# ripple_carry_adder_4b

ripple_carry_adder_4b/m3.png
(8 px per µm) Cells faint in the background.
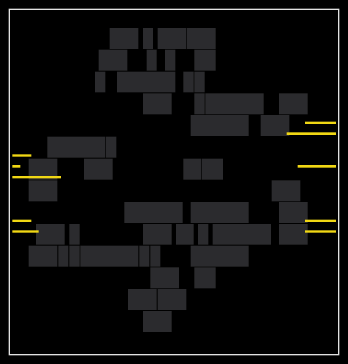

[config.mk]
export PLATFORM = sky130hd
export DESIGN_NAME = ripple_carry_adder_4b
export DESIGN_NICKNAME = d
export VERILOG_FILES = /design/src/rtl/ripple_carry_adder_4b.sv
export SDC_FILE = /design/constraint.sdc
export NUM_CORES = 1
export LEC_CHECK = 0
export ABC_AREA = 0
export CORE_AREA = 2 2 39 41
export DETAILED_ROUTE_END_ITERATION = 16
export DIE_AREA = 0 0 41 43
export HOLD_SLACK_MARGIN = 0.06
export SLEW_MARGIN = 20
export SYNTH_ARGS = -nofsm -noshare
export SYNTH_HDL_FRONTEND = slang
export SYNTH_SLANG_ARGS = --single-unit
[constraint.sdc]
create_clock -name clk -period 5.1 [get_ports clk]
set_clock_uncertainty 0.05 [all_clocks]
set_input_delay 0.51 -clock clk [delete_from_list [all_inputs] [get_ports clk]]
set_output_delay 0.51 -clock clk [all_outputs]
set_load 0.01 [all_outputs]
[src/rtl/ripple_carry_adder_4b.sv]
// Unsigned ripple-carry adder {Cout,Sum} = A+B+Cin, plus a registered copy of the result.
// Define RCA_OVERFLOW_EN to add the signed-overflow outputs ovf/ovf_q.
module ripple_carry_adder_4b #(
  parameter int WIDTH = 4
) (
  input  logic             clk,
  input  logic             rst,
  input  logic [WIDTH-1:0] A,
  input  logic [WIDTH-1:0] B,
  input  logic             Cin,
  output logic [WIDTH-1:0] Sum,
  output logic             Cout,
  output logic [WIDTH-1:0] Sum_q,
`ifdef RCA_OVERFLOW_EN
  output logic             ovf,
  output logic             ovf_q,
`endif
  output logic             Cout_q
);

  logic [WIDTH:0] c;

  assign c[0] = Cin;

  // One full-adder cell per bit; the carry ripples from bit 0 upwards.
  for (genvar i = 0; i < WIDTH; i++) begin : g_fa
    logic p;
    assign p        = A[i] ^ B[i];
    assign Sum[i]   = p ^ c[i];
    assign c[i+1]   = (A[i] & B[i]) | (c[i] & p);
  end

  assign Cout = c[WIDTH];

`ifdef RCA_OVERFLOW_EN
  // Signed overflow: carry into the MSB disagrees with carry out of it.
  assign ovf = c[WIDTH] ^ c[WIDTH-1];
`endif

  logic [WIDTH-1:0] sum_d;
  logic             cout_d;

  assign sum_d  = Sum;
  assign cout_d = Cout;

  always_ff @(posedge clk) begin
    if (rst) begin
      Sum_q  <= '0;
      Cout_q <= 1'b0;
    end else begin
      Sum_q  <= sum_d;
      Cout_q <= cout_d;
    end
  end

`ifdef RCA_OVERFLOW_EN
  logic ovf_d;
  assign ovf_d = ovf;

  always_ff @(posedge clk) begin
    if (rst) ovf_q <= 1'b0;
    else     ovf_q <= ovf_d;
  end
`endif

endmodule

# ps2_move_decoder

===== src/rtl/ps2_move_decoder.sv =====
// rtl/ps2_move_decoder.sv - PS/2 set-2 byte stream to move pulses and held directions; define PS2_WASD_EN to add unprefixed WASD keys
module ps2_move_decoder #(
    parameter int TIMEOUT_CYCLES = 250000,
    parameter int CNT_W          = 18
) (
    input  logic       CLOCK_50,
    input  logic       reset,
    input  logic [7:0] received_data,
    input  logic       received_data_en,
    input  logic       move_en,
    output logic       move_up,
    output logic       move_down,
    output logic       move_left,
    output logic       move_right,
    output logic [3:0] dir_held,
    output logic       prefix_timeout
);

    typedef enum logic [1:0] {
        IDLE    = 2'd0,
        EXT     = 2'd1,
        BRK     = 2'd2,
        EXT_BRK = 2'd3
    } state_t;

    localparam logic [CNT_W-1:0] CNT_LAST = CNT_W'(TIMEOUT_CYCLES - 1);

    state_t           state, state_n;
    logic [CNT_W-1:0] tmo_cnt, tmo_cnt_n;
    logic [3:0]       held_n;
    logic [3:0]       pulse_q, pulse_n;
    logic             tmo_n;
    logic [3:0]       dir_hit;
    logic             do_make;
    logic             do_break;

    // Direction bits are ordered {up, down, left, right} everywhere.
    function automatic logic [3:0] arrow_dir(input logic [7:0] code);
        case (code)
            8'h75:   arrow_dir = 4'b1000;
            8'h72:   arrow_dir = 4'b0100;
            8'h6B:   arrow_dir = 4'b0010;
            8'h74:   arrow_dir = 4'b0001;
            default: arrow_dir = 4'b0000;
        endcase
    endfunction

`ifdef PS2_WASD_EN
    function automatic logic [3:0] wasd_dir(input logic [7:0] code);
        case (code)
            8'h1D:   wasd_dir = 4'b1000;
            8'h1B:   wasd_dir = 4'b0100;
            8'h1C:   wasd_dir = 4'b0010;
            8'h23:   wasd_dir = 4'b0001;
            default: wasd_dir = 4'b0000;
        endcase
    endfunction
`endif

    // Next state, timeout counter, held set and pulse requests for this cycle.
    always_comb begin
        state_n   = state;
        tmo_cnt_n = tmo_cnt;
        held_n    = dir_held;
        pulse_n   = 4'b0000;
        tmo_n     = 1'b0;
        dir_hit   = 4'b0000;
        do_make   = 1'b0;
        do_break  = 1'b0;

        if (received_data_en) begin
            // A byte always restarts the prefix window, even on the expiry cycle.
            tmo_cnt_n = '0;
            if (received_data == 8'hE0) begin
                state_n = EXT;
            end else if (received_data == 8'hF0) begin
                state_n = (state == EXT || state == EXT_BRK) ? EXT_BRK : BRK;
            end else begin
                state_n = IDLE;
                case (state)
                    EXT: begin
                        dir_hit = arrow_dir(received_data);
                        do_make = 1'b1;
                    end
                    EXT_BRK: begin
                        dir_hit  = arrow_dir(received_data);
                        do_break = 1'b1;
                    end
`ifdef PS2_WASD_EN
                    IDLE: begin
                        dir_hit = wasd_dir(received_data);
                        do_make = 1'b1;
                    end
                    BRK: begin
                        dir_hit  = wasd_dir(received_data);
                        do_break = 1'b1;
                    end
`endif
                    default: ;
                endcase
            end
        end else if (state != IDLE) begin
            if (tmo_cnt == CNT_LAST) begin
                state_n   = IDLE;
                tmo_cnt_n = '0;
                tmo_n     = 1'b1;
            end else begin
                tmo_cnt_n = tmo_cnt + 1'b1;
            end
        end else begin
            tmo_cnt_n = '0;
        end

        // Only a press of a released key counts; typematic repeats find the bit already set.
        if (do_make && ((dir_held & dir_hit) == 4'b0000)) begin
            held_n = dir_held | dir_hit;
            if (move_en) begin
                pulse_n = dir_hit;
            end
        end
        if (do_break) begin
            held_n = dir_held & ~dir_hit;
        end
    end

    // Register state and all outputs so pulses and held bits appear one cycle after the strobe.
    always_ff @(posedge CLOCK_50) begin
        if (reset) begin
            state          <= IDLE;
            tmo_cnt        <= '0;
            dir_held       <= 4'b0000;
            pulse_q        <= 4'b0000;
            prefix_timeout <= 1'b0;
        end else begin
            state          <= state_n;
            tmo_cnt        <= tmo_cnt_n;
            dir_held       <= held_n;
            pulse_q        <= pulse_n;
            prefix_timeout <= tmo_n;
        end
    end

    assign move_up    = pulse_q[3];
    assign move_down  = pulse_q[2];
    assign move_left  = pulse_q[1];
    assign move_right = pulse_q[0];

endmodule

===== config.mk =====
export PLATFORM = sky130hd
export DESIGN_NAME = ps2_move_decoder
export DESIGN_NICKNAME = d
export VERILOG_FILES = /design/src/rtl/ps2_move_decoder.sv
export SDC_FILE = /design/constraint.sdc
export NUM_CORES = 1
export LEC_CHECK = 0
export CAP_MARGIN = 20
export CORE_ASPECT_RATIO = 1.25
export CORE_MARGIN = 10
export CORE_UTILIZATION = 38
export DETAILED_ROUTE_END_ITERATION = 16
export RECOVER_POWER = 100
export REMOVE_ABC_BUFFERS = 1
export SYNTH_ARGS = -nofsm -noshare
export SYNTH_HDL_FRONTEND = slang
export SYNTH_SLANG_ARGS = --single-unit
export TNS_END_PERCENT = 50

===== constraint.sdc =====
create_clock -name CLOCK_50 -period 1.85 [get_ports CLOCK_50]
set_input_delay 0.37 -clock CLOCK_50 [delete_from_list [all_inputs] [get_ports CLOCK_50]]
set_output_delay 0.37 -clock CLOCK_50 [all_outputs]
set_load 0.005 [all_outputs]

# capture_bank

### config.mk
export PLATFORM = sky130hd
export DESIGN_NAME = capture_bank
export DESIGN_NICKNAME = d
export VERILOG_FILES = /design/src/rtl/capture_bank_pkg.sv /design/src/rtl/capture_reg.sv /design/src/rtl/capture_bank.sv
export SDC_FILE = /design/constraint.sdc
export NUM_CORES = 1
export LEC_CHECK = 0
export ABC_CLOCK_PERIOD_IN_PS = 2200
export CAP_MARGIN = 20
export CORE_UTILIZATION = 49
export CTS_BUF_LIST = sky130_fd_sc_hd__clkbuf_4
export DETAILED_ROUTE_END_ITERATION = 10
export PLACE_DENSITY = 0.81
export SLEW_MARGIN = 20
export SYNTH_ARGS = -nofsm -noshare
export SYNTH_HDL_FRONTEND = slang
export SYNTH_HIERARCHICAL = 1
export SYNTH_SLANG_ARGS = --single-unit
### constraint.sdc
create_clock -name clk -period 2.2 [get_ports clk]
set_clock_uncertainty 0.05 [all_clocks]
set_input_delay 0.44 -clock clk [delete_from_list [all_inputs] [get_ports clk]]
set_output_delay 0.44 -clock clk [all_outputs]
set_load 0.005 [all_outputs]
### src/rtl/capture_bank_pkg.sv
// Shared types for the capture_bank block: FSM state and capture mode encodings.
package capture_bank_pkg;

  typedef enum logic [1:0] {
    IDLE  = 2'd0,
    WRITE = 2'd1,
    BURST = 2'd2
  } state_t;

  typedef enum logic {
    MODE_SINGLE = 1'b0,
    MODE_BURST  = 1'b1
  } mode_t;

endpackage

### src/rtl/capture_reg.sv
// One write-enabled capture register; holds its value until the next enabled write.
module capture_reg #(
  parameter int unsigned WIDTH = 8
) (
  input  logic             clk_i,
  input  logic             rst_i,
  input  logic             we_i,
  input  logic [WIDTH-1:0] d_i,
  output logic [WIDTH-1:0] q_o
);

  logic [WIDTH-1:0] q_q;

  always_ff @(posedge clk_i) begin
    if (rst_i) begin
      q_q <= '0;
    end else if (we_i) begin
      q_q <= d_i;
    end
  end

  assign q_o = q_q;

endmodule

### src/rtl/capture_bank.sv
// Multi-channel counter capture bank with single and burst write modes.
// Build option CAPTURE_BANK_SAT_COUNT_EN: saturating counter cleared on each write (interval mode).
module capture_bank
  import capture_bank_pkg::*;
#(
  parameter int unsigned WIDTH  = 8,
  parameter int unsigned NUM_CH = 4,
  localparam int unsigned CH_W  = (NUM_CH > 1) ? $clog2(NUM_CH) : 1
) (
  input  logic                    clk,
  input  logic                    rst,
  input  logic                    start,
  input  logic                    mode,
  input  logic [CH_W-1:0]         ch_sel,
  input  logic                    clr_valid,
  output logic [WIDTH-1:0]        count,
  output logic [NUM_CH*WIDTH-1:0] q,
  output logic [NUM_CH-1:0]       valid,
  output logic                    busy,
  output logic                    done
);

  localparam logic [CH_W-1:0] LAST_CH = CH_W'(NUM_CH - 1);

  state_t            state_q, state_d;
  logic [CH_W-1:0]   ptr_q, ptr_d;
  logic              done_q, done_d;
  logic [WIDTH-1:0]  count_q, count_d;
  logic [NUM_CH-1:0] valid_q, valid_d;
  logic [NUM_CH-1:0] ch_we;
  logic              we_c;
  logic              sel_ok;

  assign sel_ok = (32'(ch_sel) < NUM_CH);

  always_ff @(posedge clk) begin
    if (rst) begin
      state_q <= IDLE;
      ptr_q   <= '0;
      done_q  <= 1'b0;
      count_q <= '0;
      valid_q <= '0;
    end else begin
      state_q <= state_d;
      ptr_q   <= ptr_d;
      done_q  <= done_d;
      count_q <= count_d;
      valid_q <= valid_d;
    end
  end

  // Next-state: WRITE is a single-cycle write, BURST walks ptr up to the last channel.
  always_comb begin
    state_d = state_q;
    ptr_d   = ptr_q;
    done_d  = 1'b0;
    we_c    = 1'b0;
    case (state_q)
      IDLE: begin
        if (start && sel_ok) begin
          ptr_d   = ch_sel;
          state_d = (mode_t'(mode) == MODE_BURST) ? BURST : WRITE;
        end
      end
      WRITE: begin
        we_c    = 1'b1;
        done_d  = 1'b1;
        state_d = IDLE;
      end
      BURST: begin
        we_c = 1'b1;
        if (ptr_q == LAST_CH) begin
          done_d  = 1'b1;
          state_d = IDLE;
        end else begin
          ptr_d = ptr_q + CH_W'(1);
        end
      end
      default: state_d = IDLE;
    endcase
  end

`ifdef CAPTURE_BANK_SAT_COUNT_EN
  // Interval counter: restarts at every write, sticks at all-ones.
  always_comb begin
    count_d = count_q;
    if (we_c) begin
      count_d = '0;
    end else if (count_q != {WIDTH{1'b1}}) begin
      count_d = count_q + WIDTH'(1);
    end
  end
`else
  assign count_d = count_q + WIDTH'(1);
`endif

  // Write wins over a simultaneous clear for the channel being written.
  assign valid_d = (clr_valid ? {NUM_CH{1'b0}} : valid_q) | ch_we;

  for (genvar i = 0; i < NUM_CH; i++) begin : g_ch
    assign ch_we[i] = we_c && (ptr_q == CH_W'(i));

    capture_reg #(
      .WIDTH(WIDTH)
    ) u_reg (
      .clk_i(clk),
      .rst_i(rst),
      .we_i (ch_we[i]),
      .d_i  (count_q),
      .q_o  (q[i*WIDTH +: WIDTH])
    );
  end

  assign count = count_q;
  assign valid = valid_q;
  assign done  = done_q;
  assign busy  = (state_q != IDLE);

endmodule
# bin2onehot_walker

### config.mk
export PLATFORM = sky130hd
export DESIGN_NAME = bin2onehot_walker
export DESIGN_NICKNAME = d
export VERILOG_FILES = /design/src/rtl/bin2onehot_walker.sv
export SDC_FILE = /design/constraint.sdc
export NUM_CORES = 1
export LEC_CHECK = 0
export ABC_AREA = 1
export CAP_MARGIN = 20
export CORE_UTILIZATION = 34
export DETAILED_ROUTE_END_ITERATION = 8
export PLACE_DENSITY = 0.68
export SLEW_MARGIN = 0
export SYNTH_ARGS = -nofsm -noshare
export SYNTH_HDL_FRONTEND = slang
export SYNTH_SLANG_ARGS = --single-unit
### constraint.sdc
create_clock -name clk -period 2 [get_ports clk]
set_input_delay 0.5 -clock clk [delete_from_list [all_inputs] [get_ports clk]]
set_output_delay 0.5 -clock clk [all_outputs]
set_load 0.01 [all_outputs]
### src/rtl/bin2onehot_walker.sv
// Streaming binary-to-one-hot walker: each command (start index, beats-1) emits registered
// one-hot beats walking upward with wrap. Optional BIN2ONEHOT_THERMO_OUT_EN adds out_thermo.
module bin2onehot_walker #(
  parameter  int DATA_WIDTH = 8,
  parameter  int LEN_W      = 4,
  localparam int IW         = $clog2(DATA_WIDTH)
) (
  input  logic                  clk,
  input  logic                  rst_n,
  input  logic                  in_valid,
  output logic                  in_ready,
  input  logic [IW-1:0]         in_idx,
  input  logic [LEN_W-1:0]      in_len,
  output logic                  out_valid,
  input  logic                  out_ready,
  output logic [DATA_WIDTH-1:0] out_onehot,
  output logic [IW-1:0]         out_idx,
  output logic                  out_last,
  output logic                  out_err,
  output logic                  busy
`ifdef BIN2ONEHOT_THERMO_OUT_EN
  ,
  output logic [DATA_WIDTH-1:0] out_thermo
`endif
);

  typedef enum logic [0:0] {
    S_IDLE = 1'b0,
    S_RUN  = 1'b1
  } state_t;

  function automatic logic [DATA_WIDTH-1:0] f_onehot(input logic [IW-1:0] idx);
    logic [DATA_WIDTH-1:0] v;
    v = {DATA_WIDTH{1'b0}};
    for (int i = 0; i < DATA_WIDTH; i++) begin
      v[i] = (idx == IW'(i));
    end
    return v;
  endfunction

  function automatic logic [DATA_WIDTH-1:0] f_thermo(input logic [IW-1:0] idx);
    logic [DATA_WIDTH-1:0] v;
    v = {DATA_WIDTH{1'b0}};
    for (int i = 0; i < DATA_WIDTH; i++) begin
      v[i] = ({1'b0, idx} >= (IW+1)'(i));
    end
    return v;
  endfunction

  // Indices at or above DATA_WIDTH only exist when DATA_WIDTH is not a power of two.
  function automatic logic f_out_of_range(input logic [IW-1:0] idx);
    return ({1'b0, idx} >= (IW+1)'(DATA_WIDTH));
  endfunction

  state_t                r_state, w_state_nxt;
  logic [IW-1:0]         r_idx, w_idx_nxt, w_idx_adv;
  logic [LEN_W-1:0]      r_rem, w_rem_nxt;
  logic [DATA_WIDTH-1:0] r_onehot, w_onehot_nxt;
  logic [DATA_WIDTH-1:0] r_thermo, w_thermo_nxt;
  logic                  r_last, w_last_nxt;
  logic                  r_err, w_err_nxt;
  logic                  w_load, w_adv, w_oor;

  assign in_ready = (r_state == S_IDLE) || ((r_state == S_RUN) && r_last && out_ready);

  // Next-state and next-beat computation: load a command, advance a beat, or hold.
  always_comb begin
    w_state_nxt  = r_state;
    w_idx_nxt    = r_idx;
    w_rem_nxt    = r_rem;
    w_onehot_nxt = r_onehot;
    w_thermo_nxt = r_thermo;
    w_last_nxt   = r_last;
    w_err_nxt    = r_err;
    w_load       = 1'b0;
    w_adv        = 1'b0;
    w_oor        = f_out_of_range(in_idx);
    w_idx_adv    = (r_idx == IW'(DATA_WIDTH - 1)) ? {IW{1'b0}} : r_idx + IW'(1);

    case (r_state)
      S_IDLE: begin
        if (in_valid) begin
          w_load      = 1'b1;
          w_state_nxt = S_RUN;
        end else begin
          w_state_nxt = S_IDLE;
        end
      end
      S_RUN: begin
        if (out_ready) begin
          if (r_rem != {LEN_W{1'b0}}) begin
            w_adv = 1'b1;
          end else if (in_valid) begin
            w_load = 1'b1;
          end else begin
            w_state_nxt = S_IDLE;
          end
        end else begin
          w_state_nxt = S_RUN;
        end
      end
      default: begin
        w_state_nxt = S_IDLE;
      end
    endcase

    if (w_load) begin
      w_idx_nxt    = in_idx;
      w_rem_nxt    = w_oor ? {LEN_W{1'b0}} : in_len;
      w_onehot_nxt = w_oor ? {DATA_WIDTH{1'b0}} : f_onehot(in_idx);
      w_thermo_nxt = w_oor ? {DATA_WIDTH{1'b0}} : f_thermo(in_idx);
      w_last_nxt   = w_oor || (in_len == {LEN_W{1'b0}});
      w_err_nxt    = w_oor;
    end else if (w_adv) begin
      w_idx_nxt    = w_idx_adv;
      w_rem_nxt    = r_rem - LEN_W'(1);
      w_onehot_nxt = f_onehot(w_idx_adv);
      w_thermo_nxt = f_thermo(w_idx_adv);
      w_last_nxt   = (r_rem == LEN_W'(1));
      w_err_nxt    = 1'b0;
    end else begin
      w_idx_nxt    = r_idx;
    end
  end

  // State and beat registers; reset discards any in-flight command.
  always_ff @(posedge clk or negedge rst_n) begin
    if (!rst_n) begin
      r_state  <= S_IDLE;
      r_idx    <= {IW{1'b0}};
      r_rem    <= {LEN_W{1'b0}};
      r_onehot <= {DATA_WIDTH{1'b0}};
      r_thermo <= {DATA_WIDTH{1'b0}};
      r_last   <= 1'b0;
      r_err    <= 1'b0;
    end else begin
      r_state  <= w_state_nxt;
      r_idx    <= w_idx_nxt;
      r_rem    <= w_rem_nxt;
      r_onehot <= w_onehot_nxt;
      r_thermo <= w_thermo_nxt;
      r_last   <= w_last_nxt;
      r_err    <= w_err_nxt;
    end
  end

  assign out_valid  = (r_state == S_RUN);
  assign busy       = (r_state == S_RUN);
  assign out_onehot = r_onehot;
  assign out_idx    = r_idx;
  assign out_last   = r_last;
  assign out_err    = r_err;

`ifdef BIN2ONEHOT_THERMO_OUT_EN
  assign out_thermo = r_thermo;
`else
  logic w_unused_thermo;
  assign w_unused_thermo = ^r_thermo;
`endif

endmodule

ripple_carry_adder_4b/class_map.png
(6 px per µm)
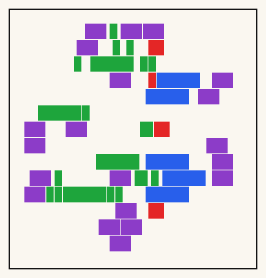
[green] remaining logic cells | cells: 19 | share of their area: 30%
[blue] registers | cells: 5 | share of their area: 21%
[purple] remaining buffers and delay cells | cells: 20 | share of their area: 43%
[red] clock drivers and dummy loads | cells: 4 | share of their area: 5.6%

Notes on ripple_carry_adder_4b/m3.png above:
share of all routed wire: 7.5%
wire length on this layer: 34.6 µm
nets with wire on the layer: 10
longest straight run: 5.90 µm
main direction: horizontal

==> impl_metrics.tcl, ripple_carry_adder_4b <==
# implementation run metrics
set metrics [dict create \
    aoi_share_pct 0 \
    ctsResizeCount 0 \
    post_cts_buffers 0 \
    drive_gt1_share_pct 6.25 \
    min_period_ns 3.64 \
    finalCoreUtilization_pct 35.3 \
    cts_tree "built" \
    synthesis.nets 39 \
    dr_wl_met2_um 281 \
    drtIter0Drc 4 \
    cts_buffer_depth 2 \
    cp-start-kind "input port" \
    dr_wl_met3_um 34 \
    stdcell_count 64 \
    slowest_stage "clkdlybuf4s50_1" \
    use_met1_pct 4.25 \
    fmax_mhz 275 \
    firstDrtPassIters 2 \
    ys_ff 5 \
    finalClockPeriodUsage_pct 71.4 \
    synth.logic.top_family "adder cells" \
    ys_cells 24 \
    relSlewSlack_pct 88.7 \
    detailedPlacementHpwl_um 434 \
    ios 21 \
    ys_sh_mux_pct 0 \
    worst_pin_slew_ns 0.169 \
    cts_buffers 3 \
    holdWs_ns 0.849 \
    netSwitchingPower_w 0.0000336 \
    crit_buf_inv 6 \
    antenna_found_initial 0 \
    place.gp.congestion 0.584 \
    critPathMaxStageDelay_ns 0.52 \
    ys_seq_share_pct 41.5 \
    use_met3_pct 0 \
    ys_chip_area_um2 241 \
    ys_warn_count 0 \
    core_um2 1380 \
    postSynthAreaPerCell_um2 10.1 \
    grt_pass1_wl_um 669 \
    fin_tns_setup_ns 0 \
    synth_cells 24 \
    area_leaders "dfxtp_1 (41%), fa_1 (33%), inv_1 (16%)" \
    nets 64 \
    p_int_w 0.000104 \
    final_max_slew_viol_count 0 \
    crit_arrival_ns 3.08 \
    fp-row-count 14 \
    path_clk_slew_ns 0.04 \
    drcViolationCount 0 \
    syn_area_um2 241 \
    min_path_type "input port to flip-flop" \
    via_per_inst 3.23 \
    outcome "complete, no violations" \
    ant_nets 0 \
    crit_type "input port to output port" \
]
ripple_carry_adder_4b: state kept, by name, indices dropped and copies added (netlist names):
signal  flops
Sum_q       4
Cout_q      1
ripple_carry_adder_4b: path summary, 6_finish.rpt:
check | cells after the start | startpoint | slack (ns) | endpoint
worst max-delay path | 10 | A[0] | 1.46 | Sum[3]
worst min-delay path | 2 | rst | 0.85 | Sum_q[1]
ripple_carry_adder_4b: area by class of cell:
cell class                 instances  area [µm²]
sequential                         5         100
multi-input combinational          9         104
fill                             146         896
clock buffer                       4        26.3
inverter                          10        37.5
timing repair buffer              20         200
tap                               16        20.0
ripple_carry_adder_4b: power groups by stage:
stage	Clock [W]	Combinational [W]	Sequential, W
after floorplan	0	0.0000161	0.0000478
after global placement	0	0.0000496	0.0000453
after detailed placement	0	0.0000500	0.0000454
after CTS	0.0000464	0.0000503	0.0000447
after global routing	0.0000465	0.0000549	0.0000449
final	0.0000438	0.0000491	0.0000447
ripple_carry_adder_4b: cells in the mapped netlist:
cell type / n
inv_1: 10
dfxtp_1: 5
fa_1: 4
nor2_1: 3
nor2b_1: 2
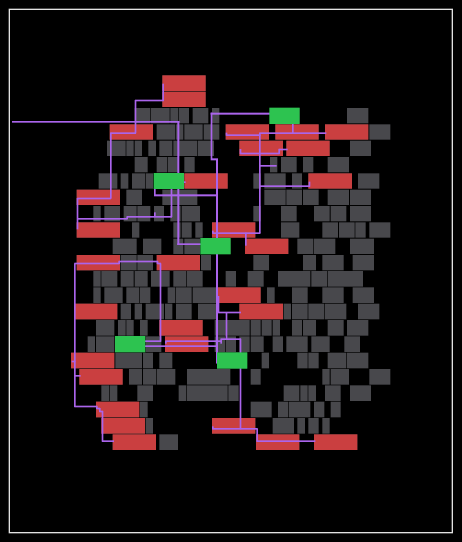
ps2_move_decoder/clock_wires.png
(6 px per µm)
[red] flip-flops | count: 29
[green] clock-net drivers | count: 5
[purple] clock wires | length: 394 µm
routed clock nets: 6

==> impl_metrics.tcl, ps2_move_decoder <==
# implementation run metrics
set metrics [dict create \
    warnings 27 \
    aoi_share_pct 10.7 \
    async_flop_share_pct 0 \
    power_frac_clock_pct 41.7 \
    syn_area_um2 1360 \
    min_path_type "flip-flop to flip-flop" \
    drcViolationCount 0 \
    die_y_um 87.0 \
    avgRoutedWirePerCell_um 13.5 \
    r2r_end "tmo_cnt[16]" \
    wl_mm 3.36 \
    dp_cells 240 \
    buffers 50 \
    fin_ws_ns -0.0740 \
    outcome "finished, violations left" \
    synth.logic.top_family "simple AND/OR/NAND/NOR gates" \
    violations "setup timing" \
    setup_viol 18 \
    h-tree-depth 2 \
]
==> ps2_move_decoder: how the worst max path moves through the flow <==
stage	startpoint	end	slack [ns]	cells after the start
after floorplan	tmo_cnt[13]	tmo_cnt[10]	-0.04	4
after global placement	received_data[4]	flip-flop	-0.18	6
after detailed placement	received_data[3]	flip-flop	-0.17	6
after CTS	tmo_cnt[13]	tmo_cnt[16]	-0.08	5
after global routing	tmo_cnt[13]	tmo_cnt[16]	-0.12	5
final	tmo_cnt[13]	tmo_cnt[16]	-0.07	5
==> ps2_move_decoder: Yosys cell counts, types with 2 or more instances <==
library cell,instances,area share (%)
mux2i_1,2,1.5
o21ai_0,5,1.8
nand2_1,4,1.1
or3b_2,3,1.9
a21oi_1,7,2.6
nor4_1,3,1.4
xor2_1,2,1.3
inv_1,9,2.5
nor4bb_1,2,1.5
nor3b_1,2,1.1
and3b_1,2,1.3
nor3_1,8,2.9
nor2_1,23,6.3
xnor2_1,11,7.1
nand4_1,5,2.3
dfxtp_1,29,43
or4_1,2,1.1
or3_1,4,1.8
nor2b_1,2,0.92
nor4b_1,2,1.3
nand3_1,8,2.9
==> ps2_move_decoder: repair_timing <==
item	CTS	global route
pin swaps	1	0
setup endpoints to repair	18	19
resized	2	2
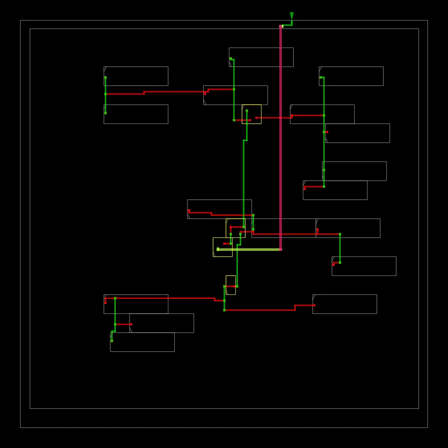
bin2onehot_walker/clock_nets.png
Power Clock: 0.000183 W
flop count: 17
Latency at later pin: 0.29 ns
CTS buffer count: 3

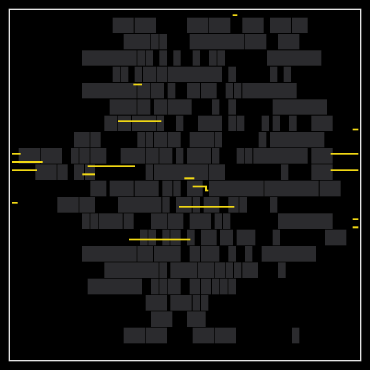
bin2onehot_walker/m3.png
(6 px per µm) Cells faint in the background.
nets with wire on the layer: 15
main direction: horizontal
longest straight run: 9.90 µm

==> impl_metrics.tcl, bin2onehot_walker <==
# implementation run metrics
set metrics [dict create \
    clock-root-buffer "clkbuf_4" \
    grt_pass1_wl_mm 3.99 \
    ios 27 \
    lay_top_count "nand2_1" \
    p_total_w 0.00221 \
    nets 185 \
    place_worst_setup_slack_ns -0.110 \
    dr_wl_met2_mm 1.10 \
    cp-start-kind "flip-flop" \
    ys_cells 135 \
    placed_area_um2 1430 \
    critPathMaxStageDelay_ns 0.59 \
    grtUsageTotal_pct 15.4 \
    startpoint "busy" \
    outcome "complete, no violations" \
    wl_mm 2.26 \
    crit_buf_inv 1 \
    whs_path_depth 2 \
    chipArea_um2 3400 \
    fin_ws_ns 0.121 \
    detailedPlacementHpwl_mm 1.81 \
    r2r_slack_ns 0.37 \
    cts.sinks 17 \
    min_path_type "flip-flop to flip-flop" \
    grt_max_degree 18 \
    grt.busiest_layer "met2" \
]
bin2onehot_walker: report_power, final:
part	leakage (nW)	total [W]	switching [W]	internal, W
Clock	0.0150	0.000183	0.000106	0.0000774
Sequential	0.213	0.000599	0.000112	0.000487
Combinational	0.491	0.00142	0.000797	0.000627
bin2onehot_walker: cells by family after synthesis:
group                    synth area share [%]
adder cells (fa/ha/maj)                  4.64
other                                   0.348
AND/OR/NAND/NOR                          41.1
XOR/XNOR                                 1.62
flip-flops                               39.4
AND-OR/OR-AND                            4.76
buffers and inverters                    8.12
bin2onehot_walker: area by class of cell:
type,count,area (µm²)
Inverter,12,45.0
Sequential cell,17,425
Timing Repair Buffer,35,337
Multi-Input combinational cell,101,566
Tap cell,44,55.1
Clock buffer,4,26.3
Fill cell,306,1570
bin2onehot_walker: Yosys cell counts:
cell type and n:
nand2_1 41, dfrtp_1 17, nor2_1 11, inv_1 10, nand2_2 10, nand3_1 6, nand2_4 5, ha_1 4
nor2_4 4, nor2_2 3, o21ai_0 3, a21oi_1 2, buf_4 2, buf_6 2, inv_2 2, nand3b_1 2
nor3_1 2, o211ai_1 2, xor2_1 2, buf_2 1, conb_1 1, nand3_2 1, o21ai_1 1, o22ai_1 1
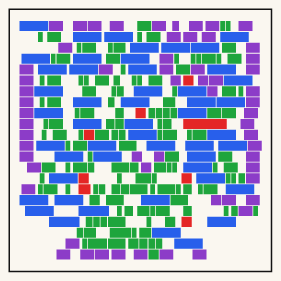
capture_bank/class_map.png
(4 px per µm)
[red] clock drivers and dummy loads | cells: 8 | share of their area: 3.3%
[green] remaining logic cells | cells: 136 | share of their area: 36%
[blue] registers | cells: 49 | share of their area: 39%
[purple] remaining buffers and delay cells | cells: 59 | share of their area: 22%

==> impl_metrics.tcl, capture_bank <==
# implementation run metrics
set metrics [dict create \
    clockNetworkAreaShare_pct 3.21 \
    sh_seq_area_pct 37.7 \
    nonClkBufAreaFrac_pct 21.8 \
    r2r_start "state_q[1]" \
    power_leakage_nw 0.947 \
    chipArea_um2 4250 \
    cts.sinks 49 \
    stdcell_count 300 \
    clkbuf_count 5 \
    outcome "complete, no violations" \
    io_buffers 52 \
    startpoint "state_q[1]" \
    place_worst_setup_slack_ns 0.409 \
    power_frac_clock_pct 32.2 \
    n_antenna_cell 0 \
    p_clk_w 0.000529 \
    fin_ws_ns 0.126 \
    p_seq_w 0.000929 \
    clock-root-buffer "clkbuf_4" \
    cts_buffer_depth 2 \
    path_clk_slew_ns 0.14 \
    ant_nets 0 \
]
-- capture_bank: kinds of logic after synthesis --
group	synth area share [%]
xor gates and xnor gates	1.34
muxes	17.4
DFF	50.1
buffers and inverters	4.60
adders and majority gates	5.75
AOI/OAI and AO/OA	4.66
and+or+nand+nor	16.1
-- capture_bank: sequential cells by signal, summed over array words and instances, names as in the netlist --
| register | flops |
|---|---|
| ptr_q | 2 |
| g_ch.u_reg/q_o | 32 |
| state_q | 2 |
| valid | 4 |
| done | 1 |
| count | 8 |
-- capture_bank: cell usage after synthesis --
cell type	count
dfxtp_1	49
nor2_1	44
mux2i_1	33
a21oi_1	10
ha_1	9
inv_1	6
and2_1	4
buf_1	4
buf_6	4
nand3_1	3
nor2b_1	3
o21ai_0	3
or3_1	3
clkbuf_1	2
nand2_1	2
o21ai_1	2
or4_1	2
xor2_1	2
and2_4	1
mux2_1	1
nand4_1	1
nand4b_1	1
nor2b_4	1
nor3_1	1
nor3b_1	1
o21bai_1	1
o41ai_1	1
xnor2_1	1
-- capture_bank: worst max-delay path, stage by stage (launching register included) --
cell             delay [ns]
dfxtp_2                0.38
inv_1                  0.08
ha_2                   0.20
inv_1                  0.07
clkdlybuf4s50_1        0.50

# ceyloniac_alu_output_buffer

<file path="src/rtl/ceyloniac_pkg.sv">
/************************************************************
 * ceyloniac_pkg : shared widths, occupancy states, payload type
 * Revision 1.0 : initial release
 ************************************************************/
`default_nettype none

package ceyloniac_pkg;

    localparam int ALU_DATA_WIDTH_DEF = 32;
    localparam int REG_ADDR_WIDTH_DEF = 5;

    // State encoding doubles as the occupancy count.
    typedef enum logic [1:0] {
        EMPTY = 2'd0,
        ONE   = 2'd1,
        FULL  = 2'd2
    } occ_state_e;

    typedef struct packed {
        logic [ALU_DATA_WIDTH_DEF-1:0] data;
        logic [REG_ADDR_WIDTH_DEF-1:0] dest;
        logic                          zero;
    } payload_t;

endpackage

`default_nettype wire

</file>
<file path="src/rtl/ceyloniac_alu_output_entry.sv">
/************************************************************
 * ceyloniac_alu_output_entry : payload register, load + sync clear
 * Revision 1.0 : initial release
 ************************************************************/
`default_nettype none

module ceyloniac_alu_output_entry #(
    parameter int WIDTH = 38
) (
    input  logic             clk,
    input  logic             reset,
    input  logic             clr,
    input  logic             load,
    input  logic [WIDTH-1:0] load_data,
    output logic [WIDTH-1:0] payload
);

    logic [WIDTH-1:0] payload_d;
    logic [WIDTH-1:0] payload_q;

    always_comb begin
        payload_d = payload_q;
        if (clr) begin
            payload_d = '0;
        end else if (load) begin
            payload_d = load_data;
        end
    end

    always_ff @(posedge clk) begin
        if (!reset) begin
            payload_q <= '0;
        end else begin
            payload_q <= payload_d;
        end
    end

    assign payload = payload_q;

endmodule

`default_nettype wire

</file>
<file path="src/rtl/ceyloniac_alu_output_buffer.sv">
/************************************************************
 * ceyloniac_alu_output_buffer : two-entry skid buffer, ALU -> writeback
 * Revision 1.0 : initial release
 ************************************************************/
`default_nettype none

module ceyloniac_alu_output_buffer
    import ceyloniac_pkg::*;
#(
    parameter int ALU_DATA_WIDTH = ALU_DATA_WIDTH_DEF,
    parameter int REG_ADDR_WIDTH = REG_ADDR_WIDTH_DEF
) (
    input  logic                      clk,
    input  logic                      reset,
    input  logic                      flush,
    input  logic [ALU_DATA_WIDTH-1:0] alu_output_in,
    input  logic [REG_ADDR_WIDTH-1:0] alu_dest_in,
    input  logic                      alu_valid_in,
    output logic                      alu_ready_out,
    output logic [ALU_DATA_WIDTH-1:0] alu_output_out,
    output logic [REG_ADDR_WIDTH-1:0] alu_dest_out,
    output logic                      alu_zero_out,
    output logic                      alu_valid_out,
    input  logic                      wb_ready_in,
    output logic [1:0]                occupancy
);

    localparam int PAYLOAD_WIDTH = ALU_DATA_WIDTH + REG_ADDR_WIDTH + 1;

    occ_state_e state_d;
    occ_state_e state_q;

    logic                     in_fire;
    logic                     out_fire;
    logic                     main_load;
    logic                     main_from_skid;
    logic                     skid_load;
    logic [PAYLOAD_WIDTH-1:0] in_payload;
    logic [PAYLOAD_WIDTH-1:0] main_payload;
    logic [PAYLOAD_WIDTH-1:0] skid_payload;
    logic [PAYLOAD_WIDTH-1:0] main_load_data;

    assign alu_ready_out = (state_q != FULL);
    assign alu_valid_out = (state_q != EMPTY);
    assign occupancy     = state_q;

    assign in_fire  = alu_valid_in & alu_ready_out;
    assign out_fire = alu_valid_out & wb_ready_in;

    // Zero flag is resolved on the input side so the output path stays flop-only.
    assign in_payload = {alu_output_in, alu_dest_in, (alu_output_in == '0)};

    always_comb begin
        state_d        = state_q;
        main_load      = 1'b0;
        main_from_skid = 1'b0;
        skid_load      = 1'b0;
        if (flush) begin
            state_d = EMPTY;
        end else begin
            unique case (state_q)
                EMPTY: begin
                    if (in_fire) begin
                        main_load = 1'b1;
                        state_d   = ONE;
                    end
                end
                ONE: begin
                    if (in_fire && !out_fire) begin
                        skid_load = 1'b1;
                        state_d   = FULL;
                    end else if (in_fire && out_fire) begin
                        main_load = 1'b1;
                    end else if (out_fire) begin
                        state_d = EMPTY;
                    end
                end
                FULL: begin
                    if (out_fire) begin
                        main_load      = 1'b1;
                        main_from_skid = 1'b1;
                        state_d        = ONE;
                    end
                end
                default: state_d = EMPTY;
            endcase
        end
    end

    always_ff @(posedge clk) begin
        if (!reset) begin
            state_q <= EMPTY;
        end else begin
            state_q <= state_d;
        end
    end

    assign main_load_data = main_from_skid ? skid_payload : in_payload;

    ceyloniac_alu_output_entry #(
        .WIDTH (PAYLOAD_WIDTH)
    ) u_main (
        .clk       (clk),
        .reset     (reset),
        .clr       (flush),
        .load      (main_load),
        .load_data (main_load_data),
        .payload   (main_payload)
    );

    ceyloniac_alu_output_entry #(
        .WIDTH (PAYLOAD_WIDTH)
    ) u_skid (
        .clk       (clk),
        .reset     (reset),
        .clr       (flush),
        .load      (skid_load),
        .load_data (in_payload),
        .payload   (skid_payload)
    );

    assign alu_output_out = main_payload[PAYLOAD_WIDTH-1 -: ALU_DATA_WIDTH];
    assign alu_dest_out   = main_payload[REG_ADDR_WIDTH:1];
    assign alu_zero_out   = main_payload[0];

endmodule

`default_nettype wire

</file>
<file path="config.mk">
export PLATFORM = sky130hd
export DESIGN_NAME = ceyloniac_alu_output_buffer
export DESIGN_NICKNAME = d
export VERILOG_FILES = /design/src/rtl/ceyloniac_pkg.sv /design/src/rtl/ceyloniac_alu_output_entry.sv /design/src/rtl/ceyloniac_alu_output_buffer.sv
export SDC_FILE = /design/constraint.sdc
export NUM_CORES = 1
export LEC_CHECK = 0
export ABC_AREA = 0
export CAP_MARGIN = 20
export CORE_ASPECT_RATIO = 1.75
export CORE_MARGIN = 4
export CORE_UTILIZATION = 45
export DETAILED_ROUTE_END_ITERATION = 6
export GPL_TIMING_DRIVEN = 0
export PLACE_DENSITY = 0.74
export SYNTH_ARGS = -nofsm -noshare
export SYNTH_HDL_FRONTEND = slang
export SYNTH_SLANG_ARGS = --single-unit
</file>
<file path="constraint.sdc">
create_clock -name clk -period 1.46 [get_ports clk]
set_input_delay 0.146 -clock clk [delete_from_list [all_inputs] [get_ports clk]]
set_output_delay 0.146 -clock clk [all_outputs]
set_load 0.02 [all_outputs]
</file>
# addsub_16bit_serial

<file path="config.mk">
export PLATFORM = sky130hd
export DESIGN_NAME = addsub_16bit_serial
export DESIGN_NICKNAME = d
export VERILOG_FILES = /design/src/rtl/addsub_16bit_serial.sv
export SDC_FILE = /design/constraint.sdc
export NUM_CORES = 1
export LEC_CHECK = 0
export CAP_MARGIN = 20
export CORE_AREA = 10 10 94 96
export DETAILED_ROUTE_END_ITERATION = 10
export DIE_AREA = 0 0 104 106
export PLACE_DENSITY = 0.81
export SYNTH_ARGS = -nofsm -noshare
export SYNTH_HDL_FRONTEND = slang
export SYNTH_SLANG_ARGS = --single-unit
</file>
<file path="constraint.sdc">
create_clock -name clk -period 1.85 [get_ports clk]
set_input_delay 0.555 -clock clk [delete_from_list [all_inputs] [get_ports clk]]
set_output_delay 0.555 -clock clk [all_outputs]
set_load 0.02 [all_outputs]
</file>
<file path="src/rtl/addsub_16bit_serial.sv">
`timescale 1ns/1ps
// ---------------------------------------------------------------------------
// addsub_16bit_serial
//
// Saturating two's-complement adder/subtractor. It processes one SLICE-bit
// carry-lookahead slice per clock cycle, least significant slice first, and
// keeps a registered carry between slices. This trades latency for a narrow
// datapath.
//
// Ports
//   clk        clock, rising edge
//   rst_n      asynchronous active-low reset
//   in_valid   operand packet valid
//   in_ready   block can accept an operand packet (IDLE only)
//   A, B       operands, two's complement, WIDTH bits
//   Sub        0 = A+B, 1 = A-B
//   out_valid  Sum/Ovfl hold a completed result (DONE only)
//   out_ready  consumer accepts the result
//   Sum        saturated result, WIDTH bits
//   Ovfl       signed overflow occurred for this operation
//
// Timing: an operand accepted at edge N produces out_valid after edge
// N+WIDTH/SLICE. The result is held until out_ready is asserted. in_ready
// returns in the cycle after the handoff.
// ---------------------------------------------------------------------------
module addsub_16bit_serial #(
  parameter int WIDTH = 16,
  parameter int SLICE = 4
) (
  input  logic             clk,
  input  logic             rst_n,
  input  logic             in_valid,
  output logic             in_ready,
  input  logic [WIDTH-1:0] A,
  input  logic [WIDTH-1:0] B,
  input  logic             Sub,
  output logic             out_valid,
  input  logic             out_ready,
  output logic [WIDTH-1:0] Sum,
  output logic             Ovfl
);

  localparam int NSL = WIDTH / SLICE;
  localparam int CW  = (NSL > 1) ? $clog2(NSL) : 1;
  localparam logic [CW-1:0]    LAST    = CW'(NSL - 1);
  localparam logic [WIDTH-1:0] SAT_POS = {1'b0, {(WIDTH-1){1'b1}}};
  localparam logic [WIDTH-1:0] SAT_NEG = {1'b1, {(WIDTH-1){1'b0}}};

  typedef enum logic [1:0] {
    S_IDLE = 2'd0,
    S_CALC = 2'd1,
    S_DONE = 2'd2
  } state_t;

  state_t           state_q, state_d;
  logic [CW-1:0]    cnt_q, cnt_d;
  logic             carry_q, carry_d;
  logic [WIDTH-1:0] opa_q, opa_d;
  logic [WIDTH-1:0] opb_q, opb_d;
  logic [WIDTH-1:0] raw_q, raw_d;
  logic [WIDTH-1:0] sum_q, sum_d;
  logic             ovfl_q, ovfl_d;
  logic             in_ready_q, in_ready_d;

  // Operands shift right one slice per CALC cycle, so the active slice is
  // always the low SLICE bits. The raw result fills from the top.
  logic [SLICE-1:0] sl_a, sl_b, sl_g, sl_p, sl_s;
  logic [SLICE:0]   sl_c;
  logic             cla_acc, cla_term;
  logic [WIDTH-1:0] raw_shift;
  logic             ovf;

  assign sl_a = opa_q[SLICE-1:0];
  assign sl_b = opb_q[SLICE-1:0];

  for (genvar gi = 0; gi < SLICE; gi++) begin : g_slice
    assign sl_g[gi] = sl_a[gi] & sl_b[gi];
    assign sl_p[gi] = sl_a[gi] ^ sl_b[gi];
    assign sl_s[gi] = sl_p[gi] ^ sl_c[gi];
  end

  // Each carry in the slice is a flat sum-of-products of generate and
  // propagate terms. It does not ripple from the previous bit's carry:
  // c[i+1] = g[i] | p[i]g[i-1] | ... | p[i..0]c[0]
  always_comb begin
    sl_c     = '0;
    cla_acc  = 1'b0;
    cla_term = 1'b0;
    sl_c[0]  = carry_q;
    for (int i = 0; i < SLICE; i++) begin
      cla_acc = carry_q;
      for (int j = 0; j <= i; j++) cla_acc = cla_acc & sl_p[j];
      for (int j = 0; j <= i; j++) begin
        cla_term = sl_g[j];
        for (int k = j + 1; k <= i; k++) cla_term = cla_term & sl_p[k];
        cla_acc = cla_acc | cla_term;
      end
      sl_c[i+1] = cla_acc;
    end
  end

  assign raw_shift = WIDTH'({sl_s, raw_q} >> SLICE);

  // On the final slice, the low bits of the shifted operands hold the MSB
  // slice. opb_q is already inverted for subtraction, so the usual same-sign
  // rule also judges A-0x8000 correctly.
  assign ovf = (opa_q[SLICE-1] == opb_q[SLICE-1]) &&
               (sl_s[SLICE-1] != opa_q[SLICE-1]);

  always_comb begin
    state_d = state_q;
    cnt_d   = cnt_q;
    carry_d = carry_q;
    opa_d   = opa_q;
    opb_d   = opb_q;
    raw_d   = raw_q;
    sum_d   = sum_q;
    ovfl_d  = ovfl_q;
    case (state_q)
      S_IDLE: begin
        if (in_valid && in_ready_q) begin
          opa_d   = A;
          opb_d   = Sub ? ~B : B;
          carry_d = Sub;
          cnt_d   = '0;
          state_d = S_CALC;
        end
      end
      S_CALC: begin
        opa_d   = opa_q >> SLICE;
        opb_d   = opb_q >> SLICE;
        raw_d   = raw_shift;
        carry_d = sl_c[SLICE];
        cnt_d   = cnt_q + CW'(1);
        if (cnt_q == LAST) begin
          cnt_d   = '0;
          state_d = S_DONE;
          ovfl_d  = ovf;
          sum_d   = ovf ? (opa_q[SLICE-1] ? SAT_NEG : SAT_POS) : raw_shift;
        end
      end
      S_DONE: begin
        if (out_ready) state_d = S_IDLE;
      end
      default: state_d = S_IDLE;
    endcase
  end

  // in_ready is registered. It stays low during reset and rises on the
  // first clock edge afterwards.
  assign in_ready_d = (state_d == S_IDLE);

  always_ff @(posedge clk or negedge rst_n) begin
    if (!rst_n) begin
      state_q    <= S_IDLE;
      cnt_q      <= '0;
      carry_q    <= 1'b0;
      opa_q      <= '0;
      opb_q      <= '0;
      raw_q      <= '0;
      sum_q      <= '0;
      ovfl_q     <= 1'b0;
      in_ready_q <= 1'b0;
    end else begin
      state_q    <= state_d;
      cnt_q      <= cnt_d;
      carry_q    <= carry_d;
      opa_q      <= opa_d;
      opb_q      <= opb_d;
      raw_q      <= raw_d;
      sum_q      <= sum_d;
      ovfl_q     <= ovfl_d;
      in_ready_q <= in_ready_d;
    end
  end

  assign in_ready  = in_ready_q;
  assign out_valid = (state_q == S_DONE);
  assign Sum       = sum_q;
  assign Ovfl      = ovfl_q;

endmodule

</file>

==> gallery <==
M3 wires.
(4 px per µm) Cells faint in the background.
Plate I
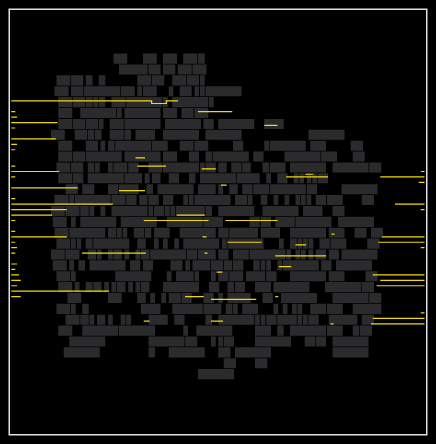
Plate II
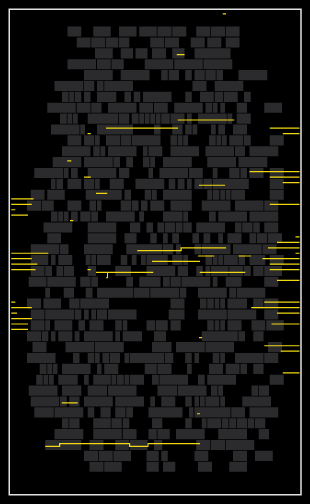
- largest die: Plate I
| from | picture |
|---|---|
| ceyloniac_alu_output_buffer | Plate II |
| addsub_16bit_serial | Plate I |

Key to Plate I:
wire length on this layer: 444 µm
main direction: horizontal
nets with wire on the layer: 58

ceyloniac_alu_output_buffer/class_map.png
(3 px per µm)
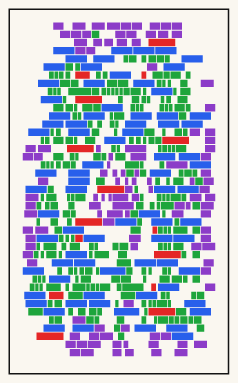
[green] remaining logic cells | cells: 258 | share of their area: 35%
[red] clock drivers and dummy loads | cells: 15 | share of their area: 6.0%
[purple] remaining buffers and delay cells | cells: 116 | share of their area: 25%
[blue] registers | cells: 78 | share of their area: 34%

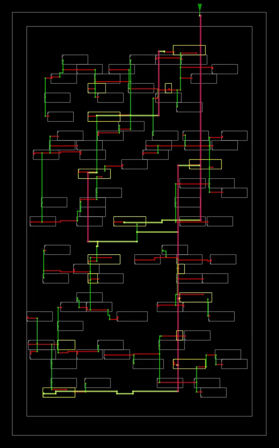
ceyloniac_alu_output_buffer/clock_nets.png
Power Clock: 0.00205 W
CTS buffer count: 9
# clk buffers: 11
flop count: 78
clock sink count: 78

==> impl_metrics.tcl, ceyloniac_alu_output_buffer <==
# implementation run metrics
set metrics [dict create \
    crit_arrival_ns 1.29 \
    drcViolationCount 0 \
    p_int_w 0.00372 \
    endpoint "alu_output_out[24]" \
    drtIter0Drc 150 \
    ys_cells 367 \
    hold_end "occupancy[1]" \
    synthTopCellsByCount "dfxtp_1 (78), a21oi_1 (76), nand2_1 (76)" \
    ctsResizeCount 24 \
    critPathMaxStageDelay_ns 0.61 \
    synth_cells 367 \
    power.density_nw_per_um2 1050 \
    hold_viol_final 0 \
    grt_pass1_wl_mm 14.1 \
    cts_tree "built" \
    ys_ff 78 \
    min_period_ns 1.43 \
    synthesis.nets 409 \
    largest_class "multi-input combinational cells" \
    worst_pin_slew_ns 0.486 \
    slowest_stage "clkdlybuf4s50_1" \
    via_count 3018 \
    fp-row-count 41 \
    postSynthAreaPerCell_um2 8.95 \
    die_x_um 72.6 \
    n_antenna_cell 0 \
    path_clk_slew_ns 0.05 \
    netSwitchingPower_w 0.00120 \
    outcome "complete, no violations" \
    wl_mm 8.89 \
    post_cts_buffers 0 \
    skew_ns 0.00466 \
    min_path_type "input port to flip-flop" \
    place_worst_setup_slack_ns -0.458 \
    endpoint_kind "output port" \
    detailedPlacementHpwl_mm 6.22 \
    worst_skew_pair.late_latency_ns 0.34 \
    flop_area_um2 1570 \
    r2r_end "u_main.payload[35]" \
    adder_share_pct 0 \
    r2r_start "occupancy[0]" \
    core_um2 7180 \
    warnings 27 \
    whs_path_depth 2 \
    ios 84 \
    power_leakage_nw 2.20 \
    fin_tns_setup_ns 0 \
    crit_type "flip-flop to output port" \
    io_buffers 83 \
    cp-start-kind "flip-flop" \
    ys_sh_simple_pct 13.5 \
]
ceyloniac_alu_output_buffer: flip-flops by register name, summed over array words and instances, names as in the netlist:
signal and cells:
occupancy 2, u_skid.payload 38, u_main.payload 38
ceyloniac_alu_output_buffer: power groups by stage:
stage | Sequential, W | Combinational [W] | Clock (W)
after CTS | 0.00223 | 0.000608 | 0.00209
final | 0.00222 | 0.000642 | 0.00205
after detailed placement | 0.00227 | 0.000605 | 0
after global placement | 0.00227 | 0.000601 | 0
after floorplan | 0.00233 | 0.000218 | 0
after global routing | 0.00223 | 0.000686 | 0.00220
ceyloniac_alu_output_buffer: metrics by stage:
step / util (%) / area [µm²] / total power, W / cells
after floorplan: - / 3280 / 0.00255 / 367
after global placement: 58.8 / 4220 / 0.00287 / 536
after detailed placement: 58.8 / 4220 / 0.00288 / 536
after CTS: 63.0 / 4520 / 0.00493 / 551
after global routing: 65.5 / 4700 / 0.00512 / 553
final: 65.5 / 4700 / 0.00492 / 553
ceyloniac_alu_output_buffer: routing by layer:
layer	GRT usage (%)	vias to the layer above	routed length, µm
li1	-	1498	-
met1	22.5	1442	3410
met2	36.6	63	4920
met3	4.31	15	349
met4	10.7	0	210
met5	0	-	0
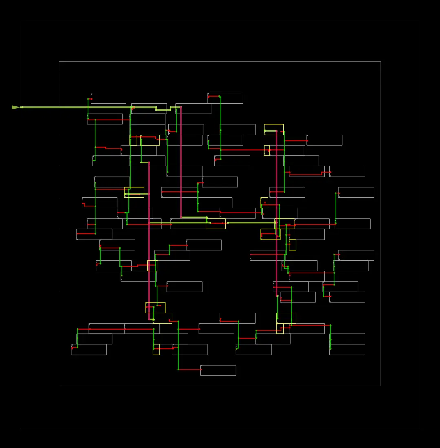
addsub_16bit_serial/clock_nets.png
# clk buffers: 10
skew final: 0.00648 ns
CTS buffer count: 9
Power Clock: 0.00100 W
clock sink count: 67

==> impl_metrics.tcl, addsub_16bit_serial <==
# implementation run metrics
set metrics [dict create \
    p_int_w 0.00454 \
    nets 419 \
    fp-utilization_pct 44.9 \
    ys_sh_mux_pct 0 \
    synth_cells 303 \
    violations "setup timing" \
    p_seq_share_pct 34.4 \
    power_frac_clock_pct 13.1 \
    ys_warn_count 0 \
    ys_cells 303 \
    dr_wl_met3_um 444 \
    fin_tns_setup_ns -0.00286 \
    stdcell_area_um2 4170 \
    antenna_found_initial 0 \
    holdWs_ns 0.220 \
    flop_area_um2 1680 \
    syn_area_um2 3170 \
    area_growth_pct 31.7 \
    crit_arrival_ns 2.06 \
    min_period_ns 1.85 \
    edf_count 0 \
    outcome "finished, violations left" \
    final_layout_top_logic_cells "dfrtp_1 (67), nand2_1 (48), nor2_1 (38)" \
    comb_area_um2 1450 \
    worst_pin_slew_ns 0.531 \
    setup_viol 1 \
    clock-root-buffer "clkbuf_8" \
    fin_ws_ns -0.00286 \
    ctsResizeCount 23 \
]
## addsub_16bit_serial: worst paths after layout
path | from | slack, ns | cells past startpoint | end
max in group asynchronous | rst_n | 1.34 | 2 | opa_q[2]
min | rst_n | 0.22 | 2 | Sum[0]
min reg2reg | Ovfl | 0.48 | 2 | Ovfl
min in group clk | Ovfl | 0.48 | 2 | Ovfl
max | opb_q[2] | -0.003 | 5 | Sum[14]
max reg2reg | opb_q[2] | -0.003 | 5 | Sum[14]
## addsub_16bit_serial: final cells by class
| cell class | instances | area share (%) |
|---|---|---|
| inverter | 4 | 0.360 |
| clock inverter | 6 | 0.780 |
| sequential | 67 | 40.2 |
| tap | 99 | 2.97 |
| clock buffer | 10 | 3.06 |
| timing repair buffer | 80 | 17.9 |
| multi-input combinational | 213 | 34.8 |
## addsub_16bit_serial: per-layer routing
layer  vias to the layer above  global-route usage (%)
met5                         -                       0
met4                         0                    6.76
met3                        17                    4.11
met2                        82                    20.6
met1                      1217                    16.0
li1                       1219                       -
## addsub_16bit_serial: worst max-delay path: stages (launching register included)
cell      delay, ns
dfrtp_1        0.41
ha_1           0.38
or2_2          0.33
o211ai_1       0.26
a21boi_1       0.25
o31ai_2        0.09

# shift_seq_ctrl

shift_seq_ctrl/clock_wires.png
(10 px per µm)
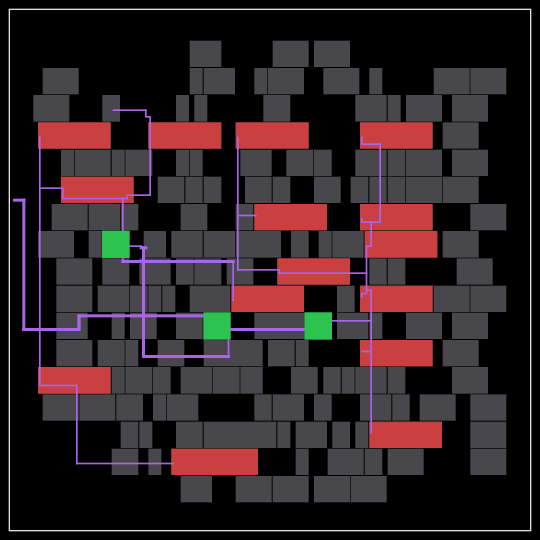

==> src/rtl/shift_seq_ctrl.sv <==
// rtl/shift_seq_ctrl.sv - multi-pass sequencer around the combinational barrel_shift core
// Optional sticky (shifted-out bits) output enabled by SHIFT_STICKY_EN.
module shift_seq_ctrl #(
    parameter int WIDTH = 8,
    parameter int SHW   = 3,
    parameter int AMT_W = 4
) (
    input  logic             clk,
    input  logic             rst_n,
    input  logic             req_valid,
    output logic             req_ready,
    input  logic [WIDTH-1:0] req_data,
    input  logic             req_dir,
    input  logic [AMT_W-1:0] req_amt,
    output logic             res_valid,
    input  logic             res_ready,
    output logic [WIDTH-1:0] res_data,
    output logic [WIDTH-1:0] sh_in,
    output logic             sh_dir,
    output logic [SHW-1:0]   sh_shamt,
    input  logic [WIDTH-1:0] sh_out
`ifdef SHIFT_STICKY_EN
    ,
    output logic             res_sticky
`endif
);

    typedef enum logic [1:0] {IDLE, BUSY, DONE} state_t;

    localparam logic [AMT_W-1:0] MAXS = AMT_W'((1 << SHW) - 1);

    state_t           state, state_n;
    logic [WIDTH-1:0] data_reg, data_n;
    logic             dir_reg, dir_n;
    logic [AMT_W-1:0] rem, rem_n;
    logic [AMT_W-1:0] step;

    // Each pass takes as much of the remaining amount as the core can do at once.
    assign step      = (rem > MAXS) ? MAXS : rem;
    assign sh_in     = data_reg;
    assign sh_dir    = dir_reg;
    assign sh_shamt  = (state == BUSY) ? step[SHW-1:0] : '0;
    assign req_ready = (state == IDLE) && rst_n;
    assign res_valid = (state == DONE);
    assign res_data  = data_reg;

`ifdef SHIFT_STICKY_EN
    localparam logic [WIDTH-1:0] ONES = '1;
    logic             sticky, sticky_n;
    logic [WIDTH-1:0] lost;

    // Bits falling off the end of this pass: top bits for left, bottom bits for right.
    assign lost       = dir_reg ? (data_reg & ~(ONES >> step)) : (data_reg & ~(ONES << step));
    assign res_sticky = sticky;
`endif

    always_comb begin
        state_n  = state;
        data_n   = data_reg;
        dir_n    = dir_reg;
        rem_n    = rem;
`ifdef SHIFT_STICKY_EN
        sticky_n = sticky;
`endif
        case (state)
            IDLE: begin
                if (req_valid && req_ready) begin
                    data_n   = req_data;
                    dir_n    = req_dir;
                    rem_n    = req_amt;
`ifdef SHIFT_STICKY_EN
                    sticky_n = 1'b0;
`endif
                    state_n  = (req_amt != '0) ? BUSY : DONE;
                end
            end
            BUSY: begin
                data_n   = sh_out;
                rem_n    = rem - step;
`ifdef SHIFT_STICKY_EN
                sticky_n = sticky | (|lost);
`endif
                if (rem == step) state_n = DONE;
            end
            DONE: begin
                if (res_ready) state_n = IDLE;
            end
            default: state_n = IDLE;
        endcase
    end

    always_ff @(posedge clk) begin
        if (!rst_n) begin
            state    <= IDLE;
            data_reg <= '0;
            dir_reg  <= 1'b0;
            rem      <= '0;
`ifdef SHIFT_STICKY_EN
            sticky   <= 1'b0;
`endif
        end else begin
            state    <= state_n;
            data_reg <= data_n;
            dir_reg  <= dir_n;
            rem      <= rem_n;
`ifdef SHIFT_STICKY_EN
            sticky   <= sticky_n;
`endif
        end
    end

endmodule

==> config.mk <==
export PLATFORM = sky130hd
export DESIGN_NAME = shift_seq_ctrl
export DESIGN_NICKNAME = d
export VERILOG_FILES = /design/src/rtl/shift_seq_ctrl.sv
export SDC_FILE = /design/constraint.sdc
export NUM_CORES = 1
export LEC_CHECK = 0
export CORE_MARGIN = 2
export CORE_UTILIZATION = 39
export DETAILED_ROUTE_END_ITERATION = 8
export HOLD_SLACK_MARGIN = 0.06
export PLACE_DENSITY = 0.79
export RECOVER_POWER = 50
export SYNTH_ARGS = -nofsm -noshare
export SYNTH_HDL_FRONTEND = slang
export SYNTH_SLANG_ARGS = --single-unit
==> constraint.sdc <==
create_clock -name clk -period 1.44 [get_ports clk]
set_input_delay 0.144 -clock clk [delete_from_list [all_inputs] [get_ports clk]]
set_output_delay 0.144 -clock clk [all_outputs]
set_load 0.01 [all_outputs]
# cmd_dispatch

$ cat config.mk
export PLATFORM = sky130hd
export DESIGN_NAME = cmd_dispatch
export DESIGN_NICKNAME = d
export VERILOG_FILES = /design/src/rtl/dso_cmd_pkg.sv /design/src/rtl/cmd_dispatch_regfile.sv /design/src/rtl/cmd_dispatch.sv
export SDC_FILE = /design/constraint.sdc
export NUM_CORES = 1
export LEC_CHECK = 0
export CORE_MARGIN = 10
export CORE_UTILIZATION = 53
export DETAILED_ROUTE_END_ITERATION = 12
export HOLD_SLACK_MARGIN = 0.12
export PLACE_DENSITY = 0.95
export SLEW_MARGIN = 0
export SYNTH_ARGS = -nofsm -noshare
export SYNTH_HDL_FRONTEND = slang
export SYNTH_HIERARCHICAL = 1
export SYNTH_SLANG_ARGS = --single-unit
$ cat constraint.sdc
create_clock -name clk -period 6.9 [get_ports clk]
set_clock_uncertainty 0.15 [all_clocks]
set_input_delay 1.035 -clock clk [delete_from_list [all_inputs] [get_ports clk]]
set_output_delay 1.035 -clock clk [all_outputs]
set_load 0.01 [all_outputs]
$ cat src/rtl/dso_cmd_pkg.sv
// Shared opcodes, FSM state encodings and command layout for the DSO UART command sequencer.
// Optional dump support is enabled in cmd_dispatch by defining CMD_DUMP_EN.
package dso_cmd_pkg;

    typedef enum logic [7:0] {
        OP_WR   = 8'h01,
        OP_RD   = 8'h02,
        OP_DUMP = 8'h03
    } op_e;

    typedef logic [2:0] state_t;

    localparam state_t S_IDLE     = 3'd0;
    localparam state_t S_EXEC     = 3'd1;
    localparam state_t S_MEM_RD   = 3'd2;
    localparam state_t S_MEM_WAIT = 3'd3;
    localparam state_t S_SEND     = 3'd4;
    localparam state_t S_WAIT_TX  = 3'd5;

    localparam logic [7:0] ACK_DEF = 8'hA5;
    localparam logic [7:0] NAK_DEF = 8'hEE;

    typedef struct packed {
        logic [7:0] op;
        logic [7:0] addr;
        logic [7:0] data;
    } cmd_t;

endpackage

$ cat src/rtl/cmd_dispatch_regfile.sv
// Config register file: NUM_REGS x 8 flops, one write port, one combinational read port.
// Addresses at or above NUM_REGS read as 0 and never write.
module cfg_regfile
    import dso_cmd_pkg::*;
#(
    parameter int NUM_REGS = 8
) (
    input  logic                  clk,
    input  logic                  rst_n,
    input  logic                  we,
    input  logic [7:0]            waddr,
    input  logic [7:0]            wdata,
    input  logic [7:0]            raddr,
    output logic [7:0]            rdata,
    output logic [8*NUM_REGS-1:0] cfg_regs
);

    logic [NUM_REGS-1:0][7:0] r_regs;

    always_ff @(posedge clk or negedge rst_n) begin
        if (!rst_n) begin
            r_regs <= '0;
        end else if (we) begin
            for (int i = 0; i < NUM_REGS; i++) begin
                if (waddr == 8'(i)) r_regs[i] <= wdata;
            end
        end
    end

    always_comb begin
        rdata = '0;
        for (int i = 0; i < NUM_REGS; i++) begin
            if (raddr == 8'(i)) rdata = r_regs[i];
        end
    end

    assign cfg_regs = r_regs;

endmodule

$ cat src/rtl/cmd_dispatch.sv
// Host command sequencer between the UART pair and the DSO core (regs + capture RAM dump).
// Define CMD_DUMP_EN to enable opcode 0x03 capture RAM dumps.
module cmd_dispatch
    import dso_cmd_pkg::*;
#(
    parameter int         NUM_REGS   = 8,
    parameter int         DUMP_DEPTH = 256,
    parameter logic [7:0] ACK_BYTE   = ACK_DEF,
    parameter logic [7:0] NAK_BYTE   = NAK_DEF,
    localparam int        AW         = $clog2(DUMP_DEPTH)
) (
    input  logic                  clk,
    input  logic                  rst_n,
    input  logic                  cmd_rdy,
    input  logic [23:0]           cmd,
    output logic                  clr_cmd_rdy,
    output logic                  trmt,
    output logic [7:0]            tx_data,
    input  logic                  tx_done,
    output logic                  mem_rd_en,
    output logic [AW-1:0]         mem_addr,
    input  logic [7:0]            mem_rdata,
    output logic [8*NUM_REGS-1:0] cfg_regs,
    output logic                  busy
);

    cmd_t       r_cmd;
    state_t     r_state;
    logic       r_clr;
    logic       r_trmt;
    logic       r_tx_done_d;
    logic [7:0] r_tx_data;

    logic       w_addr_ok;
    logic       w_we;
    logic       w_tx_rise;
    logic [7:0] w_rdata;
    logic [7:0] w_reply;

    assign w_addr_ok = (32'(r_cmd.addr) < NUM_REGS);
    assign w_we      = (r_state == S_EXEC) && (r_cmd.op == OP_WR) && w_addr_ok;
    // Only a fresh rising edge ends WAIT_TX, so a stale high level is ignored.
    assign w_tx_rise = tx_done & ~r_tx_done_d;

    cfg_regfile #(
        .NUM_REGS(NUM_REGS)
    ) u_regs (
        .clk     (clk),
        .rst_n   (rst_n),
        .we      (w_we),
        .waddr   (r_cmd.addr),
        .wdata   (r_cmd.data),
        .raddr   (r_cmd.addr),
        .rdata   (w_rdata),
        .cfg_regs(cfg_regs)
    );

    always_comb begin
        w_reply = NAK_BYTE;
        case (r_cmd.op)
            OP_WR:   if (w_addr_ok) w_reply = ACK_BYTE;
            OP_RD:   if (w_addr_ok) w_reply = w_rdata;
            default: w_reply = NAK_BYTE;
        endcase
    end

`ifdef CMD_DUMP_EN
    logic [AW-1:0] r_addr;
    logic [7:0]    r_cnt;
    logic [7:0]    r_byte;

    assign mem_rd_en = (r_state == S_MEM_RD);
    assign mem_addr  = r_addr;
`else
    logic w_unused_rdata;

    assign mem_rd_en      = 1'b0;
    assign mem_addr       = '0;
    assign w_unused_rdata = ^mem_rdata;
`endif

    always_ff @(posedge clk or negedge rst_n) begin
        if (!rst_n) begin
            r_cmd       <= '0;
            r_state     <= S_IDLE;
            r_clr       <= 1'b0;
            r_trmt      <= 1'b0;
            r_tx_done_d <= 1'b0;
            r_tx_data   <= '0;
`ifdef CMD_DUMP_EN
            r_addr      <= '0;
            r_cnt       <= '0;
            r_byte      <= '0;
`endif
        end else begin
            r_clr       <= 1'b0;
            r_trmt      <= 1'b0;
            r_tx_done_d <= tx_done;
            case (r_state)
                S_IDLE: begin
                    if (cmd_rdy) begin
                        r_cmd   <= cmd;
                        r_clr   <= 1'b1;
                        r_state <= S_EXEC;
                    end
                end
                S_EXEC: begin
`ifdef CMD_DUMP_EN
                    // r_cnt holds the bytes left after the current one.
                    if (r_cmd.op == OP_DUMP) begin
                        r_addr  <= AW'(r_cmd.addr);
                        r_cnt   <= r_cmd.data;
                        r_state <= S_MEM_RD;
                    end else
`endif
                    begin
                        r_trmt    <= 1'b1;
                        r_tx_data <= w_reply;
                        r_state   <= S_WAIT_TX;
                    end
                end
`ifdef CMD_DUMP_EN
                S_MEM_RD:   r_state <= S_MEM_WAIT;
                S_MEM_WAIT: begin
                    r_byte  <= mem_rdata;
                    r_state <= S_SEND;
                end
                S_SEND: begin
                    r_trmt    <= 1'b1;
                    r_tx_data <= r_byte;
                    r_state   <= S_WAIT_TX;
                end
`endif
                S_WAIT_TX: begin
                    if (w_tx_rise) begin
`ifdef CMD_DUMP_EN
                        if (r_cmd.op == OP_DUMP && r_cnt != 8'd0) begin
                            r_cnt   <= r_cnt - 8'd1;
                            r_addr  <= r_addr + 1'b1;
                            r_state <= S_MEM_RD;
                        end else
`endif
                        r_state <= S_IDLE;
                    end
                end
                default: r_state <= S_IDLE;
            endcase
        end
    end

    assign clr_cmd_rdy = r_clr;
    assign trmt        = r_trmt;
    assign tx_data     = r_tx_data;
    assign busy        = (r_state != S_IDLE);

endmodule

cmd_dispatch/clock_nets.png
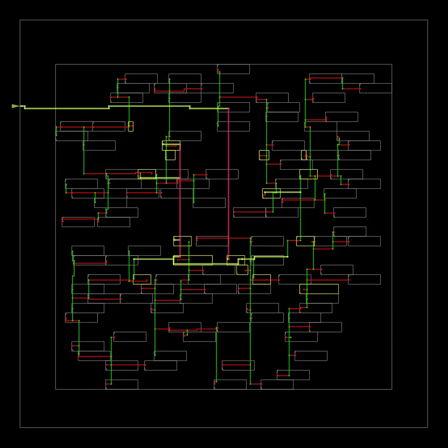
Latency at later pin: 0.35 ns
flop count: 101
Power Clock: 0.000402 W
# clk buffers: 11
CTS buffer count: 9

==> impl_metrics.tcl, cmd_dispatch <==
# implementation run metrics
set metrics [dict create \
    netlist.area_leader.share_pct 51.8 \
    startpoint "r_cmd[23]" \
    worst_pin_slew_ns 0.951 \
    ctsResizeCount 0 \
    ys_chip_area_um2 4880 \
    yosys.area.top_type "dfrtp_1" \
    place_worst_setup_slack_ns 3.71 \
    stdcell_count 581 \
    finalClockPeriodUsage_pct 47.2 \
    final_layout_top_logic_cells "dfrtp_1 (101), clkdlybuf4s50_1 (101), mux2_2 (72)" \
    whs_path_depth 1 \
    crit_fanout 10 \
    detailedPlacementHpwl_mm 8.96 \
    stdcell_area_um2 6130 \
    core_um2 8850 \
    rr_worst_depth 6 \
    wl_mm 12.7 \
    cap_viol_max_count 0 \
    io_buffers 102 \
    fp-row-count 34 \
    required_ns 6.99 \
    cp-start-kind "flip-flop" \
    ir_drop_mv 0.128 \
    power_leakage_nw 2.79 \
    via_count 3457 \
    synth-main-ff-cell "dfrtp_1" \
    async_flop_share_pct 100 \
    drtIter0Drc 257 \
    die_x_um 116 \
    n_antenna_cell 0 \
    ios 120 \
    dp_cells 565 \
    endpoint "u_regs/cfg_regs[6]" \
    fin_tns_setup_ns 0 \
    outcome "complete, no violations" \
    area_leaders "dfrtp_1 (52%), mux2_2 (17%), mux2_4 (5.8%)" \
    ys_ff 101 \
    place.gp.congestion 0.784 \
    cts_buffer_depth 2 \
    drcViolationCount 0 \
]
cmd_dispatch: power breakdown:
group	internal (W)	total [W]	switching [W]
clock	0.000206	0.000402	0.000196
combinational	0.000255	0.000560	0.000305
sequential	0.000673	0.000782	0.000109
cmd_dispatch: area by class of cell:
cell class                 instances  area (µm²)  area share, %
sequential                       101        2530           41.2
multi-input combinational        242        2170           35.4
timing repair buffer             106        1050           17.1
tap                              108         135           2.20
clock buffer                      11         131           2.14
clock inverter                     5        83.8           1.37
inverter                           8        35.0          0.572
cmd_dispatch: critical path: stages, from the launching register on:
cell and delay [ns]:
dfrtp_1 0.40, nor4_1 0.40, and4_1 0.36, and2_1 0.17, nor3b_1 0.48, nor4b_4 0.75, mux2_2 0.42
cmd_dispatch: cell families after synthesis:
kind of cell / Yosys count / synth area share [%]
compound gates: 65 / 9.00
buf+inv: 36 / 4.41
flops: 101 / 51.8
mux: 96 / 24.0
other cells: 1 / 0.0768
simple gates: 72 / 10.7
cmd_dispatch: metal layers:
metal  GRT usage, %  up-vias  wire [µm]
li1               -     1544          -
met1           24.2     1759       5120
met2           30.9      140       6220
met3           6.15       14       1210
met4           5.75        0        189
met5              0        -          0
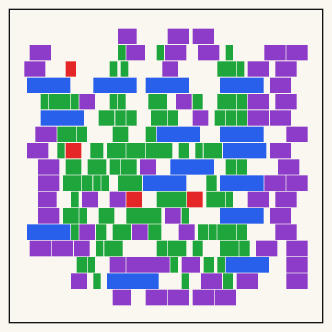
shift_seq_ctrl/class_map.png
(6 px per µm)
[red] clock drivers and dummy loads | cells: 4 | share of their area: 2.0%
[green] remaining logic cells | cells: 80 | share of their area: 35%
[blue] registers | cells: 15 | share of their area: 22%
[purple] remaining buffers and delay cells | cells: 61 | share of their area: 42%

Notes on shift_seq_ctrl/clock_wires.png above:
[red] flip-flops | count: 15
[purple] clock wires | length: 231 µm
[green] clock-net drivers | count: 3
routed clock nets: 4

==> impl_metrics.tcl, shift_seq_ctrl <==
# implementation run metrics
set metrics [dict create \
    ys_chip_area_um2 898 \
    ys_seq_share_pct 33.4 \
    fmax_mhz 736 \
    ys_warn_count 0 \
    clock-root-buffer "clkbuf_4" \
    h-tree-depth 1 \
    cp-start-kind "flip-flop" \
    largest_register_ff_count 8 \
    crit_buf_inv 1 \
    cts_buffer_depth 2 \
    syn_area_um2 898 \
    grtUsageTotal_pct 20.6 \
    netlist.area_leader.share_pct 33.4 \
    stdcell_area_um2 1430 \
    clockNetworkAreaShare_pct 1.93 \
    critical-path-top-delay-family "buffers and inverters" \
    outcome "complete, no violations" \
    synthesis.nets 138 \
    detailedPlacementHpwl_mm 1.94 \
    crit_type "flip-flop to output port" \
    place.gp.congestion 0.961 \
    slowest_stage "clkdlybuf4s50_1" \
    place_worst_setup_slack_ns -0.0631 \
    stdcell_count 188 \
    fp-utilization_pct 41.0 \
    power_leakage_nw 0.595 \
    via_count 1029 \
    comb-cell-share_pct 32.7 \
    antenna_found_initial 0 \
    top_layer_used "met4" \
    fin_tns_setup_ns 0 \
    inverters 4 \
    power.density_nw_per_um2 809 \
]
[shift_seq_ctrl: worst max-delay path by stage]
stage	slack (ns)	end	start	cells past startpoint
2_1_floorplan	0.28	sh_dir	state[1]	4
3_3_place_gp	-0.04	state[1]	rst_n	5
3_5_place_dp	-0.06	res_data[5]	rst_n	5
4_1_cts	0.08	sh_in[5]	res_data[5]	1
5_1_grt	0.01	res_data[5]	state[0]	4
6_report	0.08	res_data[4]	res_data[4]	1
[shift_seq_ctrl: synthesized netlist by cell type, drive strengths merged, types with 2 or more instances]
cell    instances
a311oi          8
a21oi          13
o21ai           2
a211oi          2
nand2          11
buf            16
nand3          10
nor2           12
clkbuf          2
dfxtp          15
inv             4
and3b           2
[shift_seq_ctrl: power breakdown]
group          leakage, nW  internal [W]  switching, W
sequential           0.124      0.000453     0.0000352
clock               0.0177      0.000103      0.000154
combinational        0.453      0.000241      0.000170
total                0.595      0.000797      0.000359
[shift_seq_ctrl: kinds of logic (layout without fill, tap and decap cells)]
family	Yosys count	in the layout	share of synthesized area [%]
AOI/OAI and AO/OA	33	33	26.3
and+or+nand+nor	42	42	24.1
buffers and inverters	22	69	15.0
DFF	15	15	33.4
muxes	1	1	1.11

# timed_cmd_dispatcher

timed_cmd_dispatcher/port_trees.png
(4 px per µm)
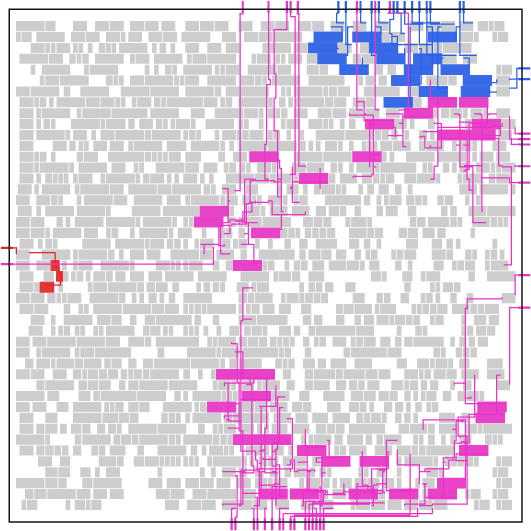

`config.mk`:
```
export PLATFORM = sky130hd
export DESIGN_NAME = timed_cmd_dispatcher
export DESIGN_NICKNAME = d
export VERILOG_FILES = /design/src/rtl/timed_cmd_dispatcher.sv
export SDC_FILE = /design/constraint.sdc
export NUM_CORES = 1
export LEC_CHECK = 0
export CORE_UTILIZATION = 56
export DETAILED_ROUTE_END_ITERATION = 6
export GPL_TIMING_DRIVEN = 0
export HOLD_SLACK_MARGIN = 0.06
export PLACE_DENSITY_LB_ADDON = 0.05
export SLEW_MARGIN = 15
export SYNTH_ARGS = -nofsm -noshare
export SYNTH_HDL_FRONTEND = slang
export SYNTH_SLANG_ARGS = --single-unit
export TNS_END_PERCENT = 20
```
`constraint.sdc`:
```
create_clock -name clk -period 7.35 [get_ports clk]
set_input_delay 1.47 -clock clk [delete_from_list [all_inputs] [get_ports clk]]
set_output_delay 1.47 -clock clk [all_outputs]
set_load 0.05 [all_outputs]
```
`src/rtl/timed_cmd_dispatcher.sv`:
```
// Timed command dispatcher: pops timestamped records from the command FIFO, holds each
// until the free-running timebase reaches its timestamp, then pulses one target enable.
//
// state    | meaning
// S_IDLE   | waiting for a non-empty FIFO
// S_FETCH  | pop strobe to the FIFO
// S_WAIT   | waiting for the popped word to come back valid
// S_DECODE | dispatch on opcode, late check
// S_HOLD   | waiting for the timestamp to fall due
// S_ISSUE  | bus write pulse visible
module timed_cmd_dispatcher #(
  parameter int DATA_W      = 16,
  parameter int ADDR_W      = 16,
  parameter int TIME_W      = 32,
  parameter int NUM_TARGETS = 16,
  localparam int TGT_W      = (NUM_TARGETS > 1) ? $clog2(NUM_TARGETS) : 1,
  localparam int REC_W      = 2 + TIME_W + ADDR_W + DATA_W
) (
  input  logic                   clk,
  input  logic                   rst,
  input  logic                   run,
  input  logic [REC_W-1:0]       cmd_fifo_dout,
  input  logic                   cmd_fifo_empty,
  input  logic                   cmd_fifo_valid,
  output logic                   cmd_fifo_rd_en,
  output logic [ADDR_W-1:0]      cmd_bus_addr,
  output logic [DATA_W-1:0]      cmd_bus_data,
  output logic [NUM_TARGETS-1:0] cmd_bus_en,
  output logic                   cmd_bus_wr,
  output logic [TIME_W-1:0]      current_time,
  output logic [15:0]            late_count,
  output logic [15:0]            drop_count,
  output logic                   busy
);

  typedef enum logic [2:0] {
    S_IDLE, S_FETCH, S_WAIT, S_DECODE, S_HOLD, S_ISSUE
  } state_t;

  localparam logic [1:0] OP_WRITE      = 2'd0;
  localparam logic [1:0] OP_RESET_TIME = 2'd1;

  state_t                   state, state_nxt;
  logic [REC_W-1:0]         rec;
  logic [1:0]               rec_op;
  logic [TIME_W-1:0]        rec_ts;
  logic [ADDR_W-1:0]        rec_addr;
  logic [DATA_W-1:0]        rec_data;
  logic [TGT_W-1:0]         tgt;
  logic [TIME_W-1:0]        diff;
  logic                     due, overdue, tgt_ok;
  logic [NUM_TARGETS-1:0]   tgt_onehot;

  assign rec_op   = rec[REC_W-1 -: 2];
  assign rec_ts   = rec[TIME_W+ADDR_W+DATA_W-1 -: TIME_W];
  assign rec_addr = rec[ADDR_W+DATA_W-1 -: ADDR_W];
  assign rec_data = rec[DATA_W-1:0];
  assign tgt      = rec_addr[ADDR_W-1 -: TGT_W];

  // Modular difference keeps the due test correct across timebase wrap.
  assign diff    = current_time - rec_ts;
  assign due     = ~diff[TIME_W-1];
  assign overdue = due && (diff != '0);
  assign tgt_ok  = int'(tgt) < NUM_TARGETS;

  always_comb begin
    tgt_onehot = '0;
    for (int i = 0; i < NUM_TARGETS; i++) begin
      if (int'(tgt) == i) tgt_onehot[i] = 1'b1;
    end
  end

  always_ff @(posedge clk) begin
    if (!rst) state <= S_IDLE;
    else      state <= state_nxt;
  end

  always_comb begin
    state_nxt      = state;
    cmd_fifo_rd_en = 1'b0;
    busy           = (state != S_IDLE);
    case (state)
      S_IDLE:   if (!cmd_fifo_empty) state_nxt = S_FETCH;
      S_FETCH: begin
        cmd_fifo_rd_en = 1'b1;
        state_nxt      = S_WAIT;
      end
      S_WAIT:   if (cmd_fifo_valid) state_nxt = S_DECODE;
      S_DECODE: state_nxt = (rec_op == OP_WRITE) ? S_HOLD : S_IDLE;
      S_HOLD:   if (due) state_nxt = S_ISSUE;
      S_ISSUE:  state_nxt = S_IDLE;
      default:  state_nxt = S_IDLE;
    endcase
  end

  always_ff @(posedge clk) begin
    if (!rst) begin
      rec          <= '0;
      current_time <= '0;
      late_count   <= '0;
      drop_count   <= '0;
      cmd_bus_addr <= '0;
      cmd_bus_data <= '0;
      cmd_bus_en   <= '0;
      cmd_bus_wr   <= 1'b0;
    end else begin
      if (state == S_DECODE && rec_op == OP_RESET_TIME) current_time <= '0;
      else if (run)                                     current_time <= current_time + TIME_W'(1);

      if (state == S_WAIT && cmd_fifo_valid) rec <= cmd_fifo_dout;

      if (state == S_DECODE && rec_op == OP_WRITE && overdue && late_count != 16'hFFFF)
        late_count <= late_count + 16'd1;

      // Bus outputs are loaded on the HOLD->ISSUE edge so the pulse occupies the ISSUE cycle.
      cmd_bus_en <= '0;
      cmd_bus_wr <= 1'b0;
      if (state == S_HOLD && due) begin
        cmd_bus_addr <= rec_addr;
        cmd_bus_data <= rec_data;
        if (tgt_ok) begin
          cmd_bus_en <= tgt_onehot;
          cmd_bus_wr <= 1'b1;
        end else if (drop_count != 16'hFFFF) begin
          drop_count <= drop_count + 16'd1;
        end
      end
    end
  end

endmodule

```
# pipeline_hazard_ctrl

[config.mk]
export PLATFORM = sky130hd
export DESIGN_NAME = pipeline_hazard_ctrl
export DESIGN_NICKNAME = d
export VERILOG_FILES = /design/src/rtl/pipeline_hazard_ctrl.sv
export SDC_FILE = /design/constraint.sdc
export NUM_CORES = 1
export LEC_CHECK = 0
export ABC_AREA = 1
export CAP_MARGIN = 30
export CORE_MARGIN = 10
export CORE_UTILIZATION = 53
export CTS_CLUSTER_DIAMETER = 120
export CTS_CLUSTER_SIZE = 16
export DETAILED_ROUTE_END_ITERATION = 10
export PLACE_DENSITY = 0.81
export SLEW_MARGIN = 10
export SYNTH_ARGS = -nofsm -noshare
export SYNTH_HDL_FRONTEND = slang
export SYNTH_SLANG_ARGS = --single-unit
[constraint.sdc]
create_clock -name clk -period 2 [get_ports clk]
set_input_delay 0.2 -clock clk [delete_from_list [all_inputs] [get_ports clk]]
set_output_delay 0.2 -clock clk [all_outputs]
set_load 0.01 [all_outputs]
[src/rtl/pipeline_hazard_ctrl.sv]
// Stall/flush sequencer for the 5-stage core: Mealy control of PC, IF_ID, ID_EX and EX_MEM enables/flushes
// from load-use hazards, EX redirects, multi-cycle MDU ops and debug halt, plus saturating perf counters.
module pipeline_hazard_ctrl #(
    parameter int REG_ADDR_WIDTH = 5,
    parameter int CNT_WIDTH      = 32,
    parameter int MDU_TIMEOUT    = 64
) (
    input  logic                      clk,
    input  logic                      rst,
    input  logic [REG_ADDR_WIDTH-1:0] ID_rs1_addr_i,
    input  logic [REG_ADDR_WIDTH-1:0] ID_rs2_addr_i,
    input  logic                      ID_rs1_used_i,
    input  logic                      ID_rs2_used_i,
    input  logic [REG_ADDR_WIDTH-1:0] EX_rd_addr_i,
    input  logic                      EX_mem_read_i,
    input  logic                      EX_branch_taken_i,
    input  logic                      EX_mdu_start_i,
    input  logic                      mdu_done_i,
    input  logic                      halt_req_i,
    output logic                      pc_write_en_o,
    output logic                      IF_ID_write_en_o,
    output logic                      IF_ID_flush_o,
    output logic                      ID_EX_write_en_o,
    output logic                      ID_EX_flush_o,
    output logic                      EX_MEM_flush_o,
    output logic                      halted_o,
    output logic                      mdu_timeout_o,
    output logic [CNT_WIDTH-1:0]      stall_cycles_o,
    output logic [CNT_WIDTH-1:0]      flush_count_o
);

    localparam int TW = $clog2(MDU_TIMEOUT);

    typedef enum logic [1:0] {
        ST_RUN      = 2'd0,
        ST_MDU_WAIT = 2'd1,
        ST_HALTED   = 2'd2
    } state_t;

    state_t        state;
    logic [TW-1:0] timer;
    logic          load_use;
    logic          mdu_stall;
    logic          timer_last;
    logic          stall_evt;
    logic          redirect_evt;
    logic          timeout_evt;

    always_comb begin
        load_use = EX_mem_read_i && (EX_rd_addr_i != '0) &&
                   ((ID_rs1_used_i && (ID_rs1_addr_i == EX_rd_addr_i)) ||
                    (ID_rs2_used_i && (ID_rs2_addr_i == EX_rd_addr_i)));
        // A start that completes in the same cycle never needs to freeze the pipe.
        mdu_stall  = EX_mdu_start_i && !mdu_done_i;
        timer_last = (timer == TW'(MDU_TIMEOUT - 1));
    end

    always_comb begin
        pc_write_en_o    = 1'b0;
        IF_ID_write_en_o = 1'b0;
        IF_ID_flush_o    = 1'b0;
        ID_EX_write_en_o = 1'b0;
        ID_EX_flush_o    = 1'b0;
        EX_MEM_flush_o   = 1'b0;
        redirect_evt     = 1'b0;
        timeout_evt      = 1'b0;
        if (!rst) begin
            pc_write_en_o    = 1'b1;
            IF_ID_write_en_o = 1'b1;
            ID_EX_write_en_o = 1'b1;
            case (state)
                ST_RUN: begin
                    if (mdu_stall) begin
                        pc_write_en_o    = 1'b0;
                        IF_ID_write_en_o = 1'b0;
                        ID_EX_write_en_o = 1'b0;
                        EX_MEM_flush_o   = 1'b1;
                    end else if (EX_branch_taken_i) begin
                        IF_ID_flush_o = 1'b1;
                        ID_EX_flush_o = 1'b1;
                        redirect_evt  = 1'b1;
                    end else if (load_use) begin
                        pc_write_en_o    = 1'b0;
                        IF_ID_write_en_o = 1'b0;
                        ID_EX_flush_o    = 1'b1;
                    end else if (halt_req_i) begin
                        pc_write_en_o    = 1'b0;
                        IF_ID_write_en_o = 1'b0;
                        ID_EX_write_en_o = 1'b0;
                    end
                end
                ST_MDU_WAIT: begin
                    if (!mdu_done_i && !timer_last) begin
                        pc_write_en_o    = 1'b0;
                        IF_ID_write_en_o = 1'b0;
                        ID_EX_write_en_o = 1'b0;
                        EX_MEM_flush_o   = 1'b1;
                    end else if (!mdu_done_i) begin
                        timeout_evt = 1'b1;
                    end
                end
                ST_HALTED: begin
                    pc_write_en_o    = 1'b0;
                    IF_ID_write_en_o = 1'b0;
                    ID_EX_write_en_o = 1'b0;
                end
                default: ;
            endcase
        end
        stall_evt = !rst && (state != ST_HALTED) && !pc_write_en_o;
    end

    always_ff @(posedge clk) begin
        if (rst) begin
            state          <= ST_RUN;
            timer          <= '0;
            halted_o       <= 1'b0;
            mdu_timeout_o  <= 1'b0;
            stall_cycles_o <= '0;
            flush_count_o  <= '0;
        end else begin
            mdu_timeout_o <= timeout_evt;
            if (stall_evt && (stall_cycles_o != '1))
                stall_cycles_o <= stall_cycles_o + CNT_WIDTH'(1);
            if (redirect_evt && (flush_count_o != '1))
                flush_count_o <= flush_count_o + CNT_WIDTH'(1);
            case (state)
                ST_RUN: begin
                    if (mdu_stall) begin
                        state <= ST_MDU_WAIT;
                        timer <= '0;
                    end else if (!EX_branch_taken_i && !load_use && halt_req_i) begin
                        state    <= ST_HALTED;
                        halted_o <= 1'b1;
                    end
                end
                ST_MDU_WAIT: begin
                    if (mdu_done_i || timer_last)
                        state <= ST_RUN;
                    else
                        timer <= timer + TW'(1);
                end
                ST_HALTED: begin
                    if (!halt_req_i) begin
                        state    <= ST_RUN;
                        halted_o <= 1'b0;
                    end
                end
                default: begin
                    state    <= ST_RUN;
                    halted_o <= 1'b0;
                end
            endcase
        end
    end

endmodule
# chime_sequencer

$ cat config.mk
export PLATFORM = sky130hd
export DESIGN_NAME = chime_sequencer
export DESIGN_NICKNAME = d
export VERILOG_FILES = /design/src/rtl/chime_sequencer_pkg.sv /design/src/rtl/chime_trigger_detect.sv /design/src/rtl/chime_sequencer.sv
export SDC_FILE = /design/constraint.sdc
export NUM_CORES = 1
export LEC_CHECK = 0
export CAP_MARGIN = 10
export CELL_PAD_IN_SITES_DETAIL_PLACEMENT = 1
export CELL_PAD_IN_SITES_GLOBAL_PLACEMENT = 2
export CORE_MARGIN = 8
export CORE_UTILIZATION = 32
export CTS_CLUSTER_DIAMETER = 30
export DETAILED_ROUTE_END_ITERATION = 10
export PLACE_DENSITY = 0.87
export SKIP_CTS_REPAIR_TIMING = 1
export SLEW_MARGIN = 10
export SYNTH_ARGS = -nofsm -noshare
export SYNTH_HDL_FRONTEND = slang
export SYNTH_SLANG_ARGS = --single-unit
$ cat constraint.sdc
create_clock -name clk_i -period 1.9 [get_ports clk_i]
set_input_delay 0.19 -clock clk_i [delete_from_list [all_inputs] [get_ports clk_i]]
set_output_delay 0.19 -clock clk_i [all_outputs]
set_load 0.005 [all_outputs]
$ cat src/rtl/chime_sequencer_pkg.sv
// Shared constants for the Westminster chime sequencer: note codes, change ROM,
// quarter sequence selection and FSM encoding.
package chime_sequencer_pkg;

   typedef enum logic [2:0] {
      StIdle,
      StNote,
      StNoteGap,
      StStrike,
      StStrikeGap
   } state_e;

   localparam logic [2:0] CodeB3   = 3'd0;
   localparam logic [2:0] CodeE4   = 3'd1;
   localparam logic [2:0] CodeFs4  = 3'd2;
   localparam logic [2:0] CodeGs4  = 3'd3;
   localparam logic [2:0] CodeBell = 3'd4;

   localparam int unsigned RomDepth = 20;

   localparam logic [4:0] StartQ15 = 5'd0;
   localparam logic [4:0] LenQ15   = 5'd4;
   localparam logic [4:0] StartQ30 = 5'd4;
   localparam logic [4:0] LenQ30   = 5'd8;
   localparam logic [4:0] StartQ45 = 5'd12;
   localparam logic [4:0] LenQ45   = 5'd12;
   localparam logic [4:0] StartQ00 = 5'd4;
   localparam logic [4:0] LenQ00   = 5'd16;

   // Five changes of four notes each, played back to back with wrap at 20.
   function automatic logic [2:0] note_rom(input logic [4:0] idx);
      logic [2:0] code;
      case (idx)
         5'd0:    code = CodeGs4;
         5'd1:    code = CodeFs4;
         5'd2:    code = CodeE4;
         5'd3:    code = CodeB3;
         5'd4:    code = CodeE4;
         5'd5:    code = CodeGs4;
         5'd6:    code = CodeFs4;
         5'd7:    code = CodeB3;
         5'd8:    code = CodeE4;
         5'd9:    code = CodeFs4;
         5'd10:   code = CodeGs4;
         5'd11:   code = CodeE4;
         5'd12:   code = CodeGs4;
         5'd13:   code = CodeE4;
         5'd14:   code = CodeFs4;
         5'd15:   code = CodeB3;
         5'd16:   code = CodeB3;
         5'd17:   code = CodeFs4;
         5'd18:   code = CodeGs4;
         5'd19:   code = CodeE4;
         default: code = CodeB3;
      endcase
      return code;
   endfunction

endpackage

$ cat src/rtl/chime_trigger_detect.sv
// Watches {mm,ss} for a change onto a quarter hour and latches the sequence
// parameters (start, length, hour flag, strike count) alongside a one-cycle trigger.
module chime_trigger_detect
   import chime_sequencer_pkg::*;
(
   input  logic       clk_i,
   input  logic       rst_ni,
   input  logic [7:0] hh_i,
   input  logic [7:0] mm_i,
   input  logic [7:0] ss_i,
   output logic       trig_o,
   output logic [4:0] start_o,
   output logic [4:0] len_o,
   output logic       hour_o,
   output logic [3:0] strikes_o
);

   logic [15:0] hist_q;
   logic        primed_q;
   logic        trig_q;
   logic        trig_d;
   logic [4:0]  start_q, start_sel;
   logic [4:0]  len_q, len_sel;
   logic        hour_q, hour_sel;
   logic [3:0]  strikes_q, strikes_sel;
   logic        quarter;

   always_comb begin
      quarter   = 1'b0;
      hour_sel  = 1'b0;
      start_sel = StartQ15;
      len_sel   = LenQ15;
      if (ss_i == 8'h00) begin
         case (mm_i)
            8'h15: begin quarter = 1'b1; start_sel = StartQ15; len_sel = LenQ15; end
            8'h30: begin quarter = 1'b1; start_sel = StartQ30; len_sel = LenQ30; end
            8'h45: begin quarter = 1'b1; start_sel = StartQ45; len_sel = LenQ45; end
            8'h00: begin
               quarter   = 1'b1;
               hour_sel  = 1'b1;
               start_sel = StartQ00;
               len_sel   = LenQ00;
            end
            default: ;
         endcase
      end
   end

   // Out-of-range BCD hours ring the full twelve.
   always_comb begin
      strikes_sel = 4'd12;
      if (hh_i[7:4] == 4'd0 && hh_i[3:0] >= 4'd1 && hh_i[3:0] <= 4'd9) begin
         strikes_sel = hh_i[3:0];
      end else if (hh_i[7:4] == 4'd1 && hh_i[3:0] <= 4'd2) begin
         strikes_sel = 4'd10 + hh_i[3:0];
      end
   end

   assign trig_d = primed_q && quarter && ({mm_i, ss_i} != hist_q);

   always_ff @(posedge clk_i or negedge rst_ni) begin
      if (!rst_ni) begin
         hist_q    <= '0;
         primed_q  <= 1'b0;
         trig_q    <= 1'b0;
         start_q   <= '0;
         len_q     <= '0;
         hour_q    <= 1'b0;
         strikes_q <= '0;
      end else begin
         hist_q   <= {mm_i, ss_i};
         primed_q <= 1'b1;
         trig_q   <= trig_d;
         if (trig_d) begin
            start_q   <= start_sel;
            len_q     <= len_sel;
            hour_q    <= hour_sel;
            strikes_q <= strikes_sel;
         end
      end
   end

   assign trig_o    = trig_q;
   assign start_o   = start_q;
   assign len_o     = len_q;
   assign hour_o    = hour_q;
   assign strikes_o = strikes_q;

endmodule

$ cat src/rtl/chime_sequencer.sv
// Westminster quarters and hour strikes, paced by the clock's 1 Hz tick and
// delivered one code at a time over a valid/ready channel.
module chime_sequencer
   import chime_sequencer_pkg::*;
#(
   parameter int unsigned NoteGap   = 1,
   parameter int unsigned PhraseGap = 2,
   parameter int unsigned StrikeGap = 3
) (
   input  logic       clk_i,
   input  logic       rst_ni,
   input  logic       tick_i,
   input  logic [7:0] hh_i,
   input  logic [7:0] mm_i,
   input  logic [7:0] ss_i,
   input  logic       out_ready_i,
   output logic       out_valid_o,
   output logic [2:0] out_code_o,
   output logic       busy_o,
   output logic       missed_o
);

   logic       trig;
   logic [4:0] trig_start, trig_len;
   logic       trig_hour;
   logic [3:0] trig_strikes;

   state_e     state_q, state_d;
   logic [4:0] idx_q, idx_d;
   logic [4:0] notes_q, notes_d;
   logic [3:0] strikes_q, strikes_d;
   logic       hour_q, hour_d;
   logic [7:0] gap_q, gap_d;
   logic       missed_q, missed_d;
   logic       gap_done;

   chime_trigger_detect u_trigger_detect (
      .clk_i     (clk_i),
      .rst_ni    (rst_ni),
      .hh_i      (hh_i),
      .mm_i      (mm_i),
      .ss_i      (ss_i),
      .trig_o    (trig),
      .start_o   (trig_start),
      .len_o     (trig_len),
      .hour_o    (trig_hour),
      .strikes_o (trig_strikes)
   );

   assign gap_done = tick_i && (gap_q == 8'd1);

   always_comb begin
      state_d     = state_q;
      idx_d       = idx_q;
      notes_d     = notes_q;
      strikes_d   = strikes_q;
      hour_d      = hour_q;
      gap_d       = gap_q;
      out_valid_o = 1'b0;
      out_code_o  = CodeB3;
      busy_o      = (state_q != StIdle);
      // Any trigger outside IDLE is dropped, including one landing on the final expiry.
      missed_d    = trig && (state_q != StIdle);

      if ((state_q == StNoteGap || state_q == StStrikeGap) && tick_i && gap_q != 8'd0) begin
         gap_d = gap_q - 8'd1;
      end

      case (state_q)
         StIdle: begin
            if (trig) begin
               state_d   = StNote;
               idx_d     = trig_start;
               notes_d   = trig_len;
               hour_d    = trig_hour;
               strikes_d = trig_strikes;
            end
         end
         StNote: begin
            out_valid_o = 1'b1;
            out_code_o  = note_rom(idx_q);
            if (out_ready_i) begin
               state_d = StNoteGap;
               notes_d = notes_q - 5'd1;
               idx_d   = (idx_q == 5'(RomDepth - 1)) ? 5'd0 : idx_q + 5'd1;
               gap_d   = (idx_q[1:0] == 2'd3) ? 8'(PhraseGap) : 8'(NoteGap);
            end
         end
         StNoteGap: begin
            if (gap_done) begin
               if (notes_q != 5'd0) begin
                  state_d = StNote;
               end else if (hour_q) begin
                  state_d = StStrike;
               end else begin
                  state_d = StIdle;
               end
            end
         end
         StStrike: begin
            out_valid_o = 1'b1;
            out_code_o  = CodeBell;
            if (out_ready_i) begin
               state_d   = StStrikeGap;
               strikes_d = strikes_q - 4'd1;
               gap_d     = 8'(StrikeGap);
            end
         end
         StStrikeGap: begin
            if (gap_done) begin
               state_d = (strikes_q != 4'd0) ? StStrike : StIdle;
            end
         end
         default: state_d = StIdle;
      endcase
   end

   always_ff @(posedge clk_i or negedge rst_ni) begin
      if (!rst_ni) begin
         state_q   <= StIdle;
         idx_q     <= '0;
         notes_q   <= '0;
         strikes_q <= '0;
         hour_q    <= 1'b0;
         gap_q     <= '0;
         missed_q  <= 1'b0;
      end else begin
         state_q   <= state_d;
         idx_q     <= idx_d;
         notes_q   <= notes_d;
         strikes_q <= strikes_d;
         hour_q    <= hour_d;
         gap_q     <= gap_d;
         missed_q  <= missed_d;
      end
   end

   assign missed_o = missed_q;

endmodule

# serial_adder

===== src/rtl/serial_adder.sv =====
// Bit-serial adder: one full_adder cell, registered carry, LSB-first.
// Operands are captured on an accepted start and shifted through the cell
// over WIDTH cycles. Result bits enter sum at the MSB end.

module full_adder (
  input  logic in1,
  input  logic in2,
  input  logic carryin,
  output logic sum,
  output logic carry
);

  // Single-bit combinational add
  always_comb begin
    sum   = in1 ^ in2 ^ carryin;
    carry = (in1 & in2) | (carryin & (in1 ^ in2));
  end

endmodule

module serial_adder #(
  parameter int unsigned WIDTH = 8
) (
  input  logic             clk,
  input  logic             rst_n,
  input  logic             start,
  input  logic [WIDTH-1:0] a,
  input  logic [WIDTH-1:0] b,
  input  logic             cin,
  output logic             busy,
  output logic             done,
  output logic [WIDTH-1:0] sum,
  output logic             cout
);

  localparam int unsigned CW = (WIDTH > 2) ? $clog2(WIDTH) : 1;
  localparam logic [CW-1:0] LAST = CW'(WIDTH - 1);

  typedef enum logic [1:0] {
    IDLE  = 2'd0,
    SHIFT = 2'd1,
    DONE  = 2'd2
  } state_t;

  state_t          state;
  logic [WIDTH-1:0] sa;
  logic [WIDTH-1:0] sb;
  logic             c;
  logic [CW-1:0]    cnt;
  logic             fa_sum;
  logic             fa_carry;

  full_adder fa (
    .in1     (sa[0]),
    .in2     (sb[0]),
    .carryin (c),
    .sum     (fa_sum),
    .carry   (fa_carry)
  );

  // Control FSM with registered busy/done, plus the operand/result datapath
  always_ff @(posedge clk or negedge rst_n) begin
    if (!rst_n) begin
      state <= IDLE;
      busy  <= 1'b0;
      done  <= 1'b0;
      sum   <= '0;
      cout  <= 1'b0;
      c     <= 1'b0;
      cnt   <= '0;
      sa    <= '0;
      sb    <= '0;
    end else begin
      case (state)
        IDLE, DONE: begin
          done <= 1'b0;
          if (start) begin
            sa    <= a;
            sb    <= b;
            c     <= cin;
            cnt   <= '0;
            sum   <= '0;
            busy  <= 1'b1;
            state <= SHIFT;
          end else begin
            busy  <= 1'b0;
            state <= IDLE;
          end
        end
        SHIFT: begin
          sum <= {fa_sum, sum[WIDTH-1:1]};
          sa  <= sa >> 1;
          sb  <= sb >> 1;
          c   <= fa_carry;
          cnt <= cnt + 1'b1;
          if (cnt == LAST) begin
            cout  <= fa_carry;
            busy  <= 1'b0;
            done  <= 1'b1;
            state <= DONE;
          end
        end
        default: begin
          busy  <= 1'b0;
          done  <= 1'b0;
          state <= IDLE;
        end
      endcase
    end
  end

endmodule

===== config.mk =====
export PLATFORM = sky130hd
export DESIGN_NAME = serial_adder
export DESIGN_NICKNAME = d
export VERILOG_FILES = /design/src/rtl/serial_adder.sv
export SDC_FILE = /design/constraint.sdc
export NUM_CORES = 1
export LEC_CHECK = 0
export CORE_MARGIN = 1
export CORE_UTILIZATION = 40
export CTS_BUF_LIST = sky130_fd_sc_hd__clkbuf_8
export CTS_CLUSTER_DIAMETER = 30
export CTS_CLUSTER_SIZE = 40
export DETAILED_ROUTE_END_ITERATION = 6
export DONT_BUFFER_PORTS = 1
export SLEW_MARGIN = 25
export SYNTH_ARGS = -nofsm -noshare
export SYNTH_HDL_FRONTEND = slang
export SYNTH_SLANG_ARGS = --single-unit

===== constraint.sdc =====
create_clock -name clk -period 1.5 [get_ports clk]
set_input_delay 0.3 -clock clk [delete_from_list [all_inputs] [get_ports clk]]
set_output_delay 0.3 -clock clk [all_outputs]
set_load 0.03 [all_outputs]


==> screenshots <==
Nets reached from selected ports.
picture 1
(4 px per µm)
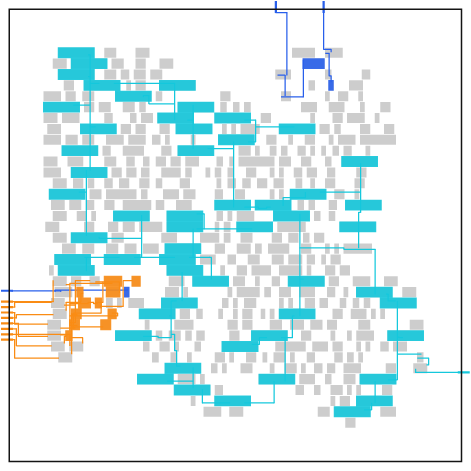
picture 2
(4 px per µm)
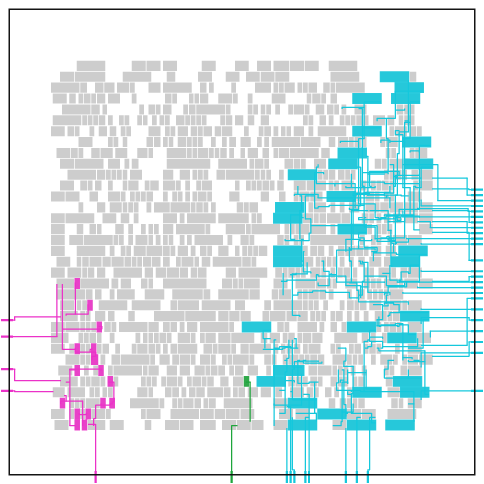
picture 3
(6 px per µm)
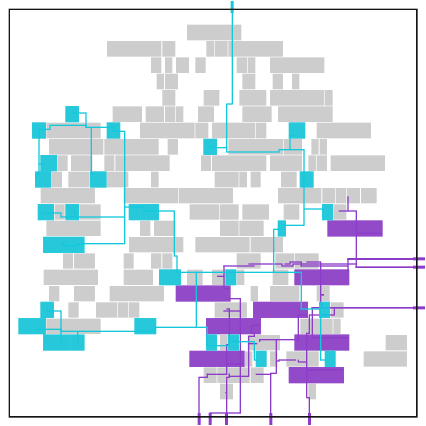
picture 3: serial_adder
picture 1: chime_sequencer
picture 2: pipeline_hazard_ctrl
The one with the fewest cells is picture 3.

Key to picture 1:
[orange] `hh_i` | direction: input | edge: left | end cells: 11 | buffers: 9 | wire: 257 µm
[cyan] `rst_ni` | direction: input | edge: right | end cells: 55 | buffers: 3 | wire: 486 µm
[blue] `out_code_o` | direction: output | edge: 2 top, 1 left | end cells: 3 | buffers: 4 | wire: 92.2 µm

chime_sequencer/class_map.png
(2 px per µm)
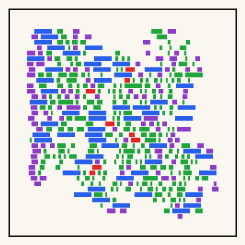
[red] clock drivers and dummy loads | cells: 8 | share of their area: 2.3%
[blue] registers | cells: 55 | share of their area: 34%
[green] remaining logic cells | cells: 241 | share of their area: 41%
[purple] remaining buffers and delay cells | cells: 103 | share of their area: 23%

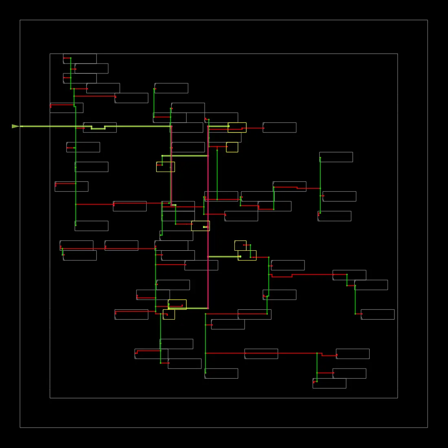
chime_sequencer/clock_nets.png
# clk buffers: 5
Latency at later pin: 0.32 ns

==> impl_metrics.tcl, chime_sequencer <==
# implementation run metrics
set metrics [dict create \
    fin_ws_ns -0.0694 \
    buffers 103 \
    ys_sh_mux_pct 4.68 \
    violations "setup timing" \
    dp_cells 498 \
    grt.overflow.total 0 \
    finalCoreUtilization_pct 45.8 \
    outcome "finished, violations left" \
    cp.depth 7 \
    ys_seq_share_pct 46.0 \
    antenna_found_initial 0 \
    setup_viol 3 \
    met2_usage_pct 22.5 \
    critical-path-top-delay-family "simple AND/OR/NAND/NOR gates" \
    postSynthAreaPerCell_um2 9.74 \
]
==> chime_sequencer: sequential cells by signal, summed over array words and instances, names as in the netlist <==
| name | flops |
|---|---|
| u_trigger_detect.hour_o | 1 |
| notes_q | 5 |
| u_trigger_detect.hist_q | 16 |
| missed_o | 1 |
| u_trigger_detect.trig_o | 1 |
| u_trigger_detect.len_o | 3 |
| idx_q | 5 |
| u_trigger_detect.primed_q | 1 |
| u_trigger_detect.strikes_o | 4 |
| u_trigger_detect.start_o | 2 |
| hour_q | 1 |
| state_q | 3 |
| strikes_q | 4 |
| gap_q | 8 |
==> chime_sequencer: cells in the final DEF, fill, tap and decap left out, types with 7 or more instances in the layout <==
cell / netlist / layout
buf_4: 1 / 62
dfrtp_1: 55 / 55
nor2_1: 26 / 26
clkdlybuf4s50_1: 0 / 24
nand2_1: 22 / 22
xnor2_1: 19 / 19
o21ai_0: 17 / 17
inv_1: 20 / 16
nor3_1: 14 / 13
a21oi_1: 13 / 13
nand3_1: 8 / 8
nand4_1: 8 / 8
mux2_2: 8 / 8
o22ai_1: 7 / 7
dlymetal6s2s_1: 0 / 7
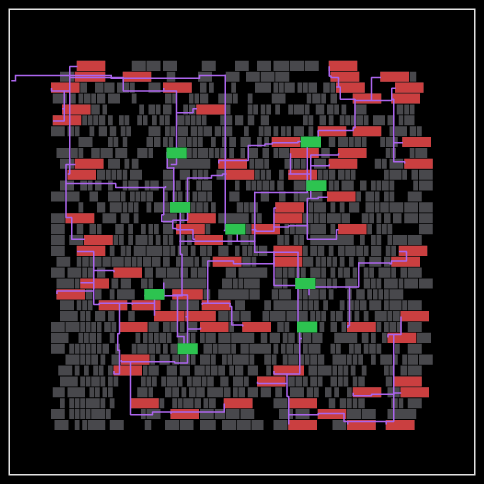
pipeline_hazard_ctrl/clock_wires.png
(4 px per µm)
[green] clock-net drivers | count: 9
[red] flip-flops | count: 74
[purple] clock wires | length: 1040 µm
flops lie: spread over the die
routed clock nets: 10

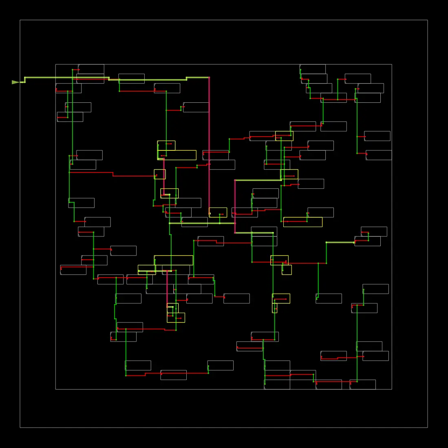
pipeline_hazard_ctrl/clock_nets.png
Latency at later pin: 0.35 ns
Power Clock: 0.00144 W
clock sink count: 74
flop count: 74
# clk buffers: 10

==> impl_metrics.tcl, pipeline_hazard_ctrl <==
# implementation run metrics
set metrics [dict create \
    postSynthAreaPerCell_um2 6.25 \
    crit_top_cell "nand2_1" \
    fin_ws_ns 0.0595 \
    r2r_slack_ns 0.16 \
    cts_tree "built" \
    ys_warn_count 0 \
    slowest_stage "clkdlybuf4s50_1" \
    min_period_ns 1.94 \
    relSlewSlack_pct 63.1 \
    cts_buffers 9 \
    chipArea_um2 13500 \
    yosys.area.top_type "dfxtp_1" \
    flop_area_um2 1490 \
    grt_pass1_vias 5560 \
    edf_count 0 \
    area_leaders "dfxtp_1 (30%), nand2_1 (20%), a21oi_1 (6.7%)" \
    netSwitchingPower_w 0.000883 \
    clock-root-buffer "clkbuf_8" \
    comb_area_um2 2990 \
    swShare_pct 25.9 \
    crit_fanout 2 \
    path_clk_slew_ns 0.09 \
    grt.overflow.total 0 \
    outcome "complete, no violations" \
    io_buffers 95 \
    cts_buffer_depth 2 \
    ys_chip_area_um2 4880 \
    drtIter0Drc 502 \
    synth_cells 781 \
]
pipeline_hazard_ctrl: sequential cells by signal, summed over array words and instances (netlist names):
register and flops:
halted_o 1, mdu_timeout_o 1, stall_cycles_o 32, flush_count_o 32
state 2, timer 6
pipeline_hazard_ctrl: metal layers:
metal	track usage, %	routed length (µm)
met1	26.0	6310
met2	40.9	7770
met3	4.96	1190
met4	8.67	377
met5	0	0
pipeline_hazard_ctrl: kinds of logic after synthesis:
logic type | Yosys count | synth area share [%]
AOI/OAI and AO/OA | 83 | 8.66
xor gates and xnor gates | 37 | 6.64
adders and majority gates | 3 | 0.769
buffers and inverters | 105 | 9.61
DFF | 74 | 30.3
and+or+nand+nor | 479 | 44.0
pipeline_hazard_ctrl: final cells by class:
class / instances / area share, %
Clock buffer: 10 / 1.94
Clock inverter: 6 / 1.75
Inverter: 78 / 4.46
Multi-Input combinational cell: 602 / 45.6
Sequential cell: 74 / 22.7
Tap cell: 108 / 2.06
Timing Repair Buffer: 150 / 21.6
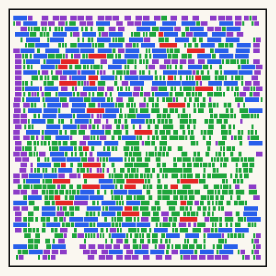
timed_cmd_dispatcher/class_map.png
(2 px per µm)
[blue] registers | cells: 166 | share of their area: 30%
[purple] remaining buffers and delay cells | cells: 250 | share of their area: 19%
[green] remaining logic cells | cells: 861 | share of their area: 46%
[red] clock drivers and dummy loads | cells: 31 | share of their area: 5.3%

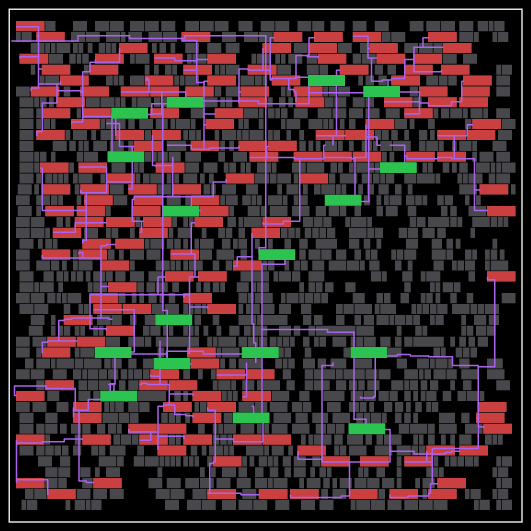
timed_cmd_dispatcher/clock_wires.png
(4 px per µm)
[green] clock-net drivers | count: 17
[red] flip-flops | count: 166
[purple] clock wires | length: 1990 µm
routed clock nets: 18

About timed_cmd_dispatcher/port_trees.png:
[magenta] `current_time` | direction: output | edge: 16 bottom, 8 top, 7 right, 1 left | end cells: 32 | buffers: 32 | wire: 1970 µm
[red] `cmd_fifo_valid` | direction: input | edge: left | end cells: 3 | buffers: 1 | wire: 22.8 µm
[blue] `cmd_bus_en` | direction: output | edge: 14 top, 2 right | end cells: 16 | buffers: 16 | wire: 247 µm

==> impl_metrics.tcl, timed_cmd_dispatcher <==
# implementation run metrics
set metrics [dict create \
    area_growth_pct 29.4 \
    outcome "complete, no violations" \
    edf_count 0 \
    io_buffers 169 \
    multiInputCombCellCount 817 \
    rsz0062_at_grt "false" \
    synth_cells 1093 \
    endpoint_kind "flip-flop" \
    min_period_ns 4.46 \
    dr_wl_met2_mm 11.5 \
    crit_fanout 10 \
    yosys.cell_types.count 82 \
    whs_path_depth 2 \
    netSwitchingPower_w 0.000702 \
    fp-utilization_pct 57.9 \
    cts_tree "built" \
    warnings 26 \
    fin_ws_ns 2.89 \
    drcViolationCount 0 \
    ys_warn_count 0 \
    use_met1_pct 37.9 \
    synthTopCellsByCount "nand2_1 (178), dfxtp_1 (166), a21oi_1 (118)" \
    synth.logic.top_family "simple AND/OR/NAND/NOR gates" \
    ys_cells 1093 \
]
[timed_cmd_dispatcher: how the worst max path moves through the flow]
| stage | end | slack [ns] | cells after the start |
|---|---|---|---|
| 3_3_place_gp | current_time[31] | 2.84 | 10 |
| 3_5_place_dp | current_time[31] | 2.87 | 10 |
| 6_report | late_count[5] | 2.89 | 15 |
| 4_1_cts | late_count[5] | 3.01 | 15 |
| 2_1_floorplan | late_count[5] | 3.50 | 15 |
| 5_1_grt | late_count[9] | 2.80 | 15 |
[timed_cmd_dispatcher: power by group through the flow]
stage                     clock network (W)  registers (W)  logic (W)
final                              0.000895       0.000939   0.000510
after global routing               0.000938       0.000941   0.000549
after floorplan                           0       0.000960   0.000363
after detailed placement                  0       0.000959   0.000497
after CTS                          0.000902       0.000938   0.000503
after global placement                    0       0.000958   0.000494
[timed_cmd_dispatcher: sequential cells by signal (all words and copies together) (netlist names)]
signal        count
rec              66
current_time     32
cmd_bus_addr     16
state             3
cmd_bus_en       16
cmd_bus_wr        1
cmd_bus_data     16
late_count       16
[timed_cmd_dispatcher: tightest hold or removal path: stages (launching register included)]
cell	delay, ns
dfxtp_1	0.31
nand2_1	0.05
a21oi_1	0.05
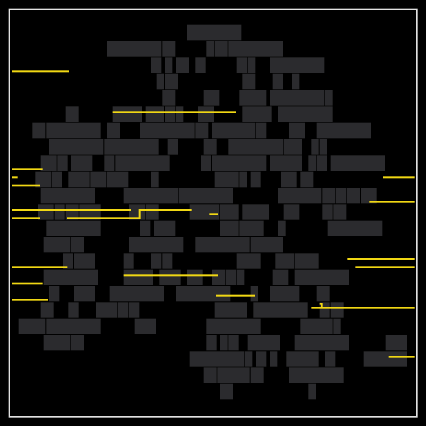
serial_adder/m3.png
(6 px per µm) Cells faint in the background.
share of all routed wire: 5.7%
wire length on this layer: 182 µm

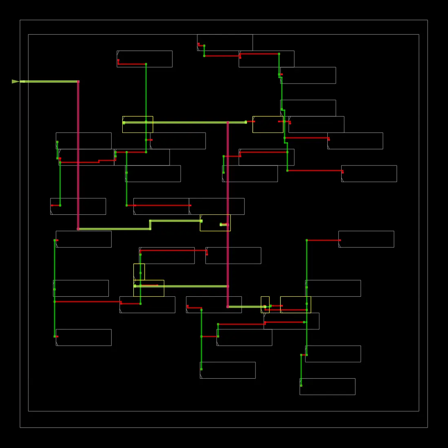
serial_adder/clock_nets.png
Power Clock: 0.000602 W
Latency at later pin: 0.28 ns

==> impl_metrics.tcl, serial_adder <==
# implementation run metrics
set metrics [dict create \
    min_period_ns 1.47 \
    whs_path_depth 1 \
    grtUsageTotal_pct 15.8 \
    grt_pass1_wl_mm 5.18 \
    cts_buffers 5 \
    skew_ns 0.00457 \
    synth-main-ff-cell "dfrtp_1" \
    wl_met1_mm 1.47 \
    fmax_mhz 678 \
    outcome "complete, no violations" \
    cp.depth 4 \
    aoi_share_pct 17.1 \
    ys_ff 32 \
    power.density_nw_per_um2 2110 \
    r2r_end "cnt[2]" \
    detailedPlacementHpwl_mm 2.10 \
    critical-path-top-delay-family "adder cells" \
    h-tree-depth 2 \
    relSlewSlack_pct 71.9 \
    area_growth_pct 7.18 \
    met2_usage_pct 24.3 \
    chipArea_um2 4580 \
    ys_chip_area_um2 1730 \
    edf_count 0 \
    adder_share_pct 2.61 \
    core_um2 4060 \
    firstDrtPassIters 4 \
    endpoint "cnt[2]" \
    placed_area_um2 1730 \
    top_power_group "sequential cells" \
    ys_seq_share_pct 46.4 \
    yosys.area.top_type "dfrtp_1" \
    ir_drop_mv 0.915 \
    power_frac_clock_pct 15.4 \
    fin_tns_setup_ns 0 \
    most_common_cell "dfrtp_1" \
    finalClockPeriodUsage_pct 98.3 \
    synthXorXnorAreaFrac_pct 0 \
]
## serial_adder: layout make-up
class	count	area [µm²]
Inverter	11	41.3
Tap cell	50	62.6
Fill cell	377	2210
Timing Repair Buffer	9	95.1
Sequential cell	32	801
Clock inverter	2	8.76
Clock buffer	5	68.8
Multi-Input combinational cell	103	772
## serial_adder: layout by cell type (no fill, tap or decap)
| cell type | count |
|---|---|
| nand3b_1 | 1 |
| clkbuf_8 | 5 |
| ha_2 | 1 |
| fa_1 | 1 |
| a21oi_1 | 13 |
| nand2b_1 | 11 |
| dfrtp_1 | 32 |
| inv_1 | 12 |
| nor2_1 | 1 |
| o221ai_1 | 1 |
| a21oi_2 | 1 |
| mux2_2 | 3 |
| mux2i_1 | 10 |
| mux2_4 | 6 |
| a211oi_2 | 3 |
| nor2b_1 | 9 |
| o21ai_0 | 1 |
| nand3_1 | 5 |
| and2_1 | 1 |
| a211oi_1 | 6 |
| o31ai_2 | 1 |
| clkinv_2 | 1 |
| ha_1 | 1 |
| buf_4 | 6 |
| o21ai_1 | 11 |
| nand2_1 | 7 |
| dlygate4sd3_1 | 1 |
| buf_12 | 2 |
| o22ai_1 | 5 |
| mux2_1 | 1 |
| a22o_1 | 3 |


==> layout pictures side by side <==
Clock wiring as the flow saved it.
image #1
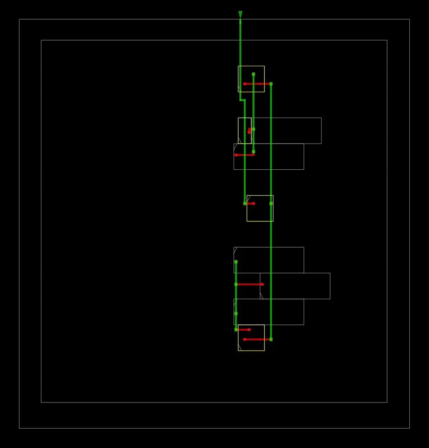
image #2
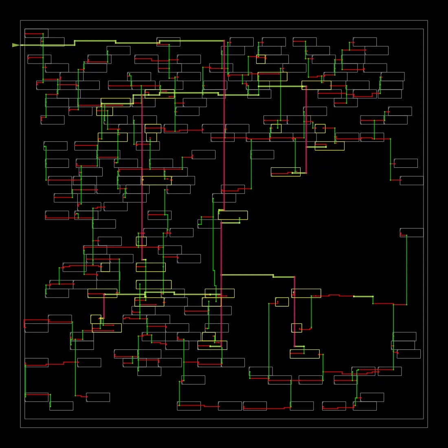
image #3
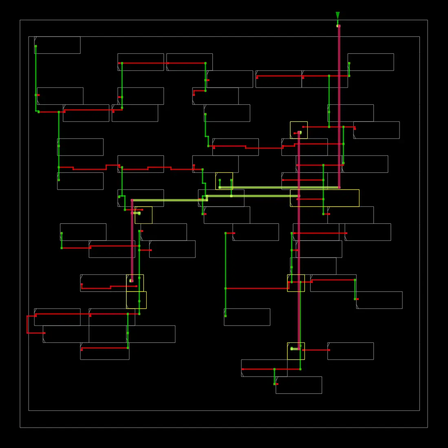
image #4
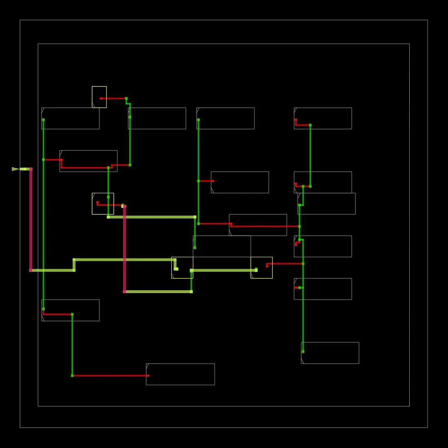
- image #3 = capture_bank
- image #4 = shift_seq_ctrl
- image #2 = timed_cmd_dispatcher
- image #1 = ripple_carry_adder_4b
- most sequential cells: image #2
- fewest sequential cells: image #1


==> notes/layouts.md <==
Pictures saved along the way, in no particular order.

Routed clock nets over the placement.
panel A
(6 px per µm)
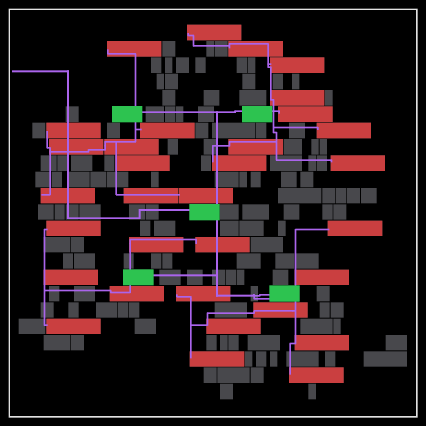
panel B
(4 px per µm)
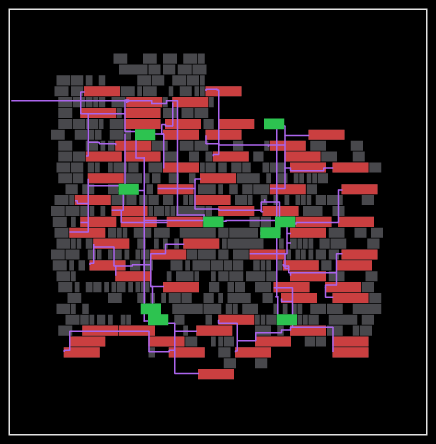
panel C
(12 px per µm)
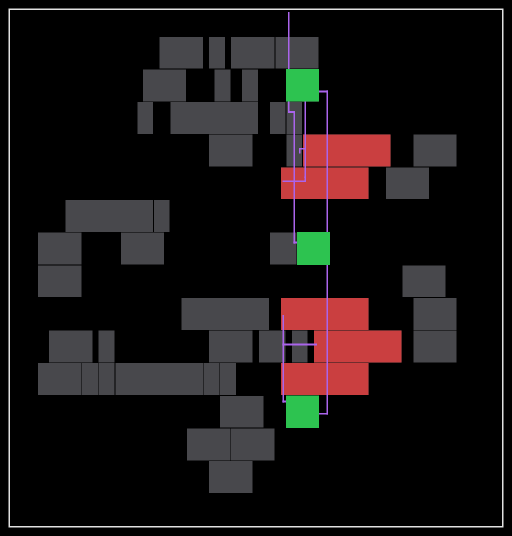
panel D
(8 px per µm)
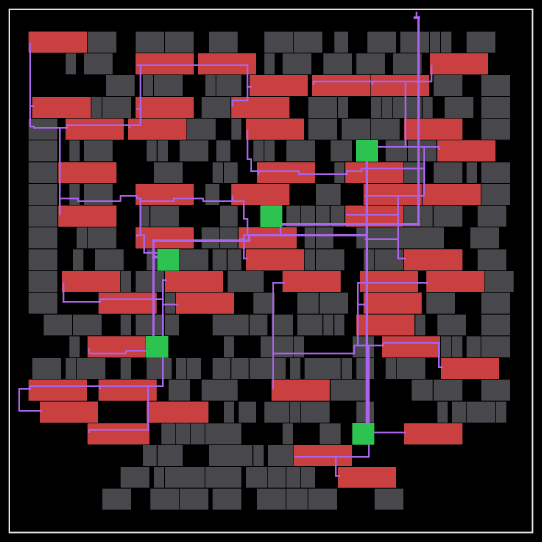
panel E
(4 px per µm)
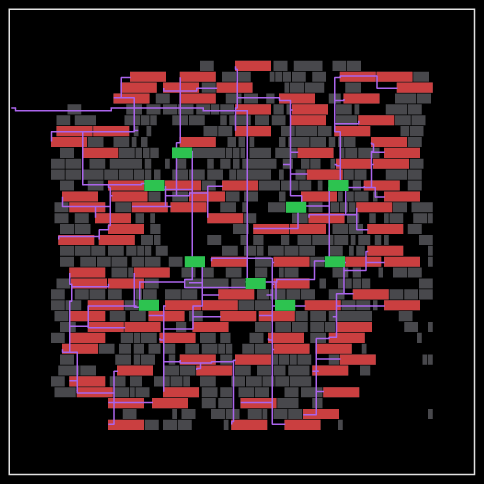
panel F
(8 px per µm)
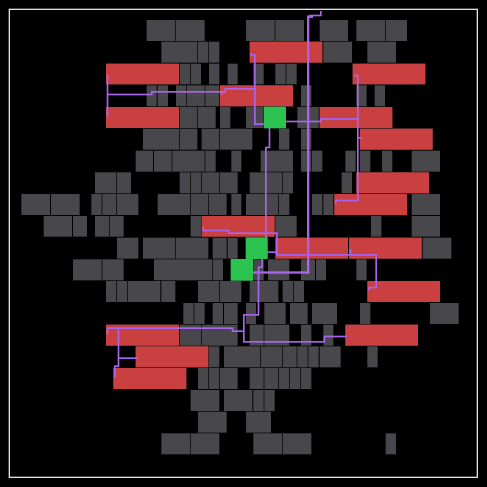
| picture | from |
|---|---|
| panel D | capture_bank |
| panel B | addsub_16bit_serial |
| panel A | serial_adder |
| panel C | ripple_carry_adder_4b |
| panel E | cmd_dispatch |
| panel F | bin2onehot_walker |
- fewest sequential cells: panel C

Key to panel D:
[red] flip-flops | count: 49
[purple] clock wires | length: 501 µm
[green] clock-net drivers | count: 5
routed clock nets: 6
flops lie: spread over the die

Power is estimated from default activity; no workload was simulated.
